######## bcd_digit_driver ########
bcd_digit_driver/congestion_map.png
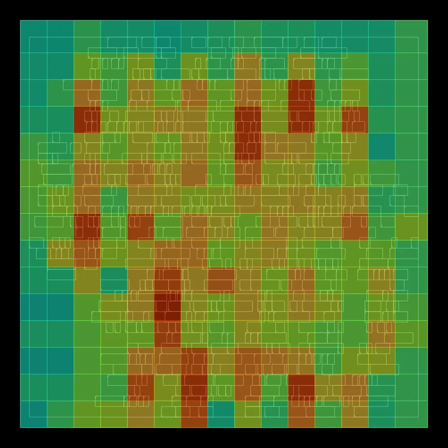

[src/rtl/bcd_pkg.sv]
// Shared constants and FSM state encoding for the binary-to-BCD digit driver.
package bcd_pkg;

    localparam int          NUM_DIGITS = 6;
    localparam logic [23:0] BCD_MAX    = 24'h999999;
    localparam logic [31:0] BIN_MAX    = 32'd999999;

    typedef enum logic [1:0] {
        IDLE  = 2'd0,
        SHIFT = 2'd1,
        DONE  = 2'd2
    } state_e;

endpackage

[src/rtl/bcd_add3.sv]
// Double-dabble nibble corrector: nibbles of 5 or more get 3 added before the shift.
module bcd_add3 (
    input  logic [3:0] in_i,
    output logic [3:0] out_o
);

    assign out_o = (in_i >= 4'd5) ? in_i + 4'd3 : in_i;

endmodule

[src/rtl/bcd_digit_driver.sv]
// Sequential binary-to-BCD converter feeding six seven-segment decoders.
// Optional raw-hex bypass enabled by defining BCD_DIGIT_DRIVER_HEX_MODE_EN.
module bcd_digit_driver
    import bcd_pkg::*;
#(
    parameter int WIDTH = 20
) (
    input  logic             clk,
    input  logic             reset,
    input  logic [WIDTH-1:0] value,
    input  logic             value_valid,
`ifdef BCD_DIGIT_DRIVER_HEX_MODE_EN
    input  logic             hex_mode,
`endif
    output logic [23:0]      digits,
    output logic             busy,
    output logic             done,
    output logic             overflow,
    output logic [1:0]       state_dbg_o
);

    localparam int                CNT_W    = $clog2(WIDTH + 1);
    localparam logic [CNT_W-1:0]  CNT_INIT = CNT_W'(WIDTH);

    logic hex_in;
`ifdef BCD_DIGIT_DRIVER_HEX_MODE_EN
    assign hex_in = hex_mode;
`else
    assign hex_in = 1'b0;
`endif

    state_e             state_q, state_d;
    logic [WIDTH-1:0]   sr_q, sr_d;
    logic [23:0]        acc_q, acc_d;
    logic [CNT_W-1:0]   cnt_q, cnt_d;
    logic               ovf_q, ovf_d;
    logic               hex_q, hex_d;
    logic               pend_valid_q, pend_valid_d;
    logic [WIDTH-1:0]   pend_value_q, pend_value_d;
    logic               pend_hex_q, pend_hex_d;
    logic [23:0]        digits_q, digits_d;
    logic               overflow_q, overflow_d;
    logic               done_q, done_d;

    logic               start;
    logic [WIDTH-1:0]   start_value;
    logic               start_hex;
    logic [23:0]        acc_adj;

    for (genvar g = 0; g < NUM_DIGITS; g++) begin : g_add3
        bcd_add3 u_add3 (
            .in_i  (acc_q[4*g +: 4]),
            .out_o (acc_adj[4*g +: 4])
        );
    end

    always_comb begin
        state_d      = state_q;
        sr_d         = sr_q;
        acc_d        = acc_q;
        cnt_d        = cnt_q;
        ovf_d        = ovf_q;
        hex_d        = hex_q;
        pend_valid_d = pend_valid_q;
        pend_value_d = pend_value_q;
        pend_hex_d   = pend_hex_q;
        digits_d     = digits_q;
        overflow_d   = overflow_q;
        done_d       = 1'b0;
        start        = 1'b0;
        start_value  = value;
        start_hex    = hex_in;

        case (state_q)
            IDLE: begin
                start = value_valid;
            end
            SHIFT: begin
                acc_d = (acc_adj << 1) | {23'd0, sr_q[WIDTH-1]};
                sr_d  = sr_q << 1;
                cnt_d = cnt_q - CNT_W'(1);
                if (cnt_q == CNT_W'(1)) begin
                    state_d = DONE;
                end
                if (value_valid) begin
                    pend_valid_d = 1'b1;
                    pend_value_d = value;
                    pend_hex_d   = hex_in;
                end
            end
            DONE: begin
                if (hex_q) begin
                    digits_d   = 24'(sr_q);
                    overflow_d = 1'b0;
                end else begin
                    digits_d   = ovf_q ? BCD_MAX : acc_q;
                    overflow_d = ovf_q;
                end
                done_d       = 1'b1;
                state_d      = IDLE;
                pend_valid_d = 1'b0;
                // A strobe landing in this cycle beats the older pending entry.
                if (value_valid) begin
                    start = 1'b1;
                end else if (pend_valid_q) begin
                    start       = 1'b1;
                    start_value = pend_value_q;
                    start_hex   = pend_hex_q;
                end
            end
            default: begin
                state_d = IDLE;
            end
        endcase

        if (start) begin
            sr_d    = start_value;
            acc_d   = 24'd0;
            cnt_d   = CNT_INIT;
            hex_d   = start_hex;
            ovf_d   = !start_hex && (32'(start_value) > BIN_MAX);
            state_d = start_hex ? DONE : SHIFT;
        end
    end

    always_ff @(posedge clk) begin
        if (reset) begin
            state_q      <= IDLE;
            sr_q         <= '0;
            acc_q        <= '0;
            cnt_q        <= '0;
            ovf_q        <= 1'b0;
            hex_q        <= 1'b0;
            pend_valid_q <= 1'b0;
            pend_value_q <= '0;
            pend_hex_q   <= 1'b0;
            digits_q     <= '0;
            overflow_q   <= 1'b0;
            done_q       <= 1'b0;
        end else begin
            state_q      <= state_d;
            sr_q         <= sr_d;
            acc_q        <= acc_d;
            cnt_q        <= cnt_d;
            ovf_q        <= ovf_d;
            hex_q        <= hex_d;
            pend_valid_q <= pend_valid_d;
            pend_value_q <= pend_value_d;
            pend_hex_q   <= pend_hex_d;
            digits_q     <= digits_d;
            overflow_q   <= overflow_d;
            done_q       <= done_d;
        end
    end

    assign digits      = digits_q;
    assign overflow    = overflow_q;
    assign done        = done_q;
    assign busy        = (state_q != IDLE);
    assign state_dbg_o = state_q;

endmodule

[config.mk]
export PLATFORM = sky130hd
export DESIGN_NAME = bcd_digit_driver
export DESIGN_NICKNAME = d
export VERILOG_FILES = /design/src/rtl/bcd_pkg.sv /design/src/rtl/bcd_add3.sv /design/src/rtl/bcd_digit_driver.sv
export SDC_FILE = /design/constraint.sdc
export NUM_CORES = 1
export LEC_CHECK = 0
export CORE_MARGIN = 2
export CORE_UTILIZATION = 45
export DETAILED_ROUTE_END_ITERATION = 6
export GPL_ROUTABILITY_DRIVEN = 0
export HOLD_SLACK_MARGIN = 0.03
export PLACE_DENSITY_LB_ADDON = 0.3
export SLEW_MARGIN = 15
export SYNTH_ARGS = -nofsm -noshare
export SYNTH_HDL_FRONTEND = slang
export SYNTH_HIERARCHICAL = 1
export SYNTH_SLANG_ARGS = --single-unit
[constraint.sdc]
create_clock -name clk -period 4.05 [get_ports clk]
set_clock_uncertainty 0.2 [all_clocks]
set_input_delay 0.81 -clock clk [delete_from_list [all_inputs] [get_ports clk]]
set_output_delay 0.81 -clock clk [all_outputs]
set_load 0.05 [all_outputs]
######## fetch_decode_pipe_flat ########
$ cat src/rtl/fetch_decode_pipe_if.sv
// Bus between the fetch/decode pipe and its neighbours: the stall control
// unit, instruction memory and the decode stage. The pipe is the slave; the
// surrounding pipeline (or a testbench) is the master.
interface fetch_decode_pipe_if #(
  parameter int CTRL_WIDTH = 10
);
  // Hazard controls from the stall unit
  logic                  PC_WriteEnable;
  logic                  IFID_WriteEnable;
  logic                  StallFlush;
  // Branch resolution from ID
  logic                  ID_BranchTaken;
  logic [31:0]           ID_BranchTarget;
  // Instruction memory read data and decoded control
  logic [31:0]           IF_Instruction;
  logic [CTRL_WIDTH-1:0] ID_Control;
  // Registered pipeline state
  logic [31:0]           PC;
  logic [31:0]           IFID_PC4;
  logic [31:0]           IFID_Instruction;
  logic                  IFID_Valid;
  logic [CTRL_WIDTH-1:0] IDEX_Control;
  logic                  IDEX_Bubble;
  logic [15:0]           StallCount;
  logic [15:0]           FlushCount;
  logic                  StallError;

  modport slave (
    input  PC_WriteEnable, IFID_WriteEnable, StallFlush,
    input  ID_BranchTaken, ID_BranchTarget, IF_Instruction, ID_Control,
    output PC, IFID_PC4, IFID_Instruction, IFID_Valid,
    output IDEX_Control, IDEX_Bubble, StallCount, FlushCount, StallError
  );

  modport master (
    output PC_WriteEnable, IFID_WriteEnable, StallFlush,
    output ID_BranchTaken, ID_BranchTarget, IF_Instruction, ID_Control,
    input  PC, IFID_PC4, IFID_Instruction, IFID_Valid,
    input  IDEX_Control, IDEX_Bubble, StallCount, FlushCount, StallError
  );
endinterface

$ cat src/rtl/fetch_decode_pipe.sv
// PC register, IF/ID register and the control half of ID/EX for a 5-stage
// MIPS pipeline. Applies load-use stalls, taken-branch flushes and bubble
// insertion, and keeps stall/flush statistics plus a stuck-stall watchdog.
//
// Enable semantics: there is no valid/ready pair here. A write enable of 0
// means "hold this register on the next edge"; StallFlush=1 means "load a
// bubble into ID/EX on the next edge". Every output is a register.
module fetch_decode_pipe #(
  parameter int          CTRL_WIDTH = 10,
  parameter logic [31:0] RESET_PC   = 32'h0000_0000,
  parameter int          MAX_STALL  = 3
) (
  input logic               clk,
  input logic               reset,
  fetch_decode_pipe_if.slave bus
);
  localparam int                   WdWidth  = $clog2(MAX_STALL + 2);
  localparam logic [WdWidth-1:0]   WdLimit  = WdWidth'(MAX_STALL + 1);
  localparam logic [WdWidth-1:0]   WdArm    = WdWidth'(MAX_STALL);

  logic               stall;
  logic               takeBranch;
  logic [31:0]        pcPlus4;
  logic [WdWidth-1:0] stallRun;

  // Stall dominates branch: a branch seen during a stall re-evaluates later
  always_comb begin
    stall      = !bus.PC_WriteEnable || !bus.IFID_WriteEnable || bus.StallFlush;
    takeBranch = bus.ID_BranchTaken && !stall;
    pcPlus4    = bus.PC + 32'd4;
  end

  // PC register: hold, redirect to branch target, or sequential fetch
  always_ff @(posedge clk) begin
    if (reset) begin
      bus.PC <= RESET_PC;
    end else if (bus.PC_WriteEnable) begin
      bus.PC <= takeBranch ? bus.ID_BranchTarget : pcPlus4;
    end
  end

  // IF/ID register: hold, flush to NOP on taken branch, or capture fetch
  always_ff @(posedge clk) begin
    if (reset) begin
      bus.IFID_PC4         <= 32'd0;
      bus.IFID_Instruction <= 32'd0;
      bus.IFID_Valid       <= 1'b0;
    end else if (bus.IFID_WriteEnable) begin
      if (takeBranch) begin
        bus.IFID_PC4         <= 32'd0;
        bus.IFID_Instruction <= 32'd0;
        bus.IFID_Valid       <= 1'b0;
      end else begin
        bus.IFID_PC4         <= pcPlus4;
        bus.IFID_Instruction <= bus.IF_Instruction;
        bus.IFID_Valid       <= 1'b1;
      end
    end
  end

  // ID/EX control: bubble when stalled or when ID holds a flushed NOP
  always_ff @(posedge clk) begin
    if (reset) begin
      bus.IDEX_Control <= '0;
      bus.IDEX_Bubble  <= 1'b1;
    end else if (bus.StallFlush || !bus.IFID_Valid) begin
      bus.IDEX_Control <= '0;
      bus.IDEX_Bubble  <= 1'b1;
    end else begin
      bus.IDEX_Control <= bus.ID_Control;
      bus.IDEX_Bubble  <= 1'b0;
    end
  end

  // Saturating statistics: stall cycles and taken-branch flushes
  always_ff @(posedge clk) begin
    if (reset) begin
      bus.StallCount <= 16'd0;
      bus.FlushCount <= 16'd0;
    end else begin
      if (stall && bus.StallCount != 16'hFFFF) begin
        bus.StallCount <= bus.StallCount + 16'd1;
      end
      if (takeBranch && bus.FlushCount != 16'hFFFF) begin
        bus.FlushCount <= bus.FlushCount + 16'd1;
      end
    end
  end

  // Watchdog: run length of consecutive stalls, sticky error on overrun
  always_ff @(posedge clk) begin
    if (reset) begin
      stallRun       <= '0;
      bus.StallError <= 1'b0;
    end else if (stall) begin
      if (stallRun != WdLimit) begin
        stallRun <= stallRun + 1'b1;
      end
      if (stallRun >= WdArm) begin
        bus.StallError <= 1'b1;
      end
    end else begin
      stallRun <= '0;
    end
  end
endmodule
$ cat src/flat_wrapper.sv
// flat-port wrapper written by rule: the top's interface ports become plain ports
module fetch_decode_pipe_flat 
#(
  parameter int          CTRL_WIDTH = 10,
  parameter logic [31:0] RESET_PC   = 32'h0000_0000,
  parameter int          MAX_STALL  = 3
)
  (clk, reset, bus_PC_WriteEnable, bus_IFID_WriteEnable, bus_StallFlush, bus_ID_BranchTaken, bus_ID_BranchTarget, bus_IF_Instruction, bus_ID_Control, bus_PC, bus_IFID_PC4, bus_IFID_Instruction, bus_IFID_Valid, bus_IDEX_Control, bus_IDEX_Bubble, bus_StallCount, bus_FlushCount, bus_StallError);
  fetch_decode_pipe_if #(.CTRL_WIDTH(CTRL_WIDTH)) bus_i ();
  input logic clk;
  input logic reset;
  input wire logic [$bits(bus_i.PC_WriteEnable)-1:0] bus_PC_WriteEnable;
  input wire logic [$bits(bus_i.IFID_WriteEnable)-1:0] bus_IFID_WriteEnable;
  input wire logic [$bits(bus_i.StallFlush)-1:0] bus_StallFlush;
  input wire logic [$bits(bus_i.ID_BranchTaken)-1:0] bus_ID_BranchTaken;
  input wire logic [$bits(bus_i.ID_BranchTarget)-1:0] bus_ID_BranchTarget;
  input wire logic [$bits(bus_i.IF_Instruction)-1:0] bus_IF_Instruction;
  input wire logic [$bits(bus_i.ID_Control)-1:0] bus_ID_Control;
  output wire logic [$bits(bus_i.PC)-1:0] bus_PC;
  output wire logic [$bits(bus_i.IFID_PC4)-1:0] bus_IFID_PC4;
  output wire logic [$bits(bus_i.IFID_Instruction)-1:0] bus_IFID_Instruction;
  output wire logic [$bits(bus_i.IFID_Valid)-1:0] bus_IFID_Valid;
  output wire logic [$bits(bus_i.IDEX_Control)-1:0] bus_IDEX_Control;
  output wire logic [$bits(bus_i.IDEX_Bubble)-1:0] bus_IDEX_Bubble;
  output wire logic [$bits(bus_i.StallCount)-1:0] bus_StallCount;
  output wire logic [$bits(bus_i.FlushCount)-1:0] bus_FlushCount;
  output wire logic [$bits(bus_i.StallError)-1:0] bus_StallError;
  assign bus_i.PC_WriteEnable = bus_PC_WriteEnable;
  assign bus_i.IFID_WriteEnable = bus_IFID_WriteEnable;
  assign bus_i.StallFlush = bus_StallFlush;
  assign bus_i.ID_BranchTaken = bus_ID_BranchTaken;
  assign bus_i.ID_BranchTarget = bus_ID_BranchTarget;
  assign bus_i.IF_Instruction = bus_IF_Instruction;
  assign bus_i.ID_Control = bus_ID_Control;
  assign bus_PC = bus_i.PC;
  assign bus_IFID_PC4 = bus_i.IFID_PC4;
  assign bus_IFID_Instruction = bus_i.IFID_Instruction;
  assign bus_IFID_Valid = bus_i.IFID_Valid;
  assign bus_IDEX_Control = bus_i.IDEX_Control;
  assign bus_IDEX_Bubble = bus_i.IDEX_Bubble;
  assign bus_StallCount = bus_i.StallCount;
  assign bus_FlushCount = bus_i.FlushCount;
  assign bus_StallError = bus_i.StallError;
  fetch_decode_pipe #(.CTRL_WIDTH(CTRL_WIDTH), .RESET_PC(RESET_PC), .MAX_STALL(MAX_STALL)) u_core (.clk(clk), .reset(reset), .bus(bus_i));
endmodule
$ cat config.mk
export PLATFORM = sky130hd
export DESIGN_NAME = fetch_decode_pipe_flat
export DESIGN_NICKNAME = d
export VERILOG_FILES = /design/src/rtl/fetch_decode_pipe_if.sv /design/src/rtl/fetch_decode_pipe.sv /design/src/flat_wrapper.sv
export SDC_FILE = /design/constraint.sdc
export NUM_CORES = 1
export LEC_CHECK = 0
export CORE_MARGIN = 2
export CORE_UTILIZATION = 47
export CTS_BUF_LIST = sky130_fd_sc_hd__clkbuf_4 sky130_fd_sc_hd__clkbuf_8
export CTS_CLUSTER_DIAMETER = 200
export CTS_CLUSTER_SIZE = 14
export DETAILED_ROUTE_END_ITERATION = 10
export PLACE_DENSITY = 0.79
export SYNTH_ARGS = -nofsm -noshare
export SYNTH_HDL_FRONTEND = slang
export SYNTH_SLANG_ARGS = --single-unit
export TNS_END_PERCENT = 20
$ cat constraint.sdc
create_clock -name clk -period 2.75 [get_ports clk]
set_clock_uncertainty 0.1 [all_clocks]
set_input_delay 0.4125 -clock clk [delete_from_list [all_inputs] [get_ports clk]]
set_output_delay 0.4125 -clock clk [all_outputs]
set_load 0.03 [all_outputs]
######## ice40_pll_sequencer ########
### src/rtl/ice40_pll_sequencer.sv
// ice40_pll_sequencer
// Control-side sequencer for an iCE40 SB_PLL40_CORE. Holds the PLL in reset,
// releases it, waits for LOCK, qualifies it over a stable window and only
// then drops BYPASS and raises `locked`. Lock timeouts trigger a bounded
// number of retries before the sequencer parks in a latched fault state.
// Everything runs on the PLL reference clock; LOCK is resynchronized first.
module ice40_pll_sequencer #(
    parameter int RESET_CYCLES  = 16,
    parameter int LOCK_TIMEOUT  = 4096,
    parameter int STABLE_CYCLES = 64,
    parameter int MAX_RETRIES   = 3
) (
    input  logic       clk,
    input  logic       reset,
    input  logic       relock,
    input  logic       pll_lock,
    output logic       pll_resetb,
    output logic       pll_bypass,
    output logic       locked,
    output logic       fault,
    output logic [1:0] retry_count
);

    // One shared cycle counter, wide enough for the longest interval.
    localparam int CNT_MAX_A = (RESET_CYCLES > LOCK_TIMEOUT) ? RESET_CYCLES : LOCK_TIMEOUT;
    localparam int CNT_MAX   = (CNT_MAX_A > STABLE_CYCLES) ? CNT_MAX_A : STABLE_CYCLES;
    localparam int CNT_W     = (CNT_MAX > 2) ? $clog2(CNT_MAX) : 1;

    // Terminal counts: the counter starts at 0 on state entry, so the exit
    // edge is the one where it already holds N-1.
    localparam logic [CNT_W-1:0] CNT_ONE      = CNT_W'(1);
    localparam logic [CNT_W-1:0] HOLD_LAST    = CNT_W'(RESET_CYCLES - 1);
    localparam logic [CNT_W-1:0] TIMEOUT_LAST = CNT_W'(LOCK_TIMEOUT - 1);
    localparam logic [CNT_W-1:0] STABLE_LAST  = CNT_W'(STABLE_CYCLES - 1);
    localparam logic [1:0]       RETRY_LIMIT  = 2'(MAX_RETRIES);

    typedef enum logic [2:0] {
        ST_HOLD,
        ST_WAIT_LOCK,
        ST_SETTLE,
        ST_LOCKED,
        ST_FAULT
    } state_t;

    // Registered PLL control / status outputs, updated together with the
    // state so they are always the Moore decode of the current state.
    typedef struct packed {
        logic resetb;
        logic bypass;
        logic locked;
        logic fault;
    } ctrl_t;

    // Output decode for a given state; used when loading ctrl_reg alongside
    // every state_reg load.
    function automatic ctrl_t decode(input state_t s);
        ctrl_t c;
        c = '{resetb: 1'b0, bypass: 1'b1, locked: 1'b0, fault: 1'b0};
        case (s)
            ST_HOLD:      c = '{resetb: 1'b0, bypass: 1'b1, locked: 1'b0, fault: 1'b0};
            ST_WAIT_LOCK: c = '{resetb: 1'b1, bypass: 1'b1, locked: 1'b0, fault: 1'b0};
            ST_SETTLE:    c = '{resetb: 1'b1, bypass: 1'b1, locked: 1'b0, fault: 1'b0};
            ST_LOCKED:    c = '{resetb: 1'b1, bypass: 1'b0, locked: 1'b1, fault: 1'b0};
            ST_FAULT:     c = '{resetb: 1'b0, bypass: 1'b1, locked: 1'b0, fault: 1'b1};
            default:      c = '{resetb: 1'b0, bypass: 1'b1, locked: 1'b0, fault: 1'b0};
        endcase
        return c;
    endfunction

    logic [1:0]       sync_reg;
    logic             lock_s;
    state_t           state_reg;
    logic [CNT_W-1:0] cnt_reg;
    logic [1:0]       retry_reg;
    ctrl_t            ctrl_reg;

    // Two-flop synchronizer for the PLL LOCK output (asynchronous to clk).
    always_ff @(posedge clk or posedge reset) begin
        if (reset) begin
            sync_reg <= 2'b00;
        end else begin
            sync_reg <= {sync_reg[0], pll_lock};
        end
    end

    assign lock_s = sync_reg[1];

    // Sequencer FSM: state, shared counter, retry count and registered outputs.
    always_ff @(posedge clk or posedge reset) begin
        if (reset) begin
            state_reg <= ST_HOLD;
            cnt_reg   <= '0;
            retry_reg <= 2'd0;
            ctrl_reg  <= decode(ST_HOLD);
        end else if (relock) begin
            // Restart request outranks every other transition, including
            // restarting an in-progress HOLD from zero.
            state_reg <= ST_HOLD;
            cnt_reg   <= '0;
            retry_reg <= 2'd0;
            ctrl_reg  <= decode(ST_HOLD);
        end else begin
            case (state_reg)
                ST_HOLD: begin
                    if (cnt_reg == HOLD_LAST) begin
                        state_reg <= ST_WAIT_LOCK;
                        ctrl_reg  <= decode(ST_WAIT_LOCK);
                        cnt_reg   <= '0;
                    end else begin
                        cnt_reg <= cnt_reg + CNT_ONE;
                    end
                end

                ST_WAIT_LOCK: begin
                    // Lock is checked first so it wins over a coincident timeout.
                    if (lock_s) begin
                        state_reg <= ST_SETTLE;
                        ctrl_reg  <= decode(ST_SETTLE);
                        cnt_reg   <= '0;
                    end else if (cnt_reg == TIMEOUT_LAST) begin
                        cnt_reg <= '0;
                        if (retry_reg == RETRY_LIMIT) begin
                            state_reg <= ST_FAULT;
                            ctrl_reg  <= decode(ST_FAULT);
                        end else begin
                            // Never exceeds RETRY_LIMIT: the limit case above
                            // goes to FAULT without incrementing.
                            retry_reg <= retry_reg + 2'd1;
                            state_reg <= ST_HOLD;
                            ctrl_reg  <= decode(ST_HOLD);
                        end
                    end else begin
                        cnt_reg <= cnt_reg + CNT_ONE;
                    end
                end

                ST_SETTLE: begin
                    // A dropout sends us back with a fresh timeout window but
                    // is not charged as a retry.
                    if (!lock_s) begin
                        state_reg <= ST_WAIT_LOCK;
                        ctrl_reg  <= decode(ST_WAIT_LOCK);
                        cnt_reg   <= '0;
                    end else if (cnt_reg == STABLE_LAST) begin
                        state_reg <= ST_LOCKED;
                        ctrl_reg  <= decode(ST_LOCKED);
                        cnt_reg   <= '0;
                        retry_reg <= 2'd0;
                    end else begin
                        cnt_reg <= cnt_reg + CNT_ONE;
                    end
                end

                ST_LOCKED: begin
                    // Loss of lock re-runs the full sequence without counting
                    // against the retry budget.
                    if (!lock_s) begin
                        state_reg <= ST_HOLD;
                        ctrl_reg  <= decode(ST_HOLD);
                        cnt_reg   <= '0;
                    end
                end

                ST_FAULT: begin
                    // Latched until relock or reset.
                end

                default: begin
                    state_reg <= ST_HOLD;
                    ctrl_reg  <= decode(ST_HOLD);
                    cnt_reg   <= '0;
                    retry_reg <= 2'd0;
                end
            endcase
        end
    end

    assign pll_resetb  = ctrl_reg.resetb;
    assign pll_bypass  = ctrl_reg.bypass;
    assign locked      = ctrl_reg.locked;
    assign fault       = ctrl_reg.fault;
    assign retry_count = retry_reg;

endmodule

### config.mk
export PLATFORM = sky130hd
export DESIGN_NAME = ice40_pll_sequencer
export DESIGN_NICKNAME = d
export VERILOG_FILES = /design/src/rtl/ice40_pll_sequencer.sv
export SDC_FILE = /design/constraint.sdc
export NUM_CORES = 1
export LEC_CHECK = 0
export CORE_ASPECT_RATIO = 1.4
export CORE_UTILIZATION = 38
export DETAILED_ROUTE_END_ITERATION = 7
export GPL_TIMING_DRIVEN = 0
export PLACE_DENSITY = 0.57
export SETUP_SLACK_MARGIN = 0.4
export SLEW_MARGIN = 20
export SYNTH_ARGS = -nofsm -noshare
export SYNTH_HDL_FRONTEND = slang
export SYNTH_SLANG_ARGS = --single-unit
export TNS_END_PERCENT = 100
### constraint.sdc
create_clock -name clk -period 2.2 [get_ports clk]
set_input_delay 0.22 -clock clk [delete_from_list [all_inputs] [get_ports clk]]
set_output_delay 0.22 -clock clk [all_outputs]
set_load 0.03 [all_outputs]
######## ccff_chain_loader ########
File: src/rtl/ccff_loader_pkg.sv
// Shared types and constants for the configuration-chain loader.
package ccff_loader_pkg;

   typedef enum logic [1:0] {
      IDLE,
      FETCH,
      SHIFT,
      DONE
   } ccff_state_e;

   localparam logic MODE_LOAD   = 1'b0;
   localparam logic MODE_VERIFY = 1'b1;

endpackage

File: src/rtl/ccff_byte_serializer.sv
// Parallel-load byte shift register, MSB out first, with a 3-bit shift counter.
module ccff_byte_serializer (
   input  logic       clk,
   input  logic       srst,
   input  logic       load,
   input  logic       shift,
   input  logic [7:0] data,
   output logic       bit_out,
   output logic       empty
);

   logic [7:0] shreg_reg;
   logic [2:0] bit_cnt_reg;

   always_ff @(posedge clk) begin
      if (srst) begin
         shreg_reg   <= 8'd0;
         bit_cnt_reg <= 3'd0;
      end else if (load) begin
         shreg_reg   <= data;
         bit_cnt_reg <= 3'd0;
      end else if (shift) begin
         shreg_reg   <= {shreg_reg[6:0], 1'b0};
         bit_cnt_reg <= bit_cnt_reg + 3'd1;
      end
   end

   assign bit_out = shreg_reg[7];
   // High while the last bit of the byte is on bit_out; the byte is exhausted after this shift.
   assign empty   = (bit_cnt_reg == 3'd7);

endmodule

File: src/rtl/ccff_chain_loader.sv
// Streams configuration bytes MSB-first into the ccff chain; optionally verifies the
// returning tail bits against the re-shifted bitstream.
module ccff_chain_loader
   import ccff_loader_pkg::*;
#(
   parameter  int CHAIN_LEN = 36,
   localparam int IDX_W     = $clog2(CHAIN_LEN + 1)
) (
   input  logic             prog_clk,
   input  logic             prog_reset,
   input  logic             start,
   input  logic             mode,
   input  logic [7:0]       s_data,
   input  logic             s_valid,
   output logic             s_ready,
   output logic             ccff_head,
   output logic             ccff_shift_en,
   input  logic             ccff_tail,
   output logic             busy,
   output logic             done,
   output logic             err,
   output logic [IDX_W-1:0] err_idx
);

   ccff_state_e      state_reg, state_next;
   logic             mode_reg;
   logic [IDX_W-1:0] cnt_reg;
   logic             err_reg;
   logic [IDX_W-1:0] err_idx_reg;

   logic ser_load, ser_shift, ser_bit, ser_empty;
   logic last_bit;

   ccff_byte_serializer u_ser (
      .clk     (prog_clk),
      .srst    (prog_reset),
      .load    (ser_load),
      .shift   (ser_shift),
      .data    (s_data),
      .bit_out (ser_bit),
      .empty   (ser_empty)
   );

   assign last_bit = (cnt_reg == IDX_W'(CHAIN_LEN - 1));

   always_comb begin
      state_next    = state_reg;
      s_ready       = 1'b0;
      ccff_head     = 1'b0;
      ccff_shift_en = 1'b0;
      busy          = 1'b1;
      done          = 1'b0;
      ser_load      = 1'b0;
      ser_shift     = 1'b0;
      case (state_reg)
         IDLE: begin
            busy = 1'b0;
            if (start) state_next = FETCH;
         end
         FETCH: begin
            s_ready  = 1'b1;
            ser_load = s_valid;
            if (s_valid) state_next = SHIFT;
         end
         SHIFT: begin
            ccff_head     = ser_bit;
            ccff_shift_en = 1'b1;
            ser_shift     = 1'b1;
            // Chain end wins over byte end: leftover bits of the final byte are padding.
            if (last_bit)       state_next = DONE;
            else if (ser_empty) state_next = FETCH;
         end
         DONE: begin
            done       = 1'b1;
            state_next = IDLE;
         end
         default: state_next = IDLE;
      endcase
   end

   always_ff @(posedge prog_clk) begin
      if (prog_reset) begin
         state_reg   <= IDLE;
         mode_reg    <= MODE_LOAD;
         cnt_reg     <= '0;
         err_reg     <= 1'b0;
         err_idx_reg <= '0;
      end else begin
         state_reg <= state_next;
         if (state_reg == IDLE && start) begin
            mode_reg    <= mode;
            cnt_reg     <= '0;
            err_reg     <= 1'b0;
            err_idx_reg <= '0;
         end
         if (state_reg == SHIFT) begin
            cnt_reg <= cnt_reg + IDX_W'(1);
            // Only the first mismatch is recorded; err stays set until the next start.
            if (mode_reg == MODE_VERIFY && ccff_tail != ser_bit && !err_reg) begin
               err_reg     <= 1'b1;
               err_idx_reg <= cnt_reg;
            end
         end
      end
   end

   assign err     = err_reg;
   assign err_idx = err_idx_reg;

endmodule
File: config.mk
export PLATFORM = sky130hd
export DESIGN_NAME = ccff_chain_loader
export DESIGN_NICKNAME = d
export VERILOG_FILES = /design/src/rtl/ccff_loader_pkg.sv /design/src/rtl/ccff_byte_serializer.sv /design/src/rtl/ccff_chain_loader.sv
export SDC_FILE = /design/constraint.sdc
export NUM_CORES = 1
export LEC_CHECK = 0
export ABC_AREA = 1
export CORE_MARGIN = 5
export CORE_UTILIZATION = 45
export CTS_CLUSTER_DIAMETER = 50
export DETAILED_ROUTE_END_ITERATION = 10
export PLACE_DENSITY_LB_ADDON = 0.05
export SLEW_MARGIN = 20
export SYNTH_ARGS = -nofsm -noshare
export SYNTH_HDL_FRONTEND = slang
export SYNTH_SLANG_ARGS = --single-unit
File: constraint.sdc
create_clock -name prog_clk -period 2.5 [get_ports prog_clk]
set_clock_uncertainty 0.05 [all_clocks]
set_input_delay 0.375 -clock prog_clk [delete_from_list [all_inputs] [get_ports prog_clk]]
set_output_delay 0.375 -clock prog_clk [all_outputs]
set_load 0.05 [all_outputs]

==> gallery <==
Cells colored by class.
shot_01.png
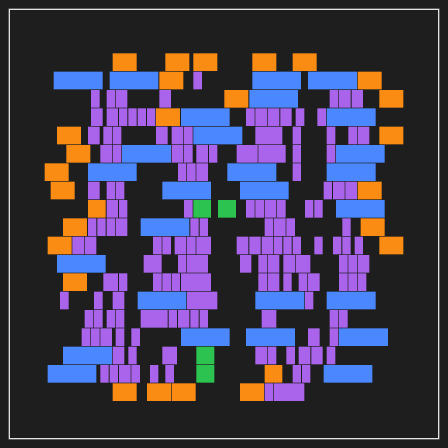
shot_02.png
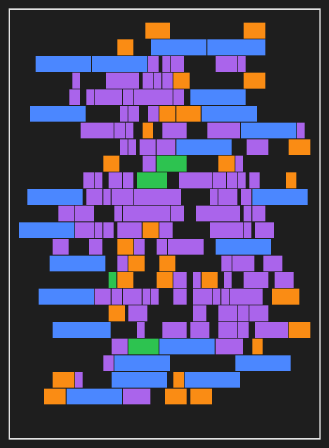
shot_03.png
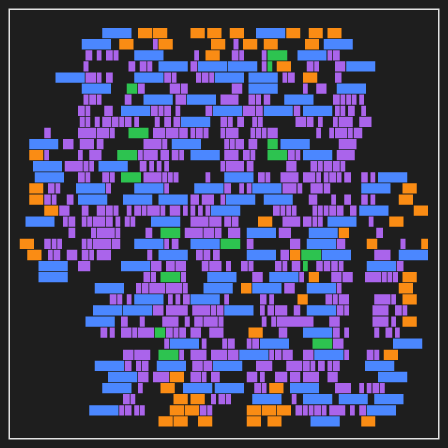
shot_04.png
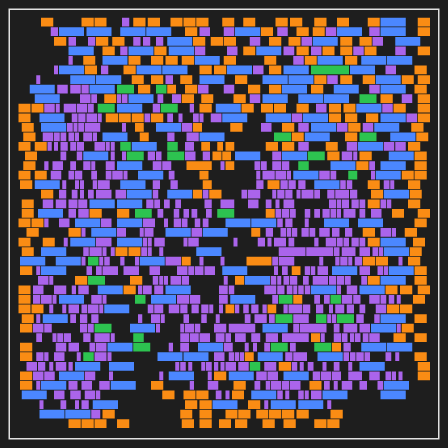
- highest utilization: shot_04.png
- fewest cells: shot_02.png
ccff_chain_loader is shot_01.png.
ice40_pll_sequencer is shot_02.png.
fetch_decode_pipe_flat is shot_04.png.
bcd_digit_driver is shot_03.png.

fetch_decode_pipe_flat/congestion_map.png
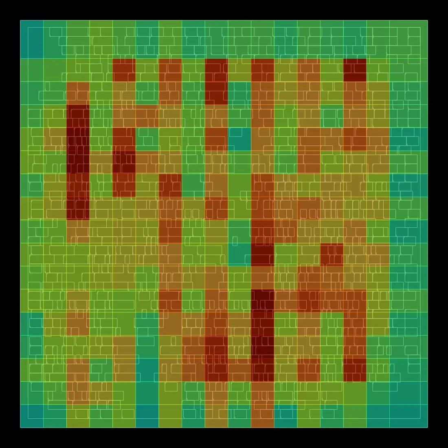
grt met1 use: 33.6%
wire per inst: 16.6 um
grt met3 use: 6.32%

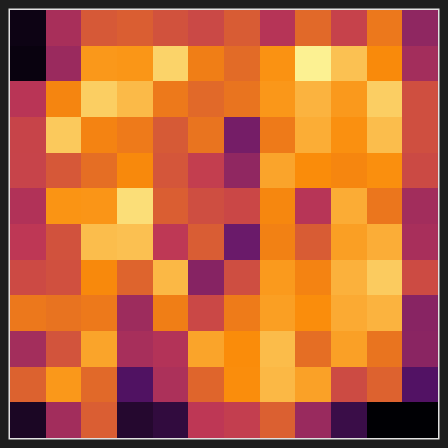
fetch_decode_pipe_flat/util_map.png
The die is cut into 12 by 12 equal tiles; black is low, pale yellow is high, 0 to 100% covered.
- nearly empty tiles: 1.4%
- fullest tile: 97%
- mean over tiles: 62%
- tiles over 75% full: 29%

==> flow_metrics.py, fetch_decode_pipe_flat <==
# Flow results
metrics = {
    "pwr": {
        "power_frac_seq_pct": 48.6,
        "clk-power_w": 0.00169,
        "power_frac_clock_pct": 36.9,
        "p_int_w": 0.00325,
        "power.group.top": "registers",
        "seq_power_w": 0.00223,
    },
    "place": {
        "place_ws_ns": 0.240,
        "placed_cell_area_mm2": 0.00896,
        "globalplace.congestion": 0.845,
    },
    "cts": {
        "post_cts_buffers": 0,
        "clock-root-buffer": "clkbuf_8",
        "clockBufferDepth": 2,
        "clock-sinks": 144,
    },
    "global_routing": {
        "grt_pass1_wl_um": 29500,
        "grt_max_degree": 60,
        "use_met2_pct": 39.3,
        "grt-ovfl-total": 0,
    },
    "finish": {
        "final_util_pct": 68.2,
        "stdcell_area_mm2": 0.00936,
        "largest_registers": "u_core.bus.IFID_Instruction (32), u_core.bus.IFID_PC4 (32), u_core.bus.PC (32)",
        "finalNonFillerCells": 1143,
    },
    "flow_run": {
        "warnings": 27,
    },
    "synthesis": {
        "floorplan.nets": 824,
        "synthAdderAreaFrac_pct": 1.15,
        "yosys.area.top_type": "dfxtp_1",
        "synth.ff_latch_count": 144,
        "ys_warn_count": 0,
        "yosys_area_mm2": 0.00652,
        "ys_cells": 738,
    },
    "sta": {
        "rsz0062_at_grt": "false",
        "fin_ws_ns": 0.396,
        "clock.fmax_mhz": 425,
    },
    "die": {
        "core_region_area_mm2": 0.0137,
        "die_x_um": 122,
    },
    "worst_setup_path": {
        "worstRegToRegCells": 6,
        "crit_path_top_delay_cell": "clkdlybuf4s50_1",
        "crit_path_start_kind": "flip-flop",
    },
    "run_status": {
        "status": "complete, no violations",
    },
    "drt": {
        "route.met2.wl_um": 8930,
        "ant_nets": 0,
        "via_per_inst": 5.51,
        "drt_first_pass_iters": 5,
    },
}
## fetch_decode_pipe_flat: layout make-up
type	count	share of cell area, %
clock inverters	14	1.55
multi-input cells	530	36.3
well taps	180	2.41
repair buffers	245	25.8
clock buffers	18	2.65
flip-flops and latches	144	30.8
inverters	12	0.481
## fetch_decode_pipe_flat: worst paths after layout
path              slack [ns]                                   from                               endpoint
hold / removal          0.30                                  reset         u_core.bus.PC[15]$_SDFFE_PP0P_
setup / recovery        0.40         u_core.bus.PC[23]$_SDFFE_PP0P_                             bus_PC[23]
setup reg to reg        0.53  u_core.bus.FlushCount[0]$_SDFFE_PP0P_  u_core.bus.FlushCount[1]$_SDFFE_PP0P_
hold reg to reg         0.35   u_core.bus.IFID_PC4[19]$_SDFFE_PP0P_   u_core.bus.IFID_PC4[19]$_SDFFE_PP0P_
## fetch_decode_pipe_flat: logic make-up (layout without fill, tap and decap cells)
kind of cell    after synthesis  in the layout
compound gates              164            164
xor+xnor                     54             54
fa+ha+maj                     6              6
buf+inv                      64            289
flops                       144            144
mux                          16             16
simple gates                290            290
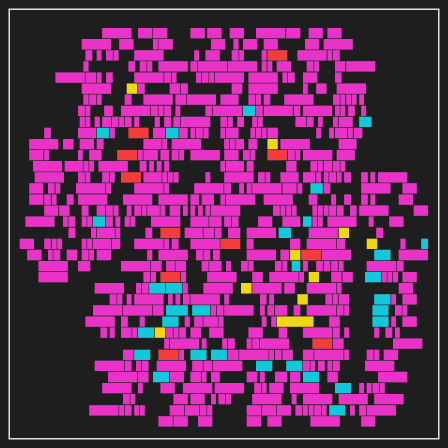
bcd_digit_driver/sizing.png
- red: x6 and larger (cells 11; share 1.8%; most used clkbuf_8)
- yellow: x3 and x4 (cells 10; share 1.7%; most used buf_4)
- magenta: x1 and smaller (cells 555; share 92%; most used nand2_1)
- cyan: x2 (cells 30; share 5.0%; most used mux2_2)
bufs w/o clock: 57
area grow syn2layout: 15.6%
fin area: 0.00530 mm2

About bcd_digit_driver/congestion_map.png:
wire per inst: 13.5 um
grt met3 use: 3.18%

==> flow_metrics.py, bcd_digit_driver <==
# Flow results
metrics = {
    "run_status": {
        "status": "complete, no violations",
    },
    "sta": {
        "clock.fmax_mhz": 338,
        "slew_headroom_pct": 31.0,
        "tightest_slew_ns": 1.03,
        "hold_ws_ns": 0.253,
    },
    "cts": {
        "clock-root-buffer": "clkbuf_8",
    },
    "place": {
        "place_ws_ns": 0.881,
        "hpwlAfterDp_um": 6420,
        "port-buffer-count": 51,
        "placed_cell_area_mm2": 0.00512,
    },
    "global_routing": {
        "grt-ovfl-total": 0,
        "grt_use_total_pct": 19.2,
    },
    "synthesis": {
        "ys_warn_count": 6,
    },
    "finish": {
        "final_cell_mix": "nand2_1 (149), dfxtp_1 (99), a21oi_1 (83)",
        "inverters_excl_clock": 14,
        "finalNonFillerCells": 739,
        "clock_buffers": 13,
        "final_util_pct": 54.0,
        "antenna_cells": 0,
    },
    "drt": {
        "ant_nets": 0,
    },
    "die": {
        "fp-row-count": 36,
        "die_x_um": 105,
    },
    "worst_setup_path": {
        "cpPeakStageDelay_ns": 0.79,
    },
    "pwr": {
        "clk-power_w": 0.000591,
    },
}
==> bcd_digit_driver: worst paths after layout <==
| check | depth (start not counted) | endpoint | startpoint | slack (ns) |
|---|---|---|---|---|
| max reg2reg | 5 | ovf_q$_SDFFE_PP0N_ | state_dbg_o[1]$_SDFFE_PP0P_ | 1.67 |
| max | 2 | busy | state_dbg_o[0]$_SDFFE_PP0P_ | 1.09 |
| min | 2 | digits[6]$_SDFFE_PP0N_ | digits[6]$_SDFFE_PP0N_ | 0.25 |
| min reg2reg | 2 | digits[6]$_SDFFE_PP0N_ | digits[6]$_SDFFE_PP0N_ | 0.25 |
==> bcd_digit_driver: critical path: cells and delay by family, from the launching register on <==
| kind | cells | cell delay (ns) |
|---|---|---|
| buffers and inverters | 1 | 0.79 |
| DFF | 1 | 0.59 |
| and+or+nand+nor | 1 | 0.21 |
==> bcd_digit_driver: state kept, by name, indices dropped and copies added, names as in the netlist <==
signal	flops
overflow	1
sr_q	20
pend_value_q	20
digits	24
acc_q	24
state_dbg_o	2
done	1
pend_valid_q	1
cnt_q	5
ovf_q	1
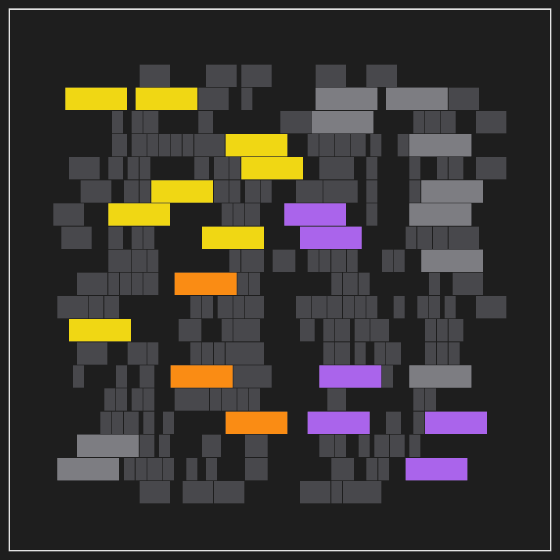
ccff_chain_loader/ff_map.png
Other sequential cells in the stronger gray, the rest of the logic in the fainter gray.
- yellow: `u_ser.shreg_reg` (sequential cells 8)
- orange: `u_ser.bit_cnt_reg` (sequential cells 3)
- purple: `cnt_reg` (sequential cells 6)
- not colored: 10

==> flow_metrics.py, ccff_chain_loader <==
# Flow results
metrics = {
    "run_status": {
        "status": "complete, no violations",
    },
    "drt": {
        "ant_nets": 0,
        "vias": 1200,
        "drt_first_pass_iters": 4,
        "wl_um": 2710,
    },
    "pwr": {
        "power_frac_clock_pct": 13.9,
        "clk-power_w": 0.000194,
        "p_per_area_mw_per_mm2": 881,
        "combPwrFrac_pct": 46.5,
        "ir_worst_vdd_mv": 0.716,
        "power_frac_seq_pct": 39.6,
        "total_power_w": 0.00140,
    },
    "global_routing": {
        "grt_max_degree": 19,
        "grt_pass1_wl_um": 4660,
    },
    "sta": {
        "setup_viol": 0,
        "setup-tns-final_ns": 0,
        "tightest_slew_ns": 0.499,
        "finalClockPeriodUsage_pct": 95.8,
    },
    "place": {
        "placed_cell_area_mm2": 0.00156,
        "port-buffer-count": 25,
        "globalplace.congestion": 0.778,
    },
    "worst_setup_path": {
        "path_max_fanout": 18,
        "critPathTopFamily": "buffers and inverters",
        "cp_data_arrival_time_ns": 1.97,
        "crit_type": "flip-flop to primary output",
        "crit_chain": "nand2_4 -> inv_4 -> clkdlybuf4s50_1",
    },
    "cts": {
        "clock-sinks": 27,
        "clk_pin_slew_ns": 0.15,
        "cts_max_level": 1,
        "cts_hold_buf": 0,
    },
    "synthesis": {
        "synthCells": 188,
        "synth_area_mm2": 0.00129,
        "ys_warn_count": 0,
        "top_cells_by_count": "nand2_1 (48), nor2_1 (29), dfxtp_1 (27)",
        "yosys_area_mm2": 0.00129,
    },
    "finish": {
        "final_cell_mix": "nand2_1 (48), nor2_1 (29), dfxtp_1 (27)",
        "final_common_cell": "nand2_1",
        "nNetsFinal": 231,
    },
    "worst_hold_path": {
        "hp-class": "flip-flop to flip-flop",
    },
}
ccff_chain_loader: kinds of logic after synthesis:
| kind of cell | Yosys count | synth area share (%) |
|---|---|---|
| xor+xnor | 2 | 1.36 |
| buf+inv | 26 | 8.65 |
| fa+ha+maj | 3 | 2.92 |
| compound gates | 31 | 12.2 |
| simple gates | 99 | 32.8 |
| flops | 27 | 42.0 |
ccff_chain_loader: final cells by class:
type / instances / area [um2]
fill: 281 / 1170
multi-input combinational: 135 / 636
sequential: 27 / 541
timing repair buffer: 27 / 265
inverter: 20 / 77.6
tap: 31 / 38.8
clock buffer: 3 / 22.5
clock inverter: 1 / 7.51
ccff_chain_loader: stage by stage:
step	utilization [%]	setup WS, ns
after global routing	57.6	0.0144
final	57.6	0.105
after global placement	56.5	0.494
after floorplan	-	0.887
after CTS	57.6	0.0874
after detailed placement	56.5	0.467
ccff_chain_loader: metal layers:
metal | part of all wire (%) | global-route usage (%)
met5 | 0 | 0
met3 | 3.3 | 2.66
met4 | 1.3 | 4.68
met1 | 45 | 15.9
met2 | 50 | 24.9
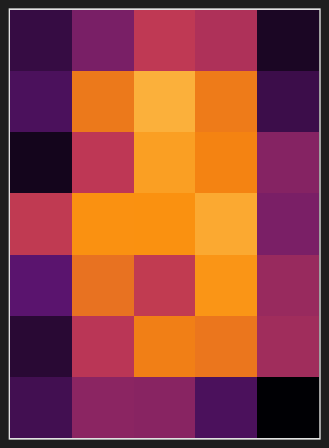
ice40_pll_sequencer/util_map.png
The die is cut into 5 by 7 equal tiles; black is low, pale yellow is high, 0 to 100% covered.
- nearly empty tiles: 2.9%
- tiles over 75% full: 17%
- fullest tile: 83%
- mean over tiles: 45%
- densest ninth of the die: middle
final core utilization: 53.0%
total core area: 0.00312 mm2

==> flow_metrics.py, ice40_pll_sequencer <==
# Flow results
metrics = {
    "pwr": {
        "swShare_pct": 35.1,
        "p_int_w": 0.000790,
        "comb-power_w": 0.000472,
        "clk-power_w": 0.000261,
    },
    "synthesis": {
        "yosys_area_mm2": 0.00126,
        "synthCells": 130,
    },
    "cts": {
        "clock-sinks": 22,
    },
    "drt": {
        "first_iter_violations": 44,
    },
    "die": {
        "die_area_mm2": 0.00354,
        "die_h_um": 70.0,
    },
    "place": {
        "placed_cell_area_mm2": 0.00140,
    },
    "worst_setup_path": {
        "crit_path_start_kind": "flip-flop",
    },
    "run_status": {
        "status": "complete, no violations",
    },
    "finish": {
        "clock_buffers": 4,
        "antenna_cells": 0,
    },
    "sta": {
        "slew_headroom_pct": 43.3,
    },
}
==> ice40_pll_sequencer: cells in the final DEF, fill, tap and decap left out, types with 2 or more instances in the layout <==
cell type        count
inv_1                7
o221ai_1             6
nor3_1               7
and3_1               3
nand3_1              7
nor2_2               3
clkbuf_8             3
nand2_1             14
dfrtp_1             20
a21oi_1              2
mux2_4               2
nor4_4               2
o31ai_1              5
nor2_4               2
nand2b_1             2
o21ai_0              5
o21ai_1              2
nor2_1               6
buf_4               13
clkdlybuf4s50_1      8
buf_2                3
buf_6                2
mux2i_1              2
==> ice40_pll_sequencer: logic make-up after synthesis <==
| logic type | count (synthesis) | synth area share (%) |
|---|---|---|
| AND-OR/OR-AND | 33 | 19.7 |
| adder cells (fa/ha/maj) | 2 | 1.99 |
| buffers and inverters | 11 | 4.08 |
| flip-flops | 22 | 43.9 |
| multiplexers | 5 | 4.88 |
| AND/OR/NAND/NOR | 57 | 25.4 |

######## adc_scan_scheduler ########
adc_scan_scheduler/sizing.png
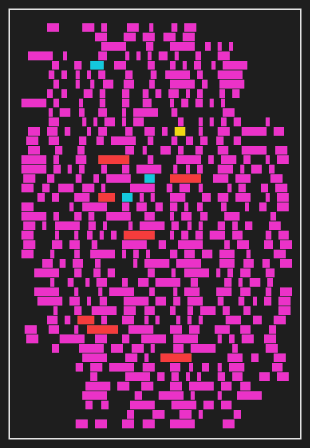

--- src/rtl/adc_scan_scheduler.sv ---
// Periodic multi-channel ADC scan scheduler: on each period tick, walks the enabled
// channels in ascending order, requests a conversion, waits for EOC and emits a tagged sample.
module adc_scan_scheduler #(
   parameter int unsigned NUM_CH  = 4,
   parameter int unsigned DATA_W  = 12,
   parameter int unsigned DIV_W   = 16,
   parameter int unsigned TIMEOUT = 1023
) (
   input  logic                      clk_in,
   input  logic                      rst_in,
   input  logic                      en_in,
   input  logic [NUM_CH-1:0]         ch_en_in,
   input  logic [DIV_W-1:0]          period_in,
   output logic                      conv_req_out,
   output logic [$clog2(NUM_CH)-1:0] conv_ch_out,
   input  logic                      conv_ack_in,
   input  logic                      eoc_in,
   input  logic [DATA_W-1:0]         data_in,
   output logic                      sample_valid_out,
   output logic [$clog2(NUM_CH)-1:0] sample_ch_out,
   output logic [DATA_W-1:0]         sample_data_out,
   output logic                      overrun_out,
   output logic                      timeout_out,
   output logic                      busy_out,
   output logic [2:0]                state_out
);

   localparam int unsigned CW = $clog2(NUM_CH);
   localparam int unsigned TW = $clog2(TIMEOUT + 1);

   typedef enum logic [2:0] {
      S_IDLE      = 3'd0,
      S_WAIT_TICK = 3'd1,
      S_REQ       = 3'd2,
      S_WAIT_EOC  = 3'd3,
      S_OUTPUT    = 3'd4
   } state_t;

   state_t              r_state;
   logic [DIV_W-1:0]    r_cnt;
   logic [TW-1:0]       r_tcnt;
   logic [NUM_CH-1:0]   r_pend;
   logic [CW-1:0]       r_ch;
   logic                r_req;
   logic                r_busy;
   logic                r_valid;
   logic [CW-1:0]       r_sch;
   logic [DATA_W-1:0]   r_sdata;
   logic                r_ovr;
   logic                r_tout;

   logic [DIV_W-1:0]    w_period;
   logic                w_tick;
   logic [NUM_CH-1:0]   w_pend_clr;
   logic [CW-1:0]       w_nxt_ch;

   function automatic logic [CW-1:0] f_lowest(input logic [NUM_CH-1:0] m);
      logic [CW-1:0] v;
      logic          found;
      v     = '0;
      found = 1'b0;
      for (int unsigned i = 0; i < NUM_CH; i++) begin
         if (m[i] && !found) begin
            v     = CW'(i);
            found = 1'b1;
         end
      end
      return v;
   endfunction

   assign w_period   = (period_in < DIV_W'(2)) ? DIV_W'(2) : period_in;
   assign w_tick     = (r_state != S_IDLE) && (r_cnt >= w_period - DIV_W'(1));
   assign w_pend_clr = r_pend & ~(NUM_CH'(1) << r_ch);
   assign w_nxt_ch   = f_lowest(w_pend_clr);

   always_ff @(posedge clk_in) begin
      if (rst_in || !en_in) begin
         r_state <= S_IDLE;
         r_cnt   <= '0;
         r_tcnt  <= '0;
         r_pend  <= '0;
         r_ch    <= '0;
         r_req   <= 1'b0;
         r_busy  <= 1'b0;
         r_valid <= 1'b0;
         r_sch   <= '0;
         r_sdata <= '0;
         r_ovr   <= 1'b0;
         r_tout  <= 1'b0;
      end else begin
         r_valid <= 1'b0;
         r_tout  <= 1'b0;
         r_sch   <= '0;
         r_sdata <= '0;
         if (r_state != S_IDLE)
            r_cnt <= w_tick ? '0 : r_cnt + DIV_W'(1);
         if (w_tick && (r_state == S_REQ || r_state == S_WAIT_EOC || r_state == S_OUTPUT))
            r_ovr <= 1'b1;
         case (r_state)
            S_IDLE: begin
               r_cnt   <= '0;
               r_state <= S_WAIT_TICK;
            end
            S_WAIT_TICK: begin
               if (w_tick && ch_en_in != '0) begin
                  r_pend  <= ch_en_in;
                  r_ch    <= f_lowest(ch_en_in);
                  r_req   <= 1'b1;
                  r_busy  <= 1'b1;
                  r_state <= S_REQ;
               end
            end
            S_REQ: begin
               if (conv_ack_in) begin
                  r_req   <= 1'b0;
                  r_tcnt  <= '0;
                  r_state <= S_WAIT_EOC;
               end
            end
            S_WAIT_EOC: begin
               // The pulse is raised while still in WAIT_EOC; the channel is abandoned a cycle later.
               if (r_tcnt == TW'(TIMEOUT)) begin
                  r_pend <= w_pend_clr;
                  if (w_pend_clr != '0) begin
                     r_ch    <= w_nxt_ch;
                     r_req   <= 1'b1;
                     r_state <= S_REQ;
                  end else begin
                     r_busy  <= 1'b0;
                     r_state <= S_WAIT_TICK;
                  end
               end else if (eoc_in) begin
                  r_valid <= 1'b1;
                  r_sch   <= r_ch;
                  r_sdata <= data_in;
                  r_state <= S_OUTPUT;
               end else begin
                  if (r_tcnt == TW'(TIMEOUT - 1))
                     r_tout <= 1'b1;
                  r_tcnt <= r_tcnt + TW'(1);
               end
            end
            S_OUTPUT: begin
               r_pend <= w_pend_clr;
               if (w_pend_clr != '0) begin
                  r_ch    <= w_nxt_ch;
                  r_req   <= 1'b1;
                  r_state <= S_REQ;
               end else begin
                  r_busy  <= 1'b0;
                  r_state <= S_WAIT_TICK;
               end
            end
            default: begin
               r_req   <= 1'b0;
               r_busy  <= 1'b0;
               r_state <= S_IDLE;
            end
         endcase
      end
   end

   assign conv_req_out     = r_req;
   assign conv_ch_out      = r_ch;
   assign sample_valid_out = r_valid;
   assign sample_ch_out    = r_sch;
   assign sample_data_out  = r_sdata;
   assign overrun_out      = r_ovr;
   assign timeout_out      = r_tout;
   assign busy_out         = r_busy;
   assign state_out        = r_state;

endmodule

--- config.mk ---
export PLATFORM = sky130hd
export DESIGN_NAME = adc_scan_scheduler
export DESIGN_NICKNAME = d
export VERILOG_FILES = /design/src/rtl/adc_scan_scheduler.sv
export SDC_FILE = /design/constraint.sdc
export NUM_CORES = 1
export LEC_CHECK = 0
export CELL_PAD_IN_SITES_DETAIL_PLACEMENT = 2
export CELL_PAD_IN_SITES_GLOBAL_PLACEMENT = 2
export CORE_ASPECT_RATIO = 1.5
export CORE_MARGIN = 2
export CORE_UTILIZATION = 33
export DETAILED_ROUTE_END_ITERATION = 8
export MAX_ROUTING_LAYER = met4
export PLACE_DENSITY = 0.93
export RECOVER_POWER = 100
export SLEW_MARGIN = 25
export SYNTH_ARGS = -nofsm -noshare
export SYNTH_HDL_FRONTEND = slang
export SYNTH_SLANG_ARGS = --single-unit
--- constraint.sdc ---
create_clock -name clk_in -period 14.05 [get_ports clk_in]
set_input_delay 1.405 -clock clk_in [delete_from_list [all_inputs] [get_ports clk_in]]
set_output_delay 1.405 -clock clk_in [all_outputs]
set_load 0.05 [all_outputs]
######## snax_acc_ordered_router ########
[src/rtl/snax_acc_router_pkg.sv]
// Shared types and CSR window decode for the ordered SNAX accelerator router.
package snax_acc_router_pkg;

  localparam int unsigned DefCsrBase = 960;
  localparam int unsigned DefNumCsrs = 32;
  localparam int unsigned IdWidth    = 6;

  typedef struct packed {
    logic [31:0]        addr;
    logic [31:0]        data_arga;
    logic [31:0]        data_argb;
    logic [31:0]        data_argc;
    logic [31:0]        data_op;
    logic [IdWidth-1:0] id;
  } acc_req_t;

  typedef struct packed {
    logic [IdWidth-1:0] id;
    logic               error;
    logic [31:0]        data;
  } acc_rsp_t;

  typedef struct packed {
    logic        valid;
    logic [31:0] sel;
    logic [31:0] local_off;
  } csr_dec_t;

  // Unsigned 32-bit decode; sel and local_off are meaningful only when valid.
  function automatic csr_dec_t csr_decode(input logic [31:0] addr, input logic [31:0] base,
                                          input logic [31:0] ncsr, input logic [31:0] nacc);
    csr_dec_t    dec;
    logic [31:0] off;
    off           = addr - base;
    dec.valid     = (addr >= base) && (off < nacc * ncsr);
    dec.sel       = off / ncsr;
    dec.local_off = off - dec.sel * ncsr;
    return dec;
  endfunction

endpackage

[src/rtl/snax_acc_order_fifo.sv]
// Synchronous order FIFO holding {sel, id} of outstanding response-expecting requests.
module snax_acc_order_fifo #(
  parameter int unsigned Depth    = 4,
  parameter int unsigned Width    = 8,
  localparam int unsigned CntWidth = $clog2(Depth + 1)
) (
  input  logic                clk_i,
  input  logic                rst_ni,
  input  logic                push_i,
  input  logic [Width-1:0]    data_i,
  input  logic                pop_i,
  output logic                full_o,
  output logic                empty_o,
  output logic [Width-1:0]    head_o,
  output logic [CntWidth-1:0] count_o
);

  localparam int unsigned PtrWidth = (Depth > 1) ? $clog2(Depth) : 1;

  logic [Width-1:0]    mem_q [Depth];
  logic [PtrWidth-1:0] wr_q, wr_d, rd_q, rd_d;
  logic [CntWidth-1:0] cnt_q, cnt_d;
  logic                do_push, do_pop;

  assign full_o  = (cnt_q == CntWidth'(Depth));
  assign empty_o = (cnt_q == '0);
  assign head_o  = mem_q[rd_q];
  assign count_o = cnt_q;

  // A full FIFO refuses a push even when the same cycle pops.
  assign do_push = push_i && !full_o;
  assign do_pop  = pop_i && !empty_o;

  always_comb begin
    wr_d  = wr_q;
    rd_d  = rd_q;
    cnt_d = cnt_q;
    if (do_push) begin
      wr_d = (wr_q == PtrWidth'(Depth - 1)) ? '0 : wr_q + 1'b1;
    end
    if (do_pop) begin
      rd_d = (rd_q == PtrWidth'(Depth - 1)) ? '0 : rd_q + 1'b1;
    end
    case ({do_push, do_pop})
      2'b10:   cnt_d = cnt_q + 1'b1;
      2'b01:   cnt_d = cnt_q - 1'b1;
      default: cnt_d = cnt_q;
    endcase
  end

  always_ff @(posedge clk_i) begin
    if (!rst_ni) begin
      wr_q  <= '0;
      rd_q  <= '0;
      cnt_q <= '0;
    end else begin
      wr_q  <= wr_d;
      rd_q  <= rd_d;
      cnt_q <= cnt_d;
    end
  end

  always_ff @(posedge clk_i) begin
    if (do_push) begin
      mem_q[wr_q] <= data_i;
    end
  end

endmodule

[src/rtl/snax_acc_ordered_router.sv]
// Routes one Snitch acc request port to NumAcc accelerators and returns responses in request order.
// Define SNAX_ACC_ROUTER_ERR_RSP_EN to answer out-of-range requests with a local error response.
module snax_acc_ordered_router
  import snax_acc_router_pkg::*;
#(
  parameter int unsigned NumAcc   = 2,
  parameter int unsigned NumCsrs  = DefNumCsrs,
  parameter int unsigned CsrBase  = DefCsrBase,
  parameter int unsigned MaxOutst = 4,
  localparam int unsigned CntWidth = $clog2(MaxOutst + 1)
) (
  input  logic                         clk_i,
  input  logic                         rst_ni,
  input  acc_req_t                     snax_req_i,
  input  logic                         snax_rsp_exp_i,
  input  logic                         snax_qvalid_i,
  output logic                         snax_qready_o,
  output acc_rsp_t                     snax_resp_o,
  output logic                         snax_pvalid_o,
  input  logic                         snax_pready_i,
  output acc_req_t [NumAcc-1:0]        snax_split_req_o,
  output logic     [NumAcc-1:0]        snax_split_qvalid_o,
  input  logic     [NumAcc-1:0]        snax_split_qready_i,
  input  acc_rsp_t [NumAcc-1:0]        snax_split_resp_i,
  input  logic     [NumAcc-1:0]        snax_split_pvalid_i,
  output logic     [NumAcc-1:0]        snax_split_pready_o,
  output logic     [CntWidth-1:0]      outst_cnt_o
);

`ifdef SNAX_ACC_ROUTER_ERR_RSP_EN
  // Index NumAcc marks an entry answered locally with an error.
  localparam int unsigned NumSel = NumAcc + 1;
`else
  localparam int unsigned NumSel = NumAcc;
`endif
  localparam int unsigned SelWidth = (NumSel > 1) ? $clog2(NumSel) : 1;

  csr_dec_t            dec;
  acc_req_t            fwd_req;
  logic                blocked, sel_qready, push, pop, full, empty;
  logic [SelWidth-1:0] push_sel, head_sel;
  logic [IdWidth-1:0]  head_id;

  // Request path: purely combinational, payload broadcast, qvalid only to the decoded port.
  always_comb begin
    dec                  = csr_decode(snax_req_i.data_argb, 32'(CsrBase), 32'(NumCsrs),
                                      32'(NumAcc));
    fwd_req              = snax_req_i;
    fwd_req.data_argb    = dec.local_off;
    blocked              = snax_rsp_exp_i && full;
    sel_qready           = 1'b0;
    push_sel             = '0;
    snax_split_req_o     = '0;
    snax_split_qvalid_o  = '0;
    for (int k = 0; k < NumAcc; k++) begin
      snax_split_req_o[k]    = fwd_req;
      snax_split_qvalid_o[k] = dec.valid && (dec.sel == 32'(k)) && snax_qvalid_i && !blocked;
      if (dec.sel == 32'(k)) begin
        sel_qready = snax_split_qready_i[k];
      end
    end
    if (dec.valid) begin
      snax_qready_o = sel_qready && !blocked;
      push_sel      = dec.sel[SelWidth-1:0];
    end else begin
`ifdef SNAX_ACC_ROUTER_ERR_RSP_EN
      snax_qready_o = !blocked;
      push_sel      = SelWidth'(NumAcc);
`else
      snax_qready_o = 1'b1;
`endif
    end
`ifdef SNAX_ACC_ROUTER_ERR_RSP_EN
    push = snax_qvalid_i && snax_qready_o && snax_rsp_exp_i;
`else
    push = snax_qvalid_i && snax_qready_o && snax_rsp_exp_i && dec.valid;
`endif
  end

  // Response path: only the port named by the FIFO head may hand back a response.
  always_comb begin
    snax_pvalid_o       = 1'b0;
    snax_resp_o         = '0;
    snax_split_pready_o = '0;
    if (!empty) begin
      for (int k = 0; k < NumAcc; k++) begin
        if (head_sel == SelWidth'(k)) begin
          snax_pvalid_o          = snax_split_pvalid_i[k];
          snax_resp_o            = snax_split_resp_i[k];
          snax_split_pready_o[k] = snax_pready_i;
        end
      end
`ifdef SNAX_ACC_ROUTER_ERR_RSP_EN
      if (head_sel == SelWidth'(NumAcc)) begin
        snax_pvalid_o     = 1'b1;
        snax_resp_o.id    = head_id;
        snax_resp_o.error = 1'b1;
        snax_resp_o.data  = '0;
      end
`endif
    end
    pop = snax_pvalid_o && snax_pready_i;
  end

`ifndef SNAX_ACC_ROUTER_ERR_RSP_EN
  logic unused_head_id;
  assign unused_head_id = ^head_id;
`endif

  snax_acc_order_fifo #(
    .Depth (MaxOutst),
    .Width (SelWidth + IdWidth)
  ) i_order_fifo (
    .clk_i   (clk_i),
    .rst_ni  (rst_ni),
    .push_i  (push),
    .data_i  ({push_sel, snax_req_i.id}),
    .pop_i   (pop),
    .full_o  (full),
    .empty_o (empty),
    .head_o  ({head_sel, head_id}),
    .count_o (outst_cnt_o)
  );

endmodule

[config.mk]
export PLATFORM = sky130hd
export DESIGN_NAME = snax_acc_ordered_router
export DESIGN_NICKNAME = d
export VERILOG_FILES = /design/src/rtl/snax_acc_router_pkg.sv /design/src/rtl/snax_acc_order_fifo.sv /design/src/rtl/snax_acc_ordered_router.sv
export SDC_FILE = /design/constraint.sdc
export NUM_CORES = 1
export LEC_CHECK = 0
export ABC_CLOCK_PERIOD_IN_PS = 3900
export CORE_AREA = 2 2 245 247
export CTS_CLUSTER_SIZE = 28
export DETAILED_ROUTE_END_ITERATION = 10
export DIE_AREA = 0 0 247 249
export PLACE_DENSITY_LB_ADDON = 0.15
export SLEW_MARGIN = 20
export SYNTH_ARGS = -nofsm -noshare
export SYNTH_HDL_FRONTEND = slang
export SYNTH_SLANG_ARGS = --single-unit
export TNS_END_PERCENT = 30
[constraint.sdc]
create_clock -name clk_i -period 3.9 [get_ports clk_i]
set_input_delay 0.78 -clock clk_i [delete_from_list [all_inputs] [get_ports clk_i]]
set_output_delay 0.78 -clock clk_i [all_outputs]
set_load 0.01 [all_outputs]

==> layout pictures side by side <==
Cell density map.
Plate I
The die is cut into 25 by 25 equal tiles; black is low, pale yellow is high, 0 to 100% covered.
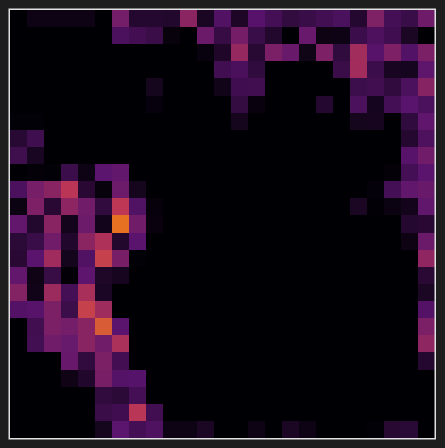
Plate II
The die is cut into 8 by 12 equal tiles; black is low, pale yellow is high, 0 to 100% covered.
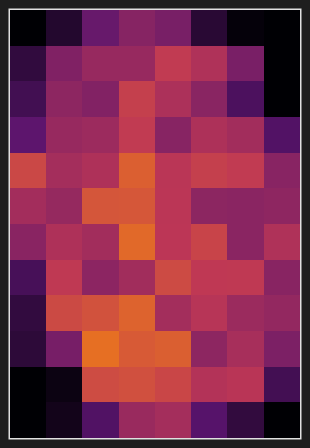
| from | picture |
|---|---|
| snax_acc_ordered_router | Plate I |
| adc_scan_scheduler | Plate II |

Key to Plate II:
- nearly empty tiles: 8.3%
- fullest tile: 67%
- mean over tiles: 37%
- emptiest ninth of the die: top right

adc_scan_scheduler/class_map.png
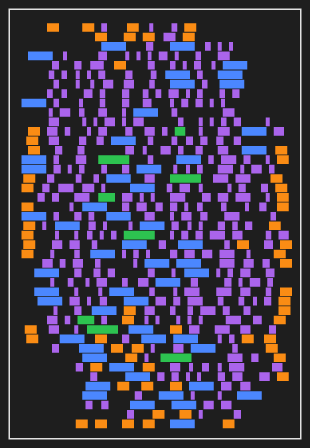
- purple: remaining logic cells (cells 318; share of their area 52%)
- orange: remaining buffers and delay cells (cells 60; share of their area 16%)
- blue: registers (cells 54; share of their area 28%)
- green: clock drivers and dummy loads (cells 8; share of their area 4.2%)

About adc_scan_scheduler/sizing.png:
- yellow: x3 and x4 (cells 1; share 0.23%; most used clkinv_4)
- cyan: x2 (cells 3; share 0.68%; most used or3b_2)
- magenta: x1 and smaller (cells 429; share 98%; most used dfxtp_1)
- red: x6 and larger (cells 7; share 1.6%; most used clkbuf_16)
bufs w/o clock: 60
fin area: 0.00396 mm2
area grow syn2layout: 26.4%
Final WS setup: 6.75 ns

==> flow_metrics.py, adc_scan_scheduler <==
# Flow results
metrics = {
    "flow_run": {
        "cap_violations": 0,
        "warnings": 27,
    },
    "worst_setup_path": {
        "critPathRequiredTime_ns": 14.26,
        "r2r_start": "r_cnt[0]$_SDFFE_PP0N_",
        "cp_data_arrival_time_ns": 7.51,
        "endpoint": "r_cnt[3]$_SDFFE_PP0N_",
    },
    "cts": {
        "clockBufferDepth": 2,
        "cts_made_buffers": 5,
        "clock-sinks": 54,
        "cts_resized": 0,
        "cts_tree": "yes",
    },
    "pwr": {
        "total_power_w": 0.000320,
        "swShare_pct": 23.3,
        "ir_worst_vdd_mv": 0.0497,
        "comb-power_w": 0.0000320,
        "p_int_w": 0.000245,
    },
    "drt": {
        "via_per_inst": 5.51,
    },
    "run_status": {
        "status": "complete, no violations",
    },
    "synthesis": {
        "ys_types": 47,
        "synthXorXnorAreaFrac_pct": 9.22,
        "ff_type": "dfxtp_1",
        "top_cell_area_share_pct": 34.5,
        "top_cell": "dfxtp_1",
        "postSynthSeqShare_pct": 34.5,
        "synth.ff_latch_count": 54,
        "ys_warn_count": 0,
        "syn_avg_cell_area_um2": 8.10,
        "top_cells_by_count": "dfxtp_1 (54), nor2_1 (50), a21oi_1 (27)",
    },
    "global_routing": {
        "grt_pass1_vias": 3489,
        "use_met2_pct": 41.3,
    },
    "sta": {
        "hold_ws_ns": 0.504,
        "finalHoldViolCount": 0,
        "period_needed_ns": 7.30,
        "clock.fmax_mhz": 137,
        "setup-tns-final_ns": 0,
    },
    "worst_hold_path": {
        "hp-class": "flip-flop to flip-flop",
    },
    "finish": {
        "nNetsFinal": 496,
    },
    "place": {
        "port-buffer-count": 60,
        "place_ws_ns": 6.93,
        "dp_cells": 544,
    },
    "die": {
        "core_region_area_mm2": 0.00925,
    },
}
[adc_scan_scheduler: final cells by class]
type                    instances  area [um2]  share of cell area [%]
well taps                     112         140                    3.54
clock inverters                 1        8.76                   0.221
flip-flops and latches         54        1080                    27.3
multi-input cells             306        1940                    48.8
repair buffers                 60         601                    15.2
inverters                      12        45.0                    1.14
clock buffers                   7         153                    3.85
[adc_scan_scheduler: worst min-delay path, stage by stage (launching register included)]
cell,delay (ns)
dfxtp_1,0.33
nand2_1,0.07
mux2i_1,0.06
[adc_scan_scheduler: cell usage in the layout (no fill, tap or decap), types with 9 or more instances in the layout]
cell / n
xor2_1: 9
ha_1: 20
nand4_1: 14
inv_1: 12
and2_1: 9
nor3_1: 15
nand2_1: 24
dfxtp_1: 54
o21ai_0: 19
a21oi_1: 27
nor2_1: 50
xnor2_1: 24
dlygate4sd3_1: 27
clkdlybuf4s50_1: 33
nor4_1: 9
[adc_scan_scheduler: registers in the layout, indices dropped and copies added (netlist names)]
signal / count
sample_valid_out: 1
busy_out: 1
state_out: 3
sample_ch_out: 2
conv_ch_out: 2
conv_req_out: 1
r_cnt: 16
r_pend: 4
overrun_out: 1
timeout_out: 1
sample_data_out: 12
r_tcnt: 10
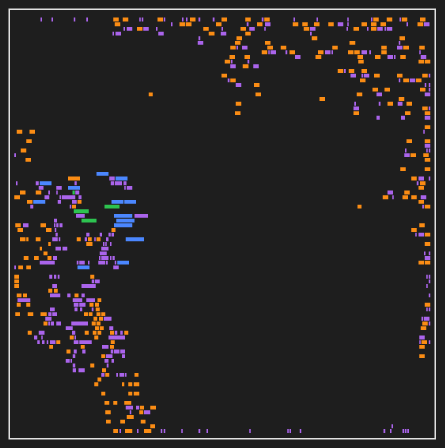
snax_acc_ordered_router/class_map.png
- green: clock drivers and dummy loads (cells 4; share of their area 1.9%)
- blue: registers (cells 13; share of their area 7.0%)
- orange: remaining buffers and delay cells (cells 223; share of their area 49%)
- purple: remaining logic cells (cells 264; share of their area 43%)

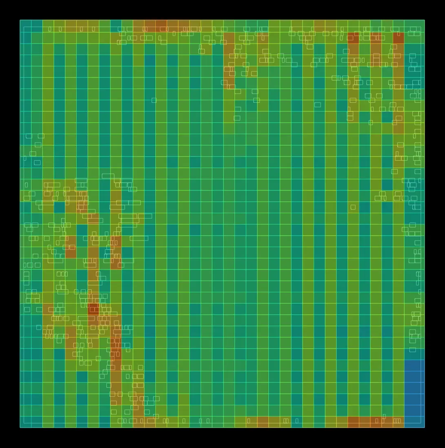
snax_acc_ordered_router/congestion_map.png
grt met1 use: 5.37%
All-Layer GR Usage: 5.15%
final core utilization: 8.91%
grt met3 use: 3.98%

==> flow_metrics.py, snax_acc_ordered_router <==
# Flow results
metrics = {
    "synthesis": {
        "ff_type": "dfxtp_1",
    },
    "pwr": {
        "total_power_w": 0.000572,
        "ir_worst_vdd_mv": 0.107,
        "p_leak_nw": 1.72,
        "swShare_pct": 27.3,
    },
    "finish": {
        "drive_gt1_share_pct": 19.2,
        "final_common_cell": "clkdlybuf4s50_1",
        "area_growth_pct": 21.6,
    },
    "global_routing": {
        "grt_pass1_vias": 3200,
    },
    "run_status": {
        "status": "complete, no violations",
    },
    "worst_setup_path": {
        "worstRegToRegCells": 10,
    },
    "place": {
        "hpwlAfterDp_um": 14800,
    },
    "die": {
        "ioPinCount": 633,
    },
    "cts": {
        "cts_hold_buf": 0,
        "clk_pin_slew_ns": 0.05,
        "cts_tree": "yes",
    },
    "drt": {
        "wl_per_cell_um": 13.6,
    },
    "worst_hold_path": {
        "whs_endpoint": "i_order_fifo.wr_q[1]$_SDFFE_PN0P_",
        "hp-class": "flip-flop to flip-flop",
        "hold_path_startpoint": "i_order_fifo.wr_q[1]$_SDFFE_PN0P_",
    },
    "sta": {
        "finalHoldViolCount": 0,
    },
}
[snax_acc_ordered_router: synth_stat cells (6+ instances only)]
| master | count |
|---|---|
| mux2i_1 | 45 |
| nand2_1 | 13 |
| clkbuf_1 | 6 |
| nor4_1 | 7 |
| nor3_1 | 11 |
| nor2_1 | 49 |
| ha_1 | 7 |
| nand3_1 | 9 |
| buf_4 | 332 |
| dfxtp_1 | 9 |
| inv_1 | 9 |
[snax_acc_ordered_router: what timing repair did]
action	in CTS	in global routing
pin swaps	13	5
buffers inserted	16	3
endpoints found under the setup margin	6	7
resized	54	11
[snax_acc_ordered_router: critical path: cells and delay by family]
| kind | cells | cell delay [ns] |
|---|---|---|
| simple gates | 4 | 0.91 |
| buf+inv | 15 | 2.01 |
| compound gates | 1 | 0.09 |
| mux | 1 | 0.12 |
[snax_acc_ordered_router: area by class of cell]
class | count | area [um2] | area share [%]
flip-flops and latches | 13 | 300 | 5.74
inverters | 9 | 33.8 | 0.646
multi-input cells | 255 | 1780 | 34.1
repair buffers | 223 | 2070 | 39.5
well taps | 773 | 967 | 18.5
clock buffers | 4 | 78.8 | 1.51

######## ctrl_word_arbiter ########
ctrl_word_arbiter/class_map.png
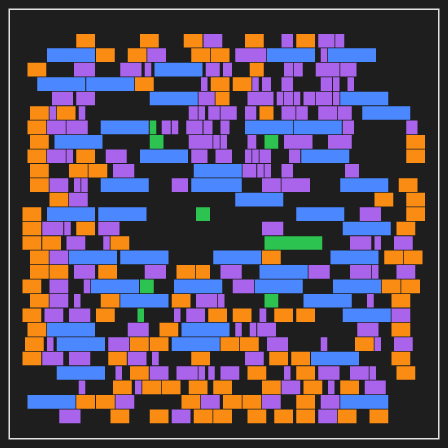

`src/rtl/ctrl_word_arbiter.sv`:
```
// ctrl_word_arbiter: round-robin arbiter that grants whole multi-beat control-word sequences onto one registered datapath port
//   clk, rst (async, active-high)
//   req_valid/req_cw/req_last/req_ready : NREQ requester handshakes, word i at req_cw[i*CW_W +: CW_W]
//   dp_valid/dp_cw/dp_ready             : registered output stage towards the datapath
//   grant_id, busy                      : current/last owner, grant held
//   timeout_err                         : sticky flag, set when an idle owner was forcibly released
module ctrl_word_arbiter #(
    parameter int NREQ      = 2,
    parameter int CW_W      = 29,
    parameter int MAX_BURST = 8,
    parameter int TIMEOUT   = 15
) (
    input  logic                 clk,
    input  logic                 rst,
    input  logic [NREQ-1:0]      req_valid,
    input  logic [NREQ*CW_W-1:0] req_cw,
    input  logic [NREQ-1:0]      req_last,
    output logic [NREQ-1:0]      req_ready,
    output logic                 dp_valid,
    output logic [CW_W-1:0]      dp_cw,
    input  logic                 dp_ready,
    output logic [1:0]           grant_id,
    output logic                 busy,
    output logic                 timeout_err
);
    localparam int BW = $clog2(MAX_BURST + 1);
    localparam int TW = $clog2(TIMEOUT + 1);
    typedef enum logic {IDLE, LOCK} state_t;
    state_t          r_state;
    logic [1:0]      r_rr_ptr;
    logic [BW-1:0]   r_beat_cnt;
    logic [TW-1:0]   r_idle_cnt;
    logic [2*NREQ-1:0] w_rot;
    logic [1:0]      w_win;
    logic [1:0]      w_next;
    logic [NREQ-1:0] w_onehot;
    logic [CW_W-1:0] w_word;
    logic            w_out_free;
    logic            w_own_valid;
    logic            w_own_last;
    logic            w_acc;
    logic            w_burst_end;
    logic            w_idle_end;
    // rotate so that bit k is requester (rr_ptr + k) mod NREQ; lowest set bit wins
    assign w_rot = {req_valid, req_valid} >> r_rr_ptr;
    always_comb begin
        w_win = r_rr_ptr;
        for (int k = NREQ - 1; k >= 0; k--)
            if (w_rot[k]) w_win = 2'((int'(r_rr_ptr) + k) % NREQ);
    end
    assign busy        = r_state == LOCK;
    assign w_onehot    = NREQ'(1) << grant_id;
    assign w_word      = CW_W'(req_cw >> (int'(grant_id) * CW_W));
    assign w_own_valid = |(req_valid & w_onehot);
    assign w_own_last  = |(req_last & w_onehot);
    assign w_out_free  = !dp_valid | dp_ready;
    assign req_ready   = busy && w_out_free ? w_onehot : '0;
    assign w_acc       = busy & w_own_valid & w_out_free;
    assign w_burst_end = r_beat_cnt == BW'(MAX_BURST - 1);
    assign w_idle_end  = !w_own_valid & (r_idle_cnt == TW'(TIMEOUT - 1));
    assign w_next      = grant_id == 2'(NREQ - 1) ? 2'd0 : grant_id + 2'd1;
    always_ff @(posedge clk or posedge rst) begin
        if (rst) begin
            r_state     <= IDLE;
            r_rr_ptr    <= '0;
            r_beat_cnt  <= '0;
            r_idle_cnt  <= '0;
            dp_valid    <= 1'b0;
            dp_cw       <= '0;
            grant_id    <= '0;
            timeout_err <= 1'b0;
        end else if (r_state == IDLE) begin
            // a word left over from the previous grant still drains here
            if (dp_ready) dp_valid <= 1'b0;
            if (|req_valid) begin
                grant_id   <= w_win;
                r_beat_cnt <= '0;
                r_idle_cnt <= '0;
                r_state    <= LOCK;
            end
        end else begin
            if (w_acc) begin
                dp_cw      <= w_word;
                dp_valid   <= 1'b1;
                r_beat_cnt <= r_beat_cnt + 1'b1;
                r_idle_cnt <= '0;
            end else if (w_out_free) begin
                dp_valid <= 1'b0;
            end
            // backpressure with the owner still valid is not idleness
            if (!w_own_valid) r_idle_cnt <= r_idle_cnt + 1'b1;
            if ((w_acc & (w_own_last | w_burst_end)) | w_idle_end) begin
                r_state  <= IDLE;
                r_rr_ptr <= w_next;
            end
            if (w_idle_end) timeout_err <= 1'b1;
        end
    end
endmodule
```
`config.mk`:
```
export PLATFORM = sky130hd
export DESIGN_NAME = ctrl_word_arbiter
export DESIGN_NICKNAME = d
export VERILOG_FILES = /design/src/rtl/ctrl_word_arbiter.sv
export SDC_FILE = /design/constraint.sdc
export NUM_CORES = 1
export LEC_CHECK = 0
export ABC_CLOCK_PERIOD_IN_PS = 4300
export CAP_MARGIN = 20
export CORE_MARGIN = 2
export CORE_UTILIZATION = 40
export CTS_BUF_LIST = sky130_fd_sc_hd__clkbuf_4
export CTS_CLUSTER_SIZE = 16
export DETAILED_ROUTE_END_ITERATION = 12
export MAX_ROUTING_LAYER = met4
export PLACE_DENSITY = 0.87
export SETUP_SLACK_MARGIN = 0.3
export SKIP_CTS_REPAIR_TIMING = 1
export SYNTH_ARGS = -nofsm -noshare
export SYNTH_HDL_FRONTEND = slang
export SYNTH_SLANG_ARGS = --single-unit
```
`constraint.sdc`:
```
create_clock -name clk -period 4.3 [get_ports clk]
set_input_delay 1.075 -clock clk [delete_from_list [all_inputs] [get_ports clk]]
set_output_delay 1.075 -clock clk [all_outputs]
set_load 0.005 [all_outputs]
```
######## seven_seg_scan_driver ########
===== config.mk =====
export PLATFORM = sky130hd
export DESIGN_NAME = seven_seg_scan_driver
export DESIGN_NICKNAME = d
export VERILOG_FILES = /design/src/rtl/seven_seg_scan_driver.sv
export SDC_FILE = /design/constraint.sdc
export NUM_CORES = 1
export LEC_CHECK = 0
export CORE_MARGIN = 4
export CORE_UTILIZATION = 30
export DETAILED_ROUTE_END_ITERATION = 8
export GPL_TIMING_DRIVEN = 0
export HOLD_SLACK_MARGIN = 0.02
export PLACE_DENSITY = 0.57
export SLEW_MARGIN = 10
export SYNTH_ARGS = -nofsm -noshare
export SYNTH_HDL_FRONTEND = slang
export SYNTH_SLANG_ARGS = --single-unit

===== constraint.sdc =====
create_clock -name clk -period 2.8 [get_ports clk]
set_input_delay 0.28 -clock clk [delete_from_list [all_inputs] [get_ports clk]]
set_output_delay 0.28 -clock clk [all_outputs]
set_load 0.005 [all_outputs]

===== src/rtl/seven_seg_scan_driver.sv =====
// rtl/seven_seg_scan_driver.sv - time-multiplexed N-digit 7-segment scan driver with tear-free frame updates
module seven_seg_scan_driver #(
    parameter int NUM_DIGITS     = 4,
    parameter int SCAN_DIV       = 1000,
    parameter int HEX_MODE       = 0,
    parameter int SEG_ACTIVE_LOW = 0,
    parameter int AN_ACTIVE_LOW  = 1
) (
    input  logic                    clk,
    input  logic                    rst_n,
    input  logic [4*NUM_DIGITS-1:0] bcd_in,
    input  logic [NUM_DIGITS-1:0]   dp_in,
    input  logic                    load,
    input  logic                    blank_lz,
    output logic [6:0]              seg,
    output logic                    dp,
    output logic [NUM_DIGITS-1:0]   an,
    output logic                    frame_start
);

    localparam int PSC_W = (SCAN_DIV > 1) ? $clog2(SCAN_DIV) : 1;
    localparam int IDX_W = (NUM_DIGITS > 1) ? $clog2(NUM_DIGITS) : 1;

    localparam logic [PSC_W-1:0] PSC_MAX = PSC_W'(SCAN_DIV - 1);
    localparam logic [IDX_W-1:0] IDX_MAX = IDX_W'(NUM_DIGITS - 1);

    // Pin levels that leave a segment / anode dark.
    localparam logic [6:0]            SEG_OFF = (SEG_ACTIVE_LOW != 0) ? 7'h7F : 7'h00;
    localparam logic                  DP_OFF  = (SEG_ACTIVE_LOW != 0);
    localparam logic [NUM_DIGITS-1:0] AN_OFF  = {NUM_DIGITS{AN_ACTIVE_LOW != 0}};

    // Scan position
    logic [PSC_W-1:0] psc_q, psc_d;
    logic [IDX_W-1:0] idx_q, idx_d;

    // Pending (double-buffer) frame and the frame currently being scanned
    logic [4*NUM_DIGITS-1:0] pend_bcd_q, pend_bcd_d;
    logic [NUM_DIGITS-1:0]   pend_dp_q, pend_dp_d;
    logic                    pend_valid_q, pend_valid_d;
    logic [4*NUM_DIGITS-1:0] disp_bcd_q, disp_bcd_d;
    logic [NUM_DIGITS-1:0]   disp_dp_q, disp_dp_d;

    // Registered pin outputs
    logic [6:0]            seg_q, seg_d;
    logic                  dp_q, dp_d;
    logic [NUM_DIGITS-1:0] an_q, an_d;
    logic                  fs_q, fs_d;

    logic tick;
    logic boundary;

    // Leading-zero helpers
    logic                  lz_run;
    logic [NUM_DIGITS-1:0] lz_blank;
    logic [3:0]            cur_code;
    logic [6:0]            raw_seg;
    logic [NUM_DIGITS-1:0] an_onehot;

    // Active-high g..a glyph for one digit code; hex letters only when enabled.
    function automatic logic [6:0] glyph(input logic [3:0] code);
        logic [6:0] g;
        g = 7'b0000000;
        case (code)
            4'd0:  g = 7'b0111111;
            4'd1:  g = 7'b0000110;
            4'd2:  g = 7'b1011011;
            4'd3:  g = 7'b1001111;
            4'd4:  g = 7'b1100110;
            4'd5:  g = 7'b1101101;
            4'd6:  g = 7'b1111101;
            4'd7:  g = 7'b0000111;
            4'd8:  g = 7'b1111111;
            4'd9:  g = 7'b1101111;
            4'd10: g = (HEX_MODE != 0) ? 7'b1110111 : 7'b0000000;
            4'd11: g = (HEX_MODE != 0) ? 7'b1111100 : 7'b0000000;
            4'd12: g = (HEX_MODE != 0) ? 7'b0111001 : 7'b0000000;
            4'd13: g = (HEX_MODE != 0) ? 7'b1011110 : 7'b0000000;
            4'd14: g = (HEX_MODE != 0) ? 7'b1111001 : 7'b0000000;
            4'd15: g = (HEX_MODE != 0) ? 7'b1110001 : 7'b0000000;
            default: g = 7'b0000000;
        endcase
        return g;
    endfunction

    assign tick     = (psc_q == PSC_MAX);
    assign boundary = tick && (idx_q == IDX_MAX);

    // Prescaler and digit index advance; index wraps after the last digit.
    always_comb begin
        psc_d = psc_q + PSC_W'(1);
        idx_d = idx_q;
        if (tick) begin
            psc_d = '0;
            idx_d = (idx_q == IDX_MAX) ? '0 : idx_q + IDX_W'(1);
        end
    end

    // Double buffering: loads park in pending and only reach the display at a
    // frame boundary, so a frame is never drawn half old and half new. A load
    // landing on the boundary itself bypasses pending.
    always_comb begin
        pend_bcd_d   = pend_bcd_q;
        pend_dp_d    = pend_dp_q;
        pend_valid_d = pend_valid_q;
        disp_bcd_d   = disp_bcd_q;
        disp_dp_d    = disp_dp_q;
        if (load) begin
            pend_bcd_d   = bcd_in;
            pend_dp_d    = dp_in;
            pend_valid_d = 1'b1;
        end
        if (boundary) begin
            pend_valid_d = 1'b0;
            if (load) begin
                disp_bcd_d = bcd_in;
                disp_dp_d  = dp_in;
            end else if (pend_valid_q) begin
                disp_bcd_d = pend_bcd_q;
                disp_dp_d  = pend_dp_q;
            end
        end
    end

    // Digit i (i>0) is a leading zero when it and every digit above it are 0.
    always_comb begin
        lz_run   = 1'b1;
        lz_blank = '0;
        for (int i = NUM_DIGITS - 1; i >= 0; i--) begin
            lz_run      = lz_run & (disp_bcd_q[4*i +: 4] == 4'd0);
            lz_blank[i] = lz_run & (i != 0);
        end
    end

    // Decode the digit under the scan pointer and apply pin polarities.
    always_comb begin
        cur_code  = disp_bcd_q[4*int'(idx_q) +: 4];
        raw_seg   = (blank_lz && lz_blank[idx_q]) ? 7'b0000000 : glyph(cur_code);
        an_onehot = NUM_DIGITS'(1) << idx_q;
        seg_d     = (SEG_ACTIVE_LOW != 0) ? ~raw_seg : raw_seg;
        dp_d      = (SEG_ACTIVE_LOW != 0) ? ~disp_dp_q[idx_q] : disp_dp_q[idx_q];
        an_d      = (AN_ACTIVE_LOW != 0) ? ~an_onehot : an_onehot;
        fs_d      = (idx_q == '0) && (psc_q == '0);
    end

    // State and output registers; reset blanks the pins immediately.
    always_ff @(posedge clk or negedge rst_n) begin
        if (!rst_n) begin
            psc_q        <= '0;
            idx_q        <= '0;
            pend_bcd_q   <= '0;
            pend_dp_q    <= '0;
            pend_valid_q <= 1'b0;
            disp_bcd_q   <= '0;
            disp_dp_q    <= '0;
            seg_q        <= SEG_OFF;
            dp_q         <= DP_OFF;
            an_q         <= AN_OFF;
            fs_q         <= 1'b0;
        end else begin
            psc_q        <= psc_d;
            idx_q        <= idx_d;
            pend_bcd_q   <= pend_bcd_d;
            pend_dp_q    <= pend_dp_d;
            pend_valid_q <= pend_valid_d;
            disp_bcd_q   <= disp_bcd_d;
            disp_dp_q    <= disp_dp_d;
            seg_q        <= seg_d;
            dp_q         <= dp_d;
            an_q         <= an_d;
            fs_q         <= fs_d;
        end
    end

    assign seg         = seg_q;
    assign dp          = dp_q;
    assign an          = an_q;
    assign frame_start = fs_q;

endmodule


######## keypad_code_lock_flat ########
==> src/rtl/keypad_code_lock_if.sv <==
// Signal bundle between the keypad scanner, the code lock and the display/buzzer side.
interface keypad_code_lock_if #(
  parameter int DIGITS = 3
) ();
  logic [15:0]                 onehot;
  logic [4*DIGITS-1:0]         display;
  logic [$clog2(DIGITS+1)-1:0] entered;
  logic [3:0]                  tries;
  logic                        unlocked;
  logic                        locked_out;
  logic                        buzzer;

  modport master (output onehot, input display, entered, tries, unlocked, locked_out, buzzer);
  modport slave  (input onehot, output display, entered, tries, unlocked, locked_out, buzzer);
endinterface

==> src/rtl/keypad_code_lock.sv <==
// Keypad code lock: debounced-key decode, BCD code entry, try limit with lockout countdown,
// code change from the open state and a single prioritised buzzer tone engine.
module keypad_code_lock #(
  parameter int                  DIGITS       = 3,
  parameter int                  MAX_TRIES    = 3,
  parameter int                  LOCK_SECS    = 20,
  parameter int                  CLK_HZ       = 50_000_000,
  parameter logic [4*DIGITS-1:0] DEFAULT_CODE = 12'h246,
  parameter int                  TONE_KEY_DIV = 50000,
  parameter int                  TONE_OK_DIV  = 25000,
  parameter int                  TONE_ERR_DIV = 100000
) (
  input  logic               clk,
  input  logic               rst,
  keypad_code_lock_if.slave  bus
);

  localparam int DW         = 4*DIGITS;
  localparam int EW         = $clog2(DIGITS+1);
  localparam int TW         = (CLK_HZ > 1) ? $clog2(CLK_HZ) : 1;
  localparam int LEN_KEY    = CLK_HZ/5;
  localparam int LEN_OK     = 3*CLK_HZ/5;
  localparam int LEN_ERR    = 3*CLK_HZ/10;
  localparam int ERR_GAP_LO = CLK_HZ/10;
  localparam int ERR_GAP_HI = LEN_ERR - CLK_HZ/10;
  localparam int NW         = $clog2(LEN_OK+1);
  localparam int DMAX_KO    = (TONE_KEY_DIV > TONE_OK_DIV) ? TONE_KEY_DIV : TONE_OK_DIV;
  localparam int DMAX       = (DMAX_KO > TONE_ERR_DIV) ? DMAX_KO : TONE_ERR_DIV;
  localparam int VW         = $clog2(DMAX+1);

  localparam logic [1:0] S_ENTRY   = 2'd0;
  localparam logic [1:0] S_OPEN    = 2'd1;
  localparam logic [1:0] S_SETCODE = 2'd2;
  localparam logic [1:0] S_LOCKOUT = 2'd3;

  localparam logic [3:0] K_ENTER = 4'd10;
  localparam logic [3:0] K_BKSP  = 4'd11;
  localparam logic [3:0] K_CLEAR = 4'd12;
  localparam logic [3:0] K_SET   = 4'd13;

  localparam logic [1:0] T_NONE = 2'd0;
  localparam logic [1:0] T_KEY  = 2'd1;
  localparam logic [1:0] T_OK   = 2'd2;
  localparam logic [1:0] T_ERR  = 2'd3;

  localparam logic [7:0]    LOCK_BCD = 8'(((LOCK_SECS/10) * 16) + (LOCK_SECS % 10));
  localparam logic [DW-1:0] BLANK    = {DIGITS{4'hF}};
  localparam logic [DW-1:0] OPEN_PAT = {DIGITS{4'hC}};

  // Returns {valid, code}; codes 0..9 are digits, 10..13 are the command keys.
  function automatic logic [4:0] decode(input logic [15:0] k);
    case (k)
      16'h0008: decode = {1'b1, 4'd0};
      16'h0080: decode = {1'b1, 4'd1};
      16'h0040: decode = {1'b1, 4'd2};
      16'h0020: decode = {1'b1, 4'd3};
      16'h0800: decode = {1'b1, 4'd4};
      16'h0400: decode = {1'b1, 4'd5};
      16'h0200: decode = {1'b1, 4'd6};
      16'h8000: decode = {1'b1, 4'd7};
      16'h4000: decode = {1'b1, 4'd8};
      16'h2000: decode = {1'b1, 4'd9};
      16'h0001: decode = {1'b1, K_ENTER};
      16'h1000: decode = {1'b1, K_BKSP};
      16'h0100: decode = {1'b1, K_CLEAR};
      16'h0010: decode = {1'b1, K_SET};
      default:  decode = 5'd0;
    endcase
  endfunction

  function automatic logic [DW-1:0] lock_disp(input logic [7:0] secs);
    logic [31:0] v;
    v = {24'hEEEEEE, secs};
    return v[DW-1:0];
  endfunction

  logic [15:0]   r_key, r_key_d;
  logic [1:0]    r_state;
  logic [DW-1:0] r_disp, r_code;
  logic [EW-1:0] r_entered;
  logic [3:0]    r_tries;
  logic [7:0]    r_secs;
  logic [TW-1:0] r_tick_cnt;
  logic          r_t_active, r_t_sq, r_buzzer;
  logic [1:0]    r_t_kind;
  logic [NW-1:0] r_t_dur;
  logic [VW-1:0] r_t_div;

  logic [4:0]    w_dec;
  logic [3:0]    w_key;
  logic          w_evt, w_full, w_match, w_tick;
  logic [DW-1:0] w_shl, w_shr;
  logic [7:0]    w_secs_dec;
  logic [1:0]    w_req;
  logic [NW-1:0] w_len, w_t_dur;
  logic [VW-1:0] w_half, w_t_div;
  logic          w_t_active, w_t_sq, w_aud, w_buzz;
  logic [1:0]    w_t_kind;

  assign w_dec   = decode(r_key);
  assign w_key   = w_dec[3:0];
  assign w_evt   = w_dec[4] && (r_key != r_key_d);
  assign w_full  = (r_entered == EW'(DIGITS));
  assign w_match = (r_disp == r_code);
  assign w_tick  = (r_tick_cnt == TW'(CLK_HZ-1));

  // Keypad sampling register and its one-cycle history for edge detection.
  always_ff @(posedge clk) begin
    if (rst) begin
      r_key   <= 16'h0000;
      r_key_d <= 16'h0000;
    end else begin
      r_key   <= bus.onehot;
      r_key_d <= r_key;
    end
  end

  // Digit shift paths and BCD seconds decrement.
  always_comb begin
    w_shl            = r_disp << 4;
    w_shl[3:0]       = w_key;
    w_shr            = r_disp >> 4;
    w_shr[DW-1 -: 4] = 4'hF;
    if (r_secs[3:0] == 4'd0) begin
      w_secs_dec = {r_secs[7:4] - 4'd1, 4'd9};
    end else begin
      w_secs_dec = {r_secs[7:4], r_secs[3:0] - 4'd1};
    end
  end

  // Tone request for the current key event.
  always_comb begin
    w_req = T_NONE;
    if (w_evt && (r_state == S_ENTRY || r_state == S_SETCODE)) begin
      if (w_key <= 4'd9) begin
        if (!w_full) w_req = T_KEY;
        else         w_req = T_NONE;
      end else if (w_key == K_ENTER && w_full) begin
        if (r_state == S_SETCODE || w_match) w_req = T_OK;
        else                                 w_req = T_ERR;
      end else begin
        w_req = T_NONE;
      end
    end else begin
      w_req = T_NONE;
    end
  end

  // Lock state machine; lockout ignores every key, so keys and ticks never compete.
  always_ff @(posedge clk) begin
    if (rst) begin
      r_state    <= S_ENTRY;
      r_disp     <= BLANK;
      r_entered  <= EW'(0);
      r_tries    <= 4'd0;
      r_code     <= DEFAULT_CODE;
      r_secs     <= 8'h00;
      r_tick_cnt <= TW'(0);
    end else begin
      r_tick_cnt <= w_tick ? TW'(0) : r_tick_cnt + TW'(1);
      if (r_state == S_LOCKOUT) begin
        if (w_tick) begin
          if (r_secs == 8'h00) begin
            r_state <= S_ENTRY;
            r_tries <= 4'd0;
            r_disp  <= BLANK;
          end else begin
            r_secs <= w_secs_dec;
            r_disp <= lock_disp(w_secs_dec);
          end
        end
      end else if (w_evt) begin
        case (w_key)
          K_ENTER: begin
            if (w_full && r_state != S_OPEN) begin
              r_disp    <= BLANK;
              r_entered <= EW'(0);
              if (r_state == S_SETCODE) begin
                r_code  <= r_disp;
                r_state <= S_ENTRY;
              end else if (w_match) begin
                r_state <= S_OPEN;
                r_tries <= 4'd0;
                r_disp  <= OPEN_PAT;
              end else if (r_tries + 4'd1 == 4'(MAX_TRIES)) begin
                r_state    <= S_LOCKOUT;
                r_tries    <= 4'(MAX_TRIES);
                r_secs     <= LOCK_BCD;
                r_disp     <= lock_disp(LOCK_BCD);
                r_tick_cnt <= TW'(0);
              end else begin
                r_tries <= r_tries + 4'd1;
              end
            end
          end
          K_BKSP: begin
            if (r_state != S_OPEN && r_entered != EW'(0)) begin
              r_disp    <= w_shr;
              r_entered <= r_entered - EW'(1);
            end
          end
          K_CLEAR: begin
            r_state   <= S_ENTRY;
            r_disp    <= BLANK;
            r_entered <= EW'(0);
          end
          K_SET: begin
            if (r_state == S_OPEN) begin
              r_state   <= S_SETCODE;
              r_disp    <= BLANK;
              r_entered <= EW'(0);
            end
          end
          default: begin
            if (w_key <= 4'd9 && r_state != S_OPEN && !w_full) begin
              r_disp    <= w_shl;
              r_entered <= r_entered + EW'(1);
            end
          end
        endcase
      end
    end
  end

  // Tone engine next state: a request restarts the tone; error tone is muted mid-way.
  always_comb begin
    case (r_t_kind)
      T_KEY:   begin w_len = NW'(LEN_KEY); w_half = VW'(TONE_KEY_DIV); end
      T_OK:    begin w_len = NW'(LEN_OK);  w_half = VW'(TONE_OK_DIV);  end
      T_ERR:   begin w_len = NW'(LEN_ERR); w_half = VW'(TONE_ERR_DIV); end
      default: begin w_len = NW'(1);       w_half = VW'(1);            end
    endcase
    w_t_active = r_t_active;
    w_t_kind   = r_t_kind;
    w_t_dur    = r_t_dur;
    w_t_div    = r_t_div;
    w_t_sq     = r_t_sq;
    if (w_req != T_NONE) begin
      w_t_active = 1'b1;
      w_t_kind   = w_req;
      w_t_dur    = NW'(0);
      w_t_div    = VW'(0);
      w_t_sq     = 1'b1;
    end else if (r_t_active) begin
      if (r_t_dur == w_len - NW'(1)) begin
        w_t_active = 1'b0;
        w_t_dur    = NW'(0);
        w_t_div    = VW'(0);
        w_t_sq     = 1'b0;
      end else begin
        w_t_dur = r_t_dur + NW'(1);
        if (r_t_div == w_half - VW'(1)) begin
          w_t_div = VW'(0);
          w_t_sq  = ~r_t_sq;
        end else begin
          w_t_div = r_t_div + VW'(1);
        end
      end
    end else begin
      w_t_sq = 1'b0;
    end
    w_aud  = (w_t_kind != T_ERR) || (w_t_dur < NW'(ERR_GAP_LO)) || (w_t_dur >= NW'(ERR_GAP_HI));
    w_buzz = w_t_active & w_t_sq & w_aud;
  end

  // Tone engine registers, including the registered buzzer drive.
  always_ff @(posedge clk) begin
    if (rst) begin
      r_t_active <= 1'b0;
      r_t_kind   <= T_NONE;
      r_t_dur    <= NW'(0);
      r_t_div    <= VW'(0);
      r_t_sq     <= 1'b0;
      r_buzzer   <= 1'b0;
    end else begin
      r_t_active <= w_t_active;
      r_t_kind   <= w_t_kind;
      r_t_dur    <= w_t_dur;
      r_t_div    <= w_t_div;
      r_t_sq     <= w_t_sq;
      r_buzzer   <= w_buzz;
    end
  end

  assign bus.display    = r_disp;
  assign bus.entered    = r_entered;
  assign bus.tries      = r_tries;
  assign bus.unlocked   = (r_state == S_OPEN);
  assign bus.locked_out = (r_state == S_LOCKOUT);
  assign bus.buzzer     = r_buzzer;

endmodule

==> src/flat_wrapper.sv <==
// flat-port wrapper written by rule: the top's interface ports become plain ports
module keypad_code_lock_flat 
#(
  parameter int                  DIGITS       = 3,
  parameter int                  MAX_TRIES    = 3,
  parameter int                  LOCK_SECS    = 20,
  parameter int                  CLK_HZ       = 50_000_000,
  parameter logic [4*DIGITS-1:0] DEFAULT_CODE = 12'h246,
  parameter int                  TONE_KEY_DIV = 50000,
  parameter int                  TONE_OK_DIV  = 25000,
  parameter int                  TONE_ERR_DIV = 100000
)
  (clk, rst, bus_onehot, bus_display, bus_entered, bus_tries, bus_unlocked, bus_locked_out, bus_buzzer);
  keypad_code_lock_if #(.DIGITS(DIGITS)) bus_i ();
  input  logic clk;
  input  logic rst;
  input wire logic [$bits(bus_i.onehot)-1:0] bus_onehot;
  output wire logic [$bits(bus_i.display)-1:0] bus_display;
  output wire logic [$bits(bus_i.entered)-1:0] bus_entered;
  output wire logic [$bits(bus_i.tries)-1:0] bus_tries;
  output wire logic [$bits(bus_i.unlocked)-1:0] bus_unlocked;
  output wire logic [$bits(bus_i.locked_out)-1:0] bus_locked_out;
  output wire logic [$bits(bus_i.buzzer)-1:0] bus_buzzer;
  assign bus_i.onehot = bus_onehot;
  assign bus_display = bus_i.display;
  assign bus_entered = bus_i.entered;
  assign bus_tries = bus_i.tries;
  assign bus_unlocked = bus_i.unlocked;
  assign bus_locked_out = bus_i.locked_out;
  assign bus_buzzer = bus_i.buzzer;
  keypad_code_lock #(.DIGITS(DIGITS), .MAX_TRIES(MAX_TRIES), .LOCK_SECS(LOCK_SECS), .CLK_HZ(CLK_HZ), .DEFAULT_CODE(DEFAULT_CODE), .TONE_KEY_DIV(TONE_KEY_DIV), .TONE_OK_DIV(TONE_OK_DIV), .TONE_ERR_DIV(TONE_ERR_DIV)) u_core (.clk(clk), .rst(rst), .bus(bus_i));
endmodule
==> config.mk <==
export PLATFORM = sky130hd
export DESIGN_NAME = keypad_code_lock_flat
export DESIGN_NICKNAME = d
export VERILOG_FILES = /design/src/rtl/keypad_code_lock_if.sv /design/src/rtl/keypad_code_lock.sv /design/src/flat_wrapper.sv
export SDC_FILE = /design/constraint.sdc
export NUM_CORES = 1
export LEC_CHECK = 0
export CAP_MARGIN = 20
export CORE_MARGIN = 2
export CORE_UTILIZATION = 45
export CTS_CLUSTER_SIZE = 28
export DETAILED_ROUTE_END_ITERATION = 12
export HOLD_SLACK_MARGIN = 0.1
export PLACE_DENSITY = 0.73
export SYNTH_ARGS = -nofsm -noshare
export SYNTH_HDL_FRONTEND = slang
export SYNTH_SLANG_ARGS = --single-unit
==> constraint.sdc <==
create_clock -name clk -period 3.12 [get_ports clk]
set_input_delay 0.624 -clock clk [delete_from_list [all_inputs] [get_ports clk]]
set_output_delay 0.624 -clock clk [all_outputs]
set_load 0.005 [all_outputs]
######## uart_rx_deser_param ########
**src/rtl/uart_rx_deser_param.sv**
```systemverilog
// UART RX deserializer: shifts DATA_WIDTH sampled bits into a parallel word
// with selectable bit order, running even parity and a one-cycle valid pulse.
module uart_rx_deser_param #(
   parameter int DATA_WIDTH = 8,
   parameter bit MSB_FIRST  = 1'b0
) (
   input  logic                  clk,
   input  logic                  rst,
   input  logic                  enable,
   input  logic                  serial_data,
   input  logic                  clear,
   output logic [DATA_WIDTH-1:0] p_data,
   output logic                  data_parity,
   output logic                  data_valid,
   output logic [3:0]            bit_count
);

   localparam logic [3:0] LAST = 4'(DATA_WIDTH - 1);

   logic [DATA_WIDTH-1:0] sr, sr_next;
   logic [3:0]            cnt;
   logic                  rp, rp_next;

   generate
      if (MSB_FIRST) begin : g_msb
         assign sr_next = {sr[DATA_WIDTH-2:0], serial_data};
      end else begin : g_lsb
         assign sr_next = {serial_data, sr[DATA_WIDTH-1:1]};
      end
   endgenerate

   assign rp_next   = rp ^ serial_data;
   assign bit_count = cnt;

   always_ff @(posedge clk) begin
      if (rst) begin
         sr          <= '0;
         cnt         <= '0;
         rp          <= 1'b0;
         p_data      <= '0;
         data_parity <= 1'b0;
         data_valid  <= 1'b0;
      end else begin
         data_valid <= 1'b0;
         if (clear) begin
            // abort drops the partial word but keeps the last completed one
            sr  <= '0;
            cnt <= '0;
            rp  <= 1'b0;
         end else if (enable) begin
            sr <= sr_next;
            if (cnt == LAST) begin
               p_data      <= sr_next;
               data_parity <= rp_next;
               data_valid  <= 1'b1;
               cnt         <= '0;
               rp          <= 1'b0;
            end else begin
               rp  <= rp_next;
               cnt <= cnt + 4'd1;
            end
         end
      end
   end

endmodule

```
**config.mk**
```make
export PLATFORM = sky130hd
export DESIGN_NAME = uart_rx_deser_param
export DESIGN_NICKNAME = d
export VERILOG_FILES = /design/src/rtl/uart_rx_deser_param.sv
export SDC_FILE = /design/constraint.sdc
export NUM_CORES = 1
export LEC_CHECK = 0
export CAP_MARGIN = 10
export CORE_ASPECT_RATIO = 0.75
export CORE_MARGIN = 2
export CORE_UTILIZATION = 35
export CTS_BUF_LIST = sky130_fd_sc_hd__clkbuf_4 sky130_fd_sc_hd__clkbuf_8
export DETAILED_ROUTE_END_ITERATION = 8
export PLACE_DENSITY = 0.56
export REMOVE_ABC_BUFFERS = 1
export SETUP_SLACK_MARGIN = 0.1
export SLEW_MARGIN = 20
export SYNTH_ARGS = -nofsm -noshare
export SYNTH_HDL_FRONTEND = slang
export SYNTH_SLANG_ARGS = --single-unit
```
**constraint.sdc**
```tcl
create_clock -name clk -period 3.31 [get_ports clk]
set_clock_uncertainty 0.05 [all_clocks]
set_input_delay 0.993 -clock clk [delete_from_list [all_inputs] [get_ports clk]]
set_output_delay 0.993 -clock clk [all_outputs]
set_load 0.01 [all_outputs]
```

==> gallery <==
Cell density map.
picture 1
The die is cut into 6 by 5 equal tiles; black is low, pale yellow is high, 0 to 100% covered.
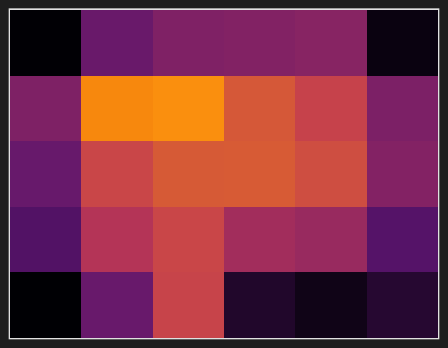
picture 2
The die is cut into 8 by 8 equal tiles; black is low, pale yellow is high, 0 to 100% covered.
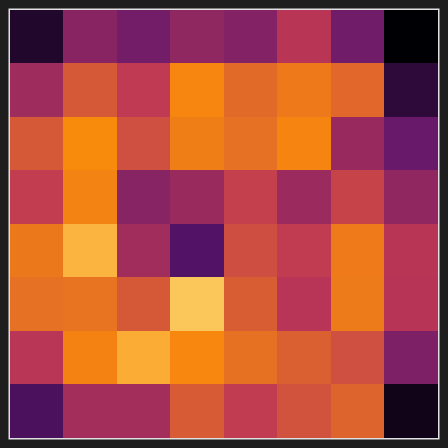
picture 3
The die is cut into 14 by 14 equal tiles; black is low, pale yellow is high, 0 to 100% covered.
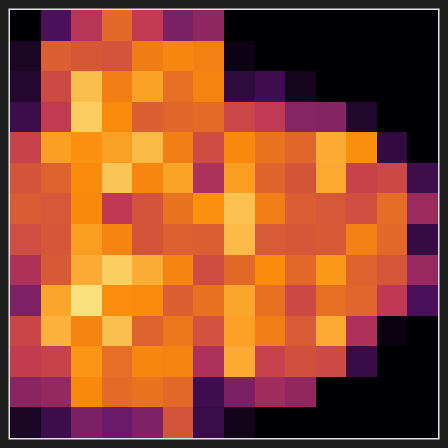
picture 4
The die is cut into 11 by 11 equal tiles; black is low, pale yellow is high, 0 to 100% covered.
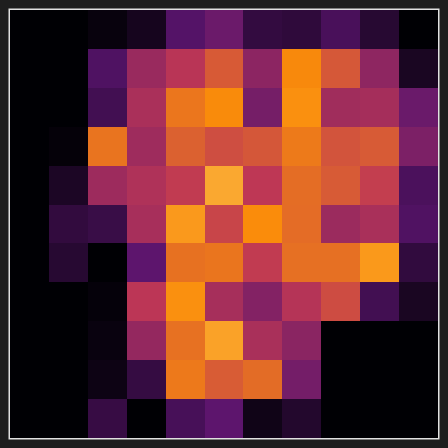
Picture 2 comes from ctrl_word_arbiter.
Picture 1 comes from uart_rx_deser_param.
Picture 3 comes from keypad_code_lock_flat.
Picture 4 comes from seven_seg_scan_driver.

keypad_code_lock_flat/sizing.png
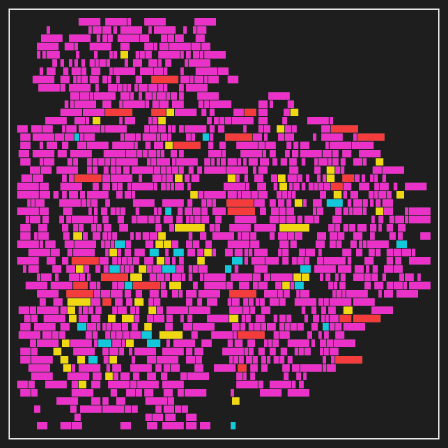
- red: x6 and larger (cells 25; share 2.2%; most used clkbuf_16)
- yellow: x3 and x4 (cells 57; share 5.1%; most used buf_4)
- magenta: x1 and smaller (cells 1011; share 91%; most used dfxtp_1)
- cyan: x2 (cells 22; share 2.0%)
fin area: 0.00977 mm2
bufs w/o clock: 82
area grow syn2layout: 15.3%

==> flow_metrics.py, keypad_code_lock_flat <==
# Flow results
metrics = {
    "flow_run": {
        "warnings": 32,
        "cap_violations": 0,
    },
    "worst_hold_path": {
        "whs_endpoint": "u_core.r_tick_cnt[0]$_SDFF_PP0_",
        "hp-class": "flip-flop to flip-flop",
    },
    "synthesis": {
        "ff_type": "dfxtp_1",
        "synthAoiAreaFrac_pct": 15.1,
        "syn_avg_cell_area_um2": 7.94,
        "synth.ff_latch_count": 145,
        "synth-edff-count": 0,
        "ys_warn_count": 0,
        "ys_types": 77,
    },
    "cts": {
        "cts_hold_buf": 0,
        "cts_max_level": 4,
        "clock-sinks": 145,
        "clockBufferDepth": 2,
        "clk_pin_slew_ns": 0.07,
    },
    "run_status": {
        "status": "complete, no violations",
    },
    "drt": {
        "drt-met1-wl_um": 9480,
        "ant_nets": 0,
        "wl_um": 21100,
    },
    "die": {
        "taps": 234,
        "fp-row-count": 50,
    },
    "finish": {
        "clock_buffers": 19,
        "seq_cells": 145,
        "clock_area_share_pct": 5.84,
    },
    "worst_setup_path": {
        "end_kind": "flip-flop",
        "crit_path_start_kind": "flip-flop",
    },
    "pwr": {
        "power_frac_clock_pct": 47.3,
    },
}
[keypad_code_lock_flat: per-stage QoR]
stage	hold slack [ns]	utilization (%)	power, W
2_1_floorplan	0.430	-	0.00214
3_3_place_gp	0.446	49.3	0.00222
3_5_place_dp	0.455	49.3	0.00223
4_1_cts	0.470	52.4	0.00419
5_1_grt	0.497	52.6	0.00430
6_report	0.465	52.6	0.00416
[keypad_code_lock_flat: Yosys cell counts (9+ instances only)]
library cell / number / area (um2)
a31oi_1: 19 / 119
nor2_1: 125 / 469
o21ai_0: 51 / 255
or3_1: 11 / 68.8
and3_1: 21 / 131
a211oi_1: 9 / 67.6
nor4b_1: 10 / 87.6
mux2i_1: 19 / 190
nor2b_1: 38 / 238
nand2b_1: 12 / 75.1
ha_1: 13 / 163
nand2_1: 77 / 289
nor3_1: 32 / 160
dfxtp_1: 145 / 2900
xnor2_1: 46 / 403
inv_1: 26 / 97.6
nor4_1: 23 / 144
clkbuf_1: 47 / 176
a21oi_1: 60 / 300
xor2_1: 50 / 438
buf_2: 9 / 45.0
nand4_1: 35 / 219
nand3_1: 52 / 260
and2_1: 12 / 75.1
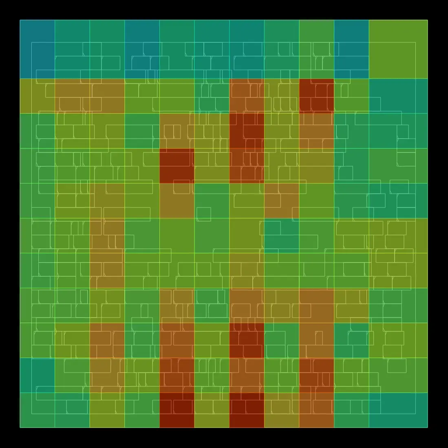
ctrl_word_arbiter/congestion_map.png
wire per inst: 14.3 um
M2 GR Usage: 34.4%
global route hottest layer: met2
All-Layer GR Usage: 19.3%
grt met3 use: 3.93%

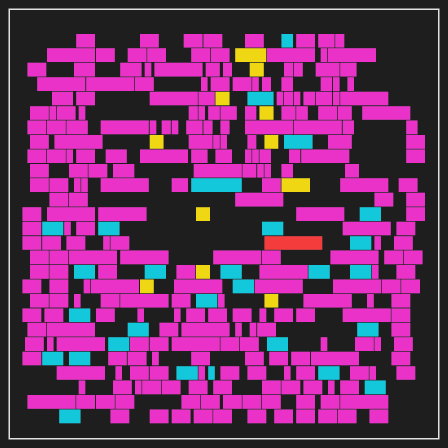
ctrl_word_arbiter/sizing.png
- magenta: x1 and smaller (cells 267; share 87%; most used clkdlybuf4s50_1)
- red: x6 and larger (cells 1; share 0.33%; most used bufinv_16)
- yellow: x3 and x4 (cells 11; share 3.6%; most used clkbuf_4)
- cyan: x2 (cells 28; share 9.1%; most used mux2_2)
fin area: 0.00346 mm2
area grow syn2layout: 47.6%
bufs w/o clock: 104

About ctrl_word_arbiter/class_map.png:
- orange: remaining buffers and delay cells (cells 104; share of their area 31%)
- blue: registers (cells 44; share of their area 33%)
- green: clock drivers and dummy loads (cells 8; share of their area 2.2%)
- purple: remaining logic cells (cells 151; share of their area 35%)
Core Rows: 27
final core utilization: 62.1%

==> flow_metrics.py, ctrl_word_arbiter <==
# Flow results
metrics = {
    "worst_hold_path": {
        "hold_depth": 1,
        "hold_path_startpoint": "timeout_err$_DFFE_PP0P_",
    },
    "drt": {
        "vias": 1914,
    },
    "synthesis": {
        "synthXorXnorAreaFrac_pct": 1.12,
        "synth.ff_latch_count": 44,
        "mux_share_pct": 28.8,
        "async_flop_share_pct": 100,
        "synthCells": 208,
    },
    "place": {
        "place_ws_ns": 0.876,
    },
    "sta": {
        "slew_viol_final": 0,
    },
    "worst_setup_path": {
        "critPathRequiredTime_ns": 3.22,
        "critPathTopFamily": "buffers and inverters",
        "crit_path_frequent_cell": "clkdlybuf4s50_1",
    },
    "finish": {
        "final_common_cell": "clkdlybuf4s50_1",
        "final_cell_mix": "clkdlybuf4s50_1 (100), dfrtp_1 (43), nor2_1 (36)",
        "drive_gt1_share_pct": 13.0,
    },
    "pwr": {
        "total_power_w": 0.00203,
    },
    "run_status": {
        "status": "complete, no violations",
    },
}
ctrl_word_arbiter: power by group:
part | internal [W] | total [W] | switching [W]
clock | 0.000119 | 0.000250 | 0.000132
combinational | 0.000652 | 0.00102 | 0.000370
sequential | 0.000606 | 0.000756 | 0.000150
total | 0.00138 | 0.00203 | 0.000652
ctrl_word_arbiter: per-layer routing:
| metal | global-route usage (%) | vias up |
|---|---|---|
| met5 | - | - |
| met4 | 7.80 | 0 |
| met3 | 3.93 | 12 |
| met2 | 34.4 | 58 |
| met1 | 20.9 | 924 |
| li1 | - | 920 |
ctrl_word_arbiter: cell type report:
| cell class | count | area, um2 | share of cell area, % |
|---|---|---|---|
| clock buffers | 5 | 37.5 | 1.08 |
| clock inverters | 3 | 37.5 | 1.08 |
| inverters | 4 | 15.0 | 0.434 |
| multi-input cells | 147 | 1150 | 33.2 |
| flip-flops and latches | 44 | 1100 | 31.8 |
| well taps | 72 | 90.1 | 2.60 |
| repair buffers | 104 | 1030 | 29.8 |
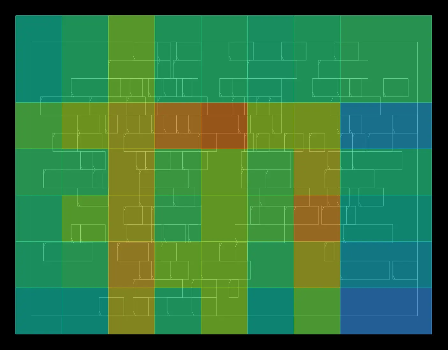
uart_rx_deser_param/congestion_map.png
wire per inst: 12.0 um
grt met1 use: 19.3%

==> flow_metrics.py, uart_rx_deser_param <==
# Flow results
metrics = {
    "cts": {
        "cts_resized": 0,
        "cts_tree": "yes",
        "clkLatencyLatePin_ns": 0.31,
        "clock-sinks": 22,
        "cts_made_buffers": 3,
    },
    "pwr": {
        "clk-power_w": 0.000207,
        "power_frac_seq_pct": 53.4,
        "p_per_area_mw_per_mm2": 448,
        "p_sw_w": 0.000102,
        "p_leak_nw": 0.381,
        "power.group.top": "registers",
    },
    "run_status": {
        "status": "complete, no violations",
    },
    "worst_setup_path": {
        "crit_path_start_kind": "flip-flop",
        "critPathRequiredTime_ns": 2.27,
        "crit_buf_inv": 1,
        "r2r-end": "data_parity$_SDFFE_PP0P_",
        "cp_data_arrival_time_ns": 1.34,
        "r2r_slack_ns": 1.82,
    },
    "synthesis": {
        "ff_type": "dfxtp_1",
        "area_leaders": "dfxtp_1 (50%), mux2i_1 (9.1%), a21oi_1 (6.3%)",
        "synth-edff-count": 0,
        "synth_area_um2": 881,
    },
    "sta": {
        "slew_viol_final": 0,
        "setup-tns-final_ns": 0,
        "fin_ws_ns": 0.931,
        "clock.fmax_mhz": 420,
    },
    "global_routing": {
        "grt_use_total_pct": 13.6,
        "antenna_found_initial": 0,
        "grt-ovfl-total": 0,
    },
    "die": {
        "die_x_um": 61.9,
        "die_area_mm2": 0.00294,
        "die_h_um": 47.4,
    },
    "drt": {
        "drc": 0,
    },
    "place": {
        "place_ws_ns": 0.799,
    },
    "finish": {
        "antenna_cells": 0,
        "final_util_pct": 47.8,
    },
    "worst_hold_path": {
        "whs_endpoint": "p_data[0]$_SDFFE_PP0P_",
        "hp-class": "flip-flop to flip-flop",
    },
    "flow_run": {
        "warnings": 25,
    },
}
-- uart_rx_deser_param: area by class of cell --
type	count	area, um2
repair buffers	19	188
multi-input cells	63	394
inverters	1	3.75
well taps	34	42.5
clock inverters	1	30.0
clock buffers	3	22.5
fillers	243	1220
flip-flops and latches	22	440
-- uart_rx_deser_param: per-stage QoR --
stage / instances / power (W)
2_1_floorplan: 86 / 0.000285
3_3_place_gp: 139 / 0.000300
3_5_place_dp: 139 / 0.000301
4_1_cts: 143 / 0.000508
5_1_grt: 143 / 0.000523
6_report: 143 / 0.000503
-- uart_rx_deser_param: routing by layer --
metal,track usage [%],up-vias,routed length [um]
met5,0,-,0
met4,1.28,0,0
met3,5.68,0,77
met2,20.2,13,800
met1,19.3,309,840
li1,-,360,-
-- uart_rx_deser_param: kinds of logic after synthesis --
| family | count (synthesis) | synth area share, % |
|---|---|---|
| buffers and inverters | 7 | 5.26 |
| AND/OR/NAND/NOR | 31 | 19.2 |
| adder cells (fa/ha/maj) | 1 | 1.42 |
| multiplexers | 8 | 9.09 |
| AND-OR/OR-AND | 21 | 13.1 |
| flip-flops | 22 | 50.0 |
| XOR/XNOR | 2 | 1.99 |
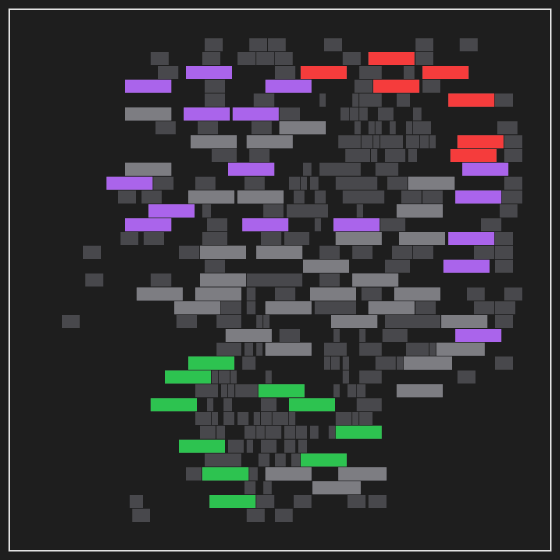
seven_seg_scan_driver/ff_map.png
Other sequential cells in the stronger gray, the rest of the logic in the fainter gray.
- purple: `pend_bcd_q` (sequential cells 16)
- red: `seg` (sequential cells 7; where top right)
- green: `psc_q` (sequential cells 10; where bottom middle)

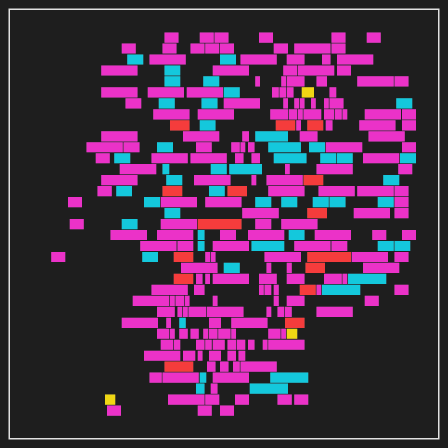
seven_seg_scan_driver/sizing.png
- magenta: x1 and smaller (cells 202; share 75%; most used dfrtp_1)
- red: x6 and larger (cells 15; share 5.6%; most used clkbuf_8)
- cyan: x2 (cells 49; share 18%; most used mux2_2)
- yellow: x3 and x4 (cells 3; share 1.1%)

==> flow_metrics.py, seven_seg_scan_driver <==
# Flow results
metrics = {
    "synthesis": {
        "synthCells": 215,
        "synth.ff_latch_count": 66,
        "ff_type": "dfrtp_1",
        "area_leaders": "dfrtp_1 (54%), mux2_2 (13%), ha_1 (4.8%)",
        "syn_avg_cell_area_um2": 13.4,
    },
    "worst_hold_path": {
        "hp-class": "primary input to async pin",
    },
    "worst_setup_path": {
        "crit_type": "flip-flop to flip-flop",
        "r2r_slack_ns": 0.63,
        "critical_path_depth": 7,
        "end_kind": "flip-flop",
    },
    "run_status": {
        "status": "complete, no violations",
    },
    "finish": {
        "drive_gt1_share_pct": 24.9,
        "final_util_pct": 39.4,
        "final_common_cell": "dfrtp_1",
    },
    "drt": {
        "first_iter_violations": 54,
        "drc": 0,
    },
    "cts": {
        "clockBufferDepth": 2,
    },
    "die": {
        "core_region_area_mm2": 0.00928,
    },
    "sta": {
        "finalClockPeriodUsage_pct": 77.6,
    },
}
[seven_seg_scan_driver: kinds of logic (layout without fill, tap and decap cells)]
kind of cell	Yosys count	in the layout	share of synthesized area, %
flops	66	66	57.4
mux	47	47	20.2
simple gates	44	44	8.02
buf+inv	22	76	3.51
compound gates	19	19	4.29
fa+ha+maj	11	11	4.77
xor+xnor	6	6	1.82
[seven_seg_scan_driver: cell type report]
cell class | instances | area, um2 | area share (%)
inverters | 13 | 48.8 | 1.33
flip-flops and latches | 66 | 1660 | 45.3
repair buffers | 38 | 388 | 10.6
well taps | 129 | 161 | 4.41
clock inverters | 5 | 77.6 | 2.12
multi-input cells | 127 | 1130 | 30.9
clock buffers | 11 | 141 | 3.87
plain buffers | 9 | 52.6 | 1.44
[seven_seg_scan_driver: power breakdown]
part / leakage [nW] / internal (W) / switching (W) / total, W
sequential: 0.812 / 0.000982 / 0.00000610 / 0.000988
combinational: 0.656 / 0.0000584 / 0.0000448 / 0.000103
clock: 0.109 / 0.000523 / 0.000352 / 0.000875


==> gallery <==
Track usage over the die.
(a)
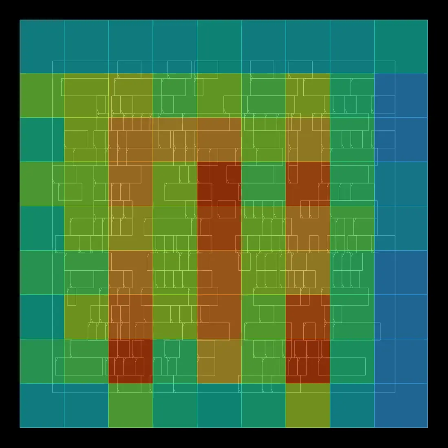
(b)
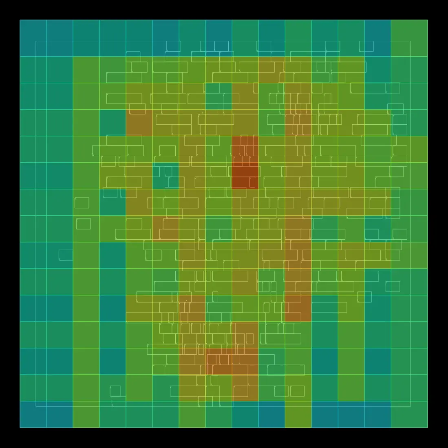
(c)
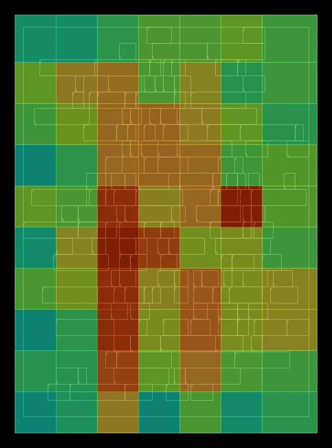
(d)
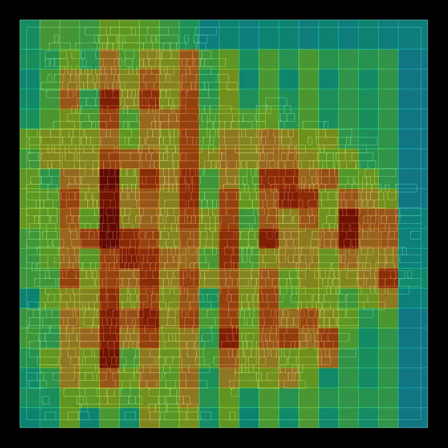
(e)
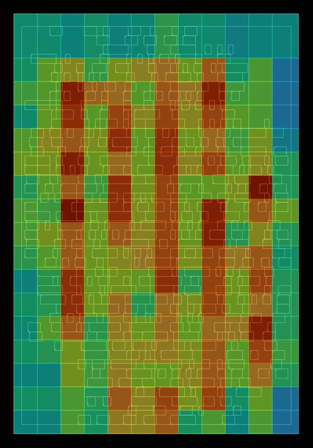
Of these, lowest track usage: (b)
Of these, most wire per cell: (e)
(a): ccff_chain_loader
(d): keypad_code_lock_flat
(c): ice40_pll_sequencer
(b): seven_seg_scan_driver
(e): adc_scan_scheduler


## Gallery

Cells colored by class.
image #1
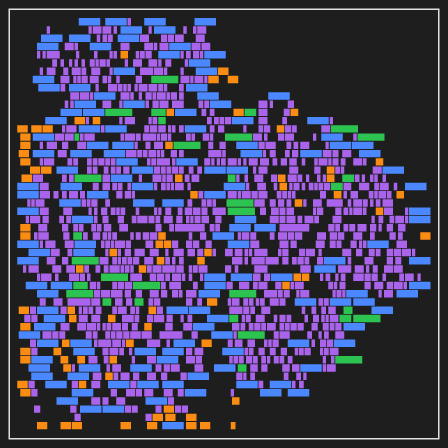
image #2
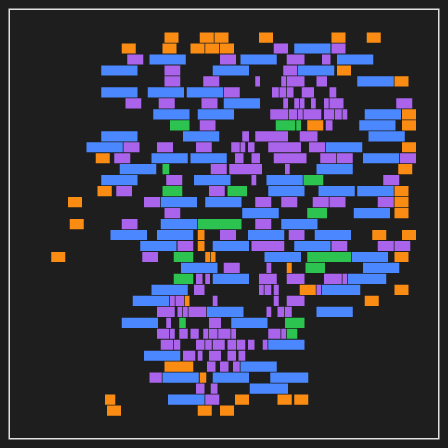
image #3
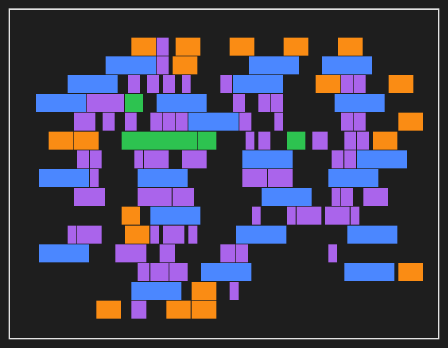
keypad_code_lock_flat -> image #1
uart_rx_deser_param -> image #3
seven_seg_scan_driver -> image #2

Power and IR drop assume default switching activity.
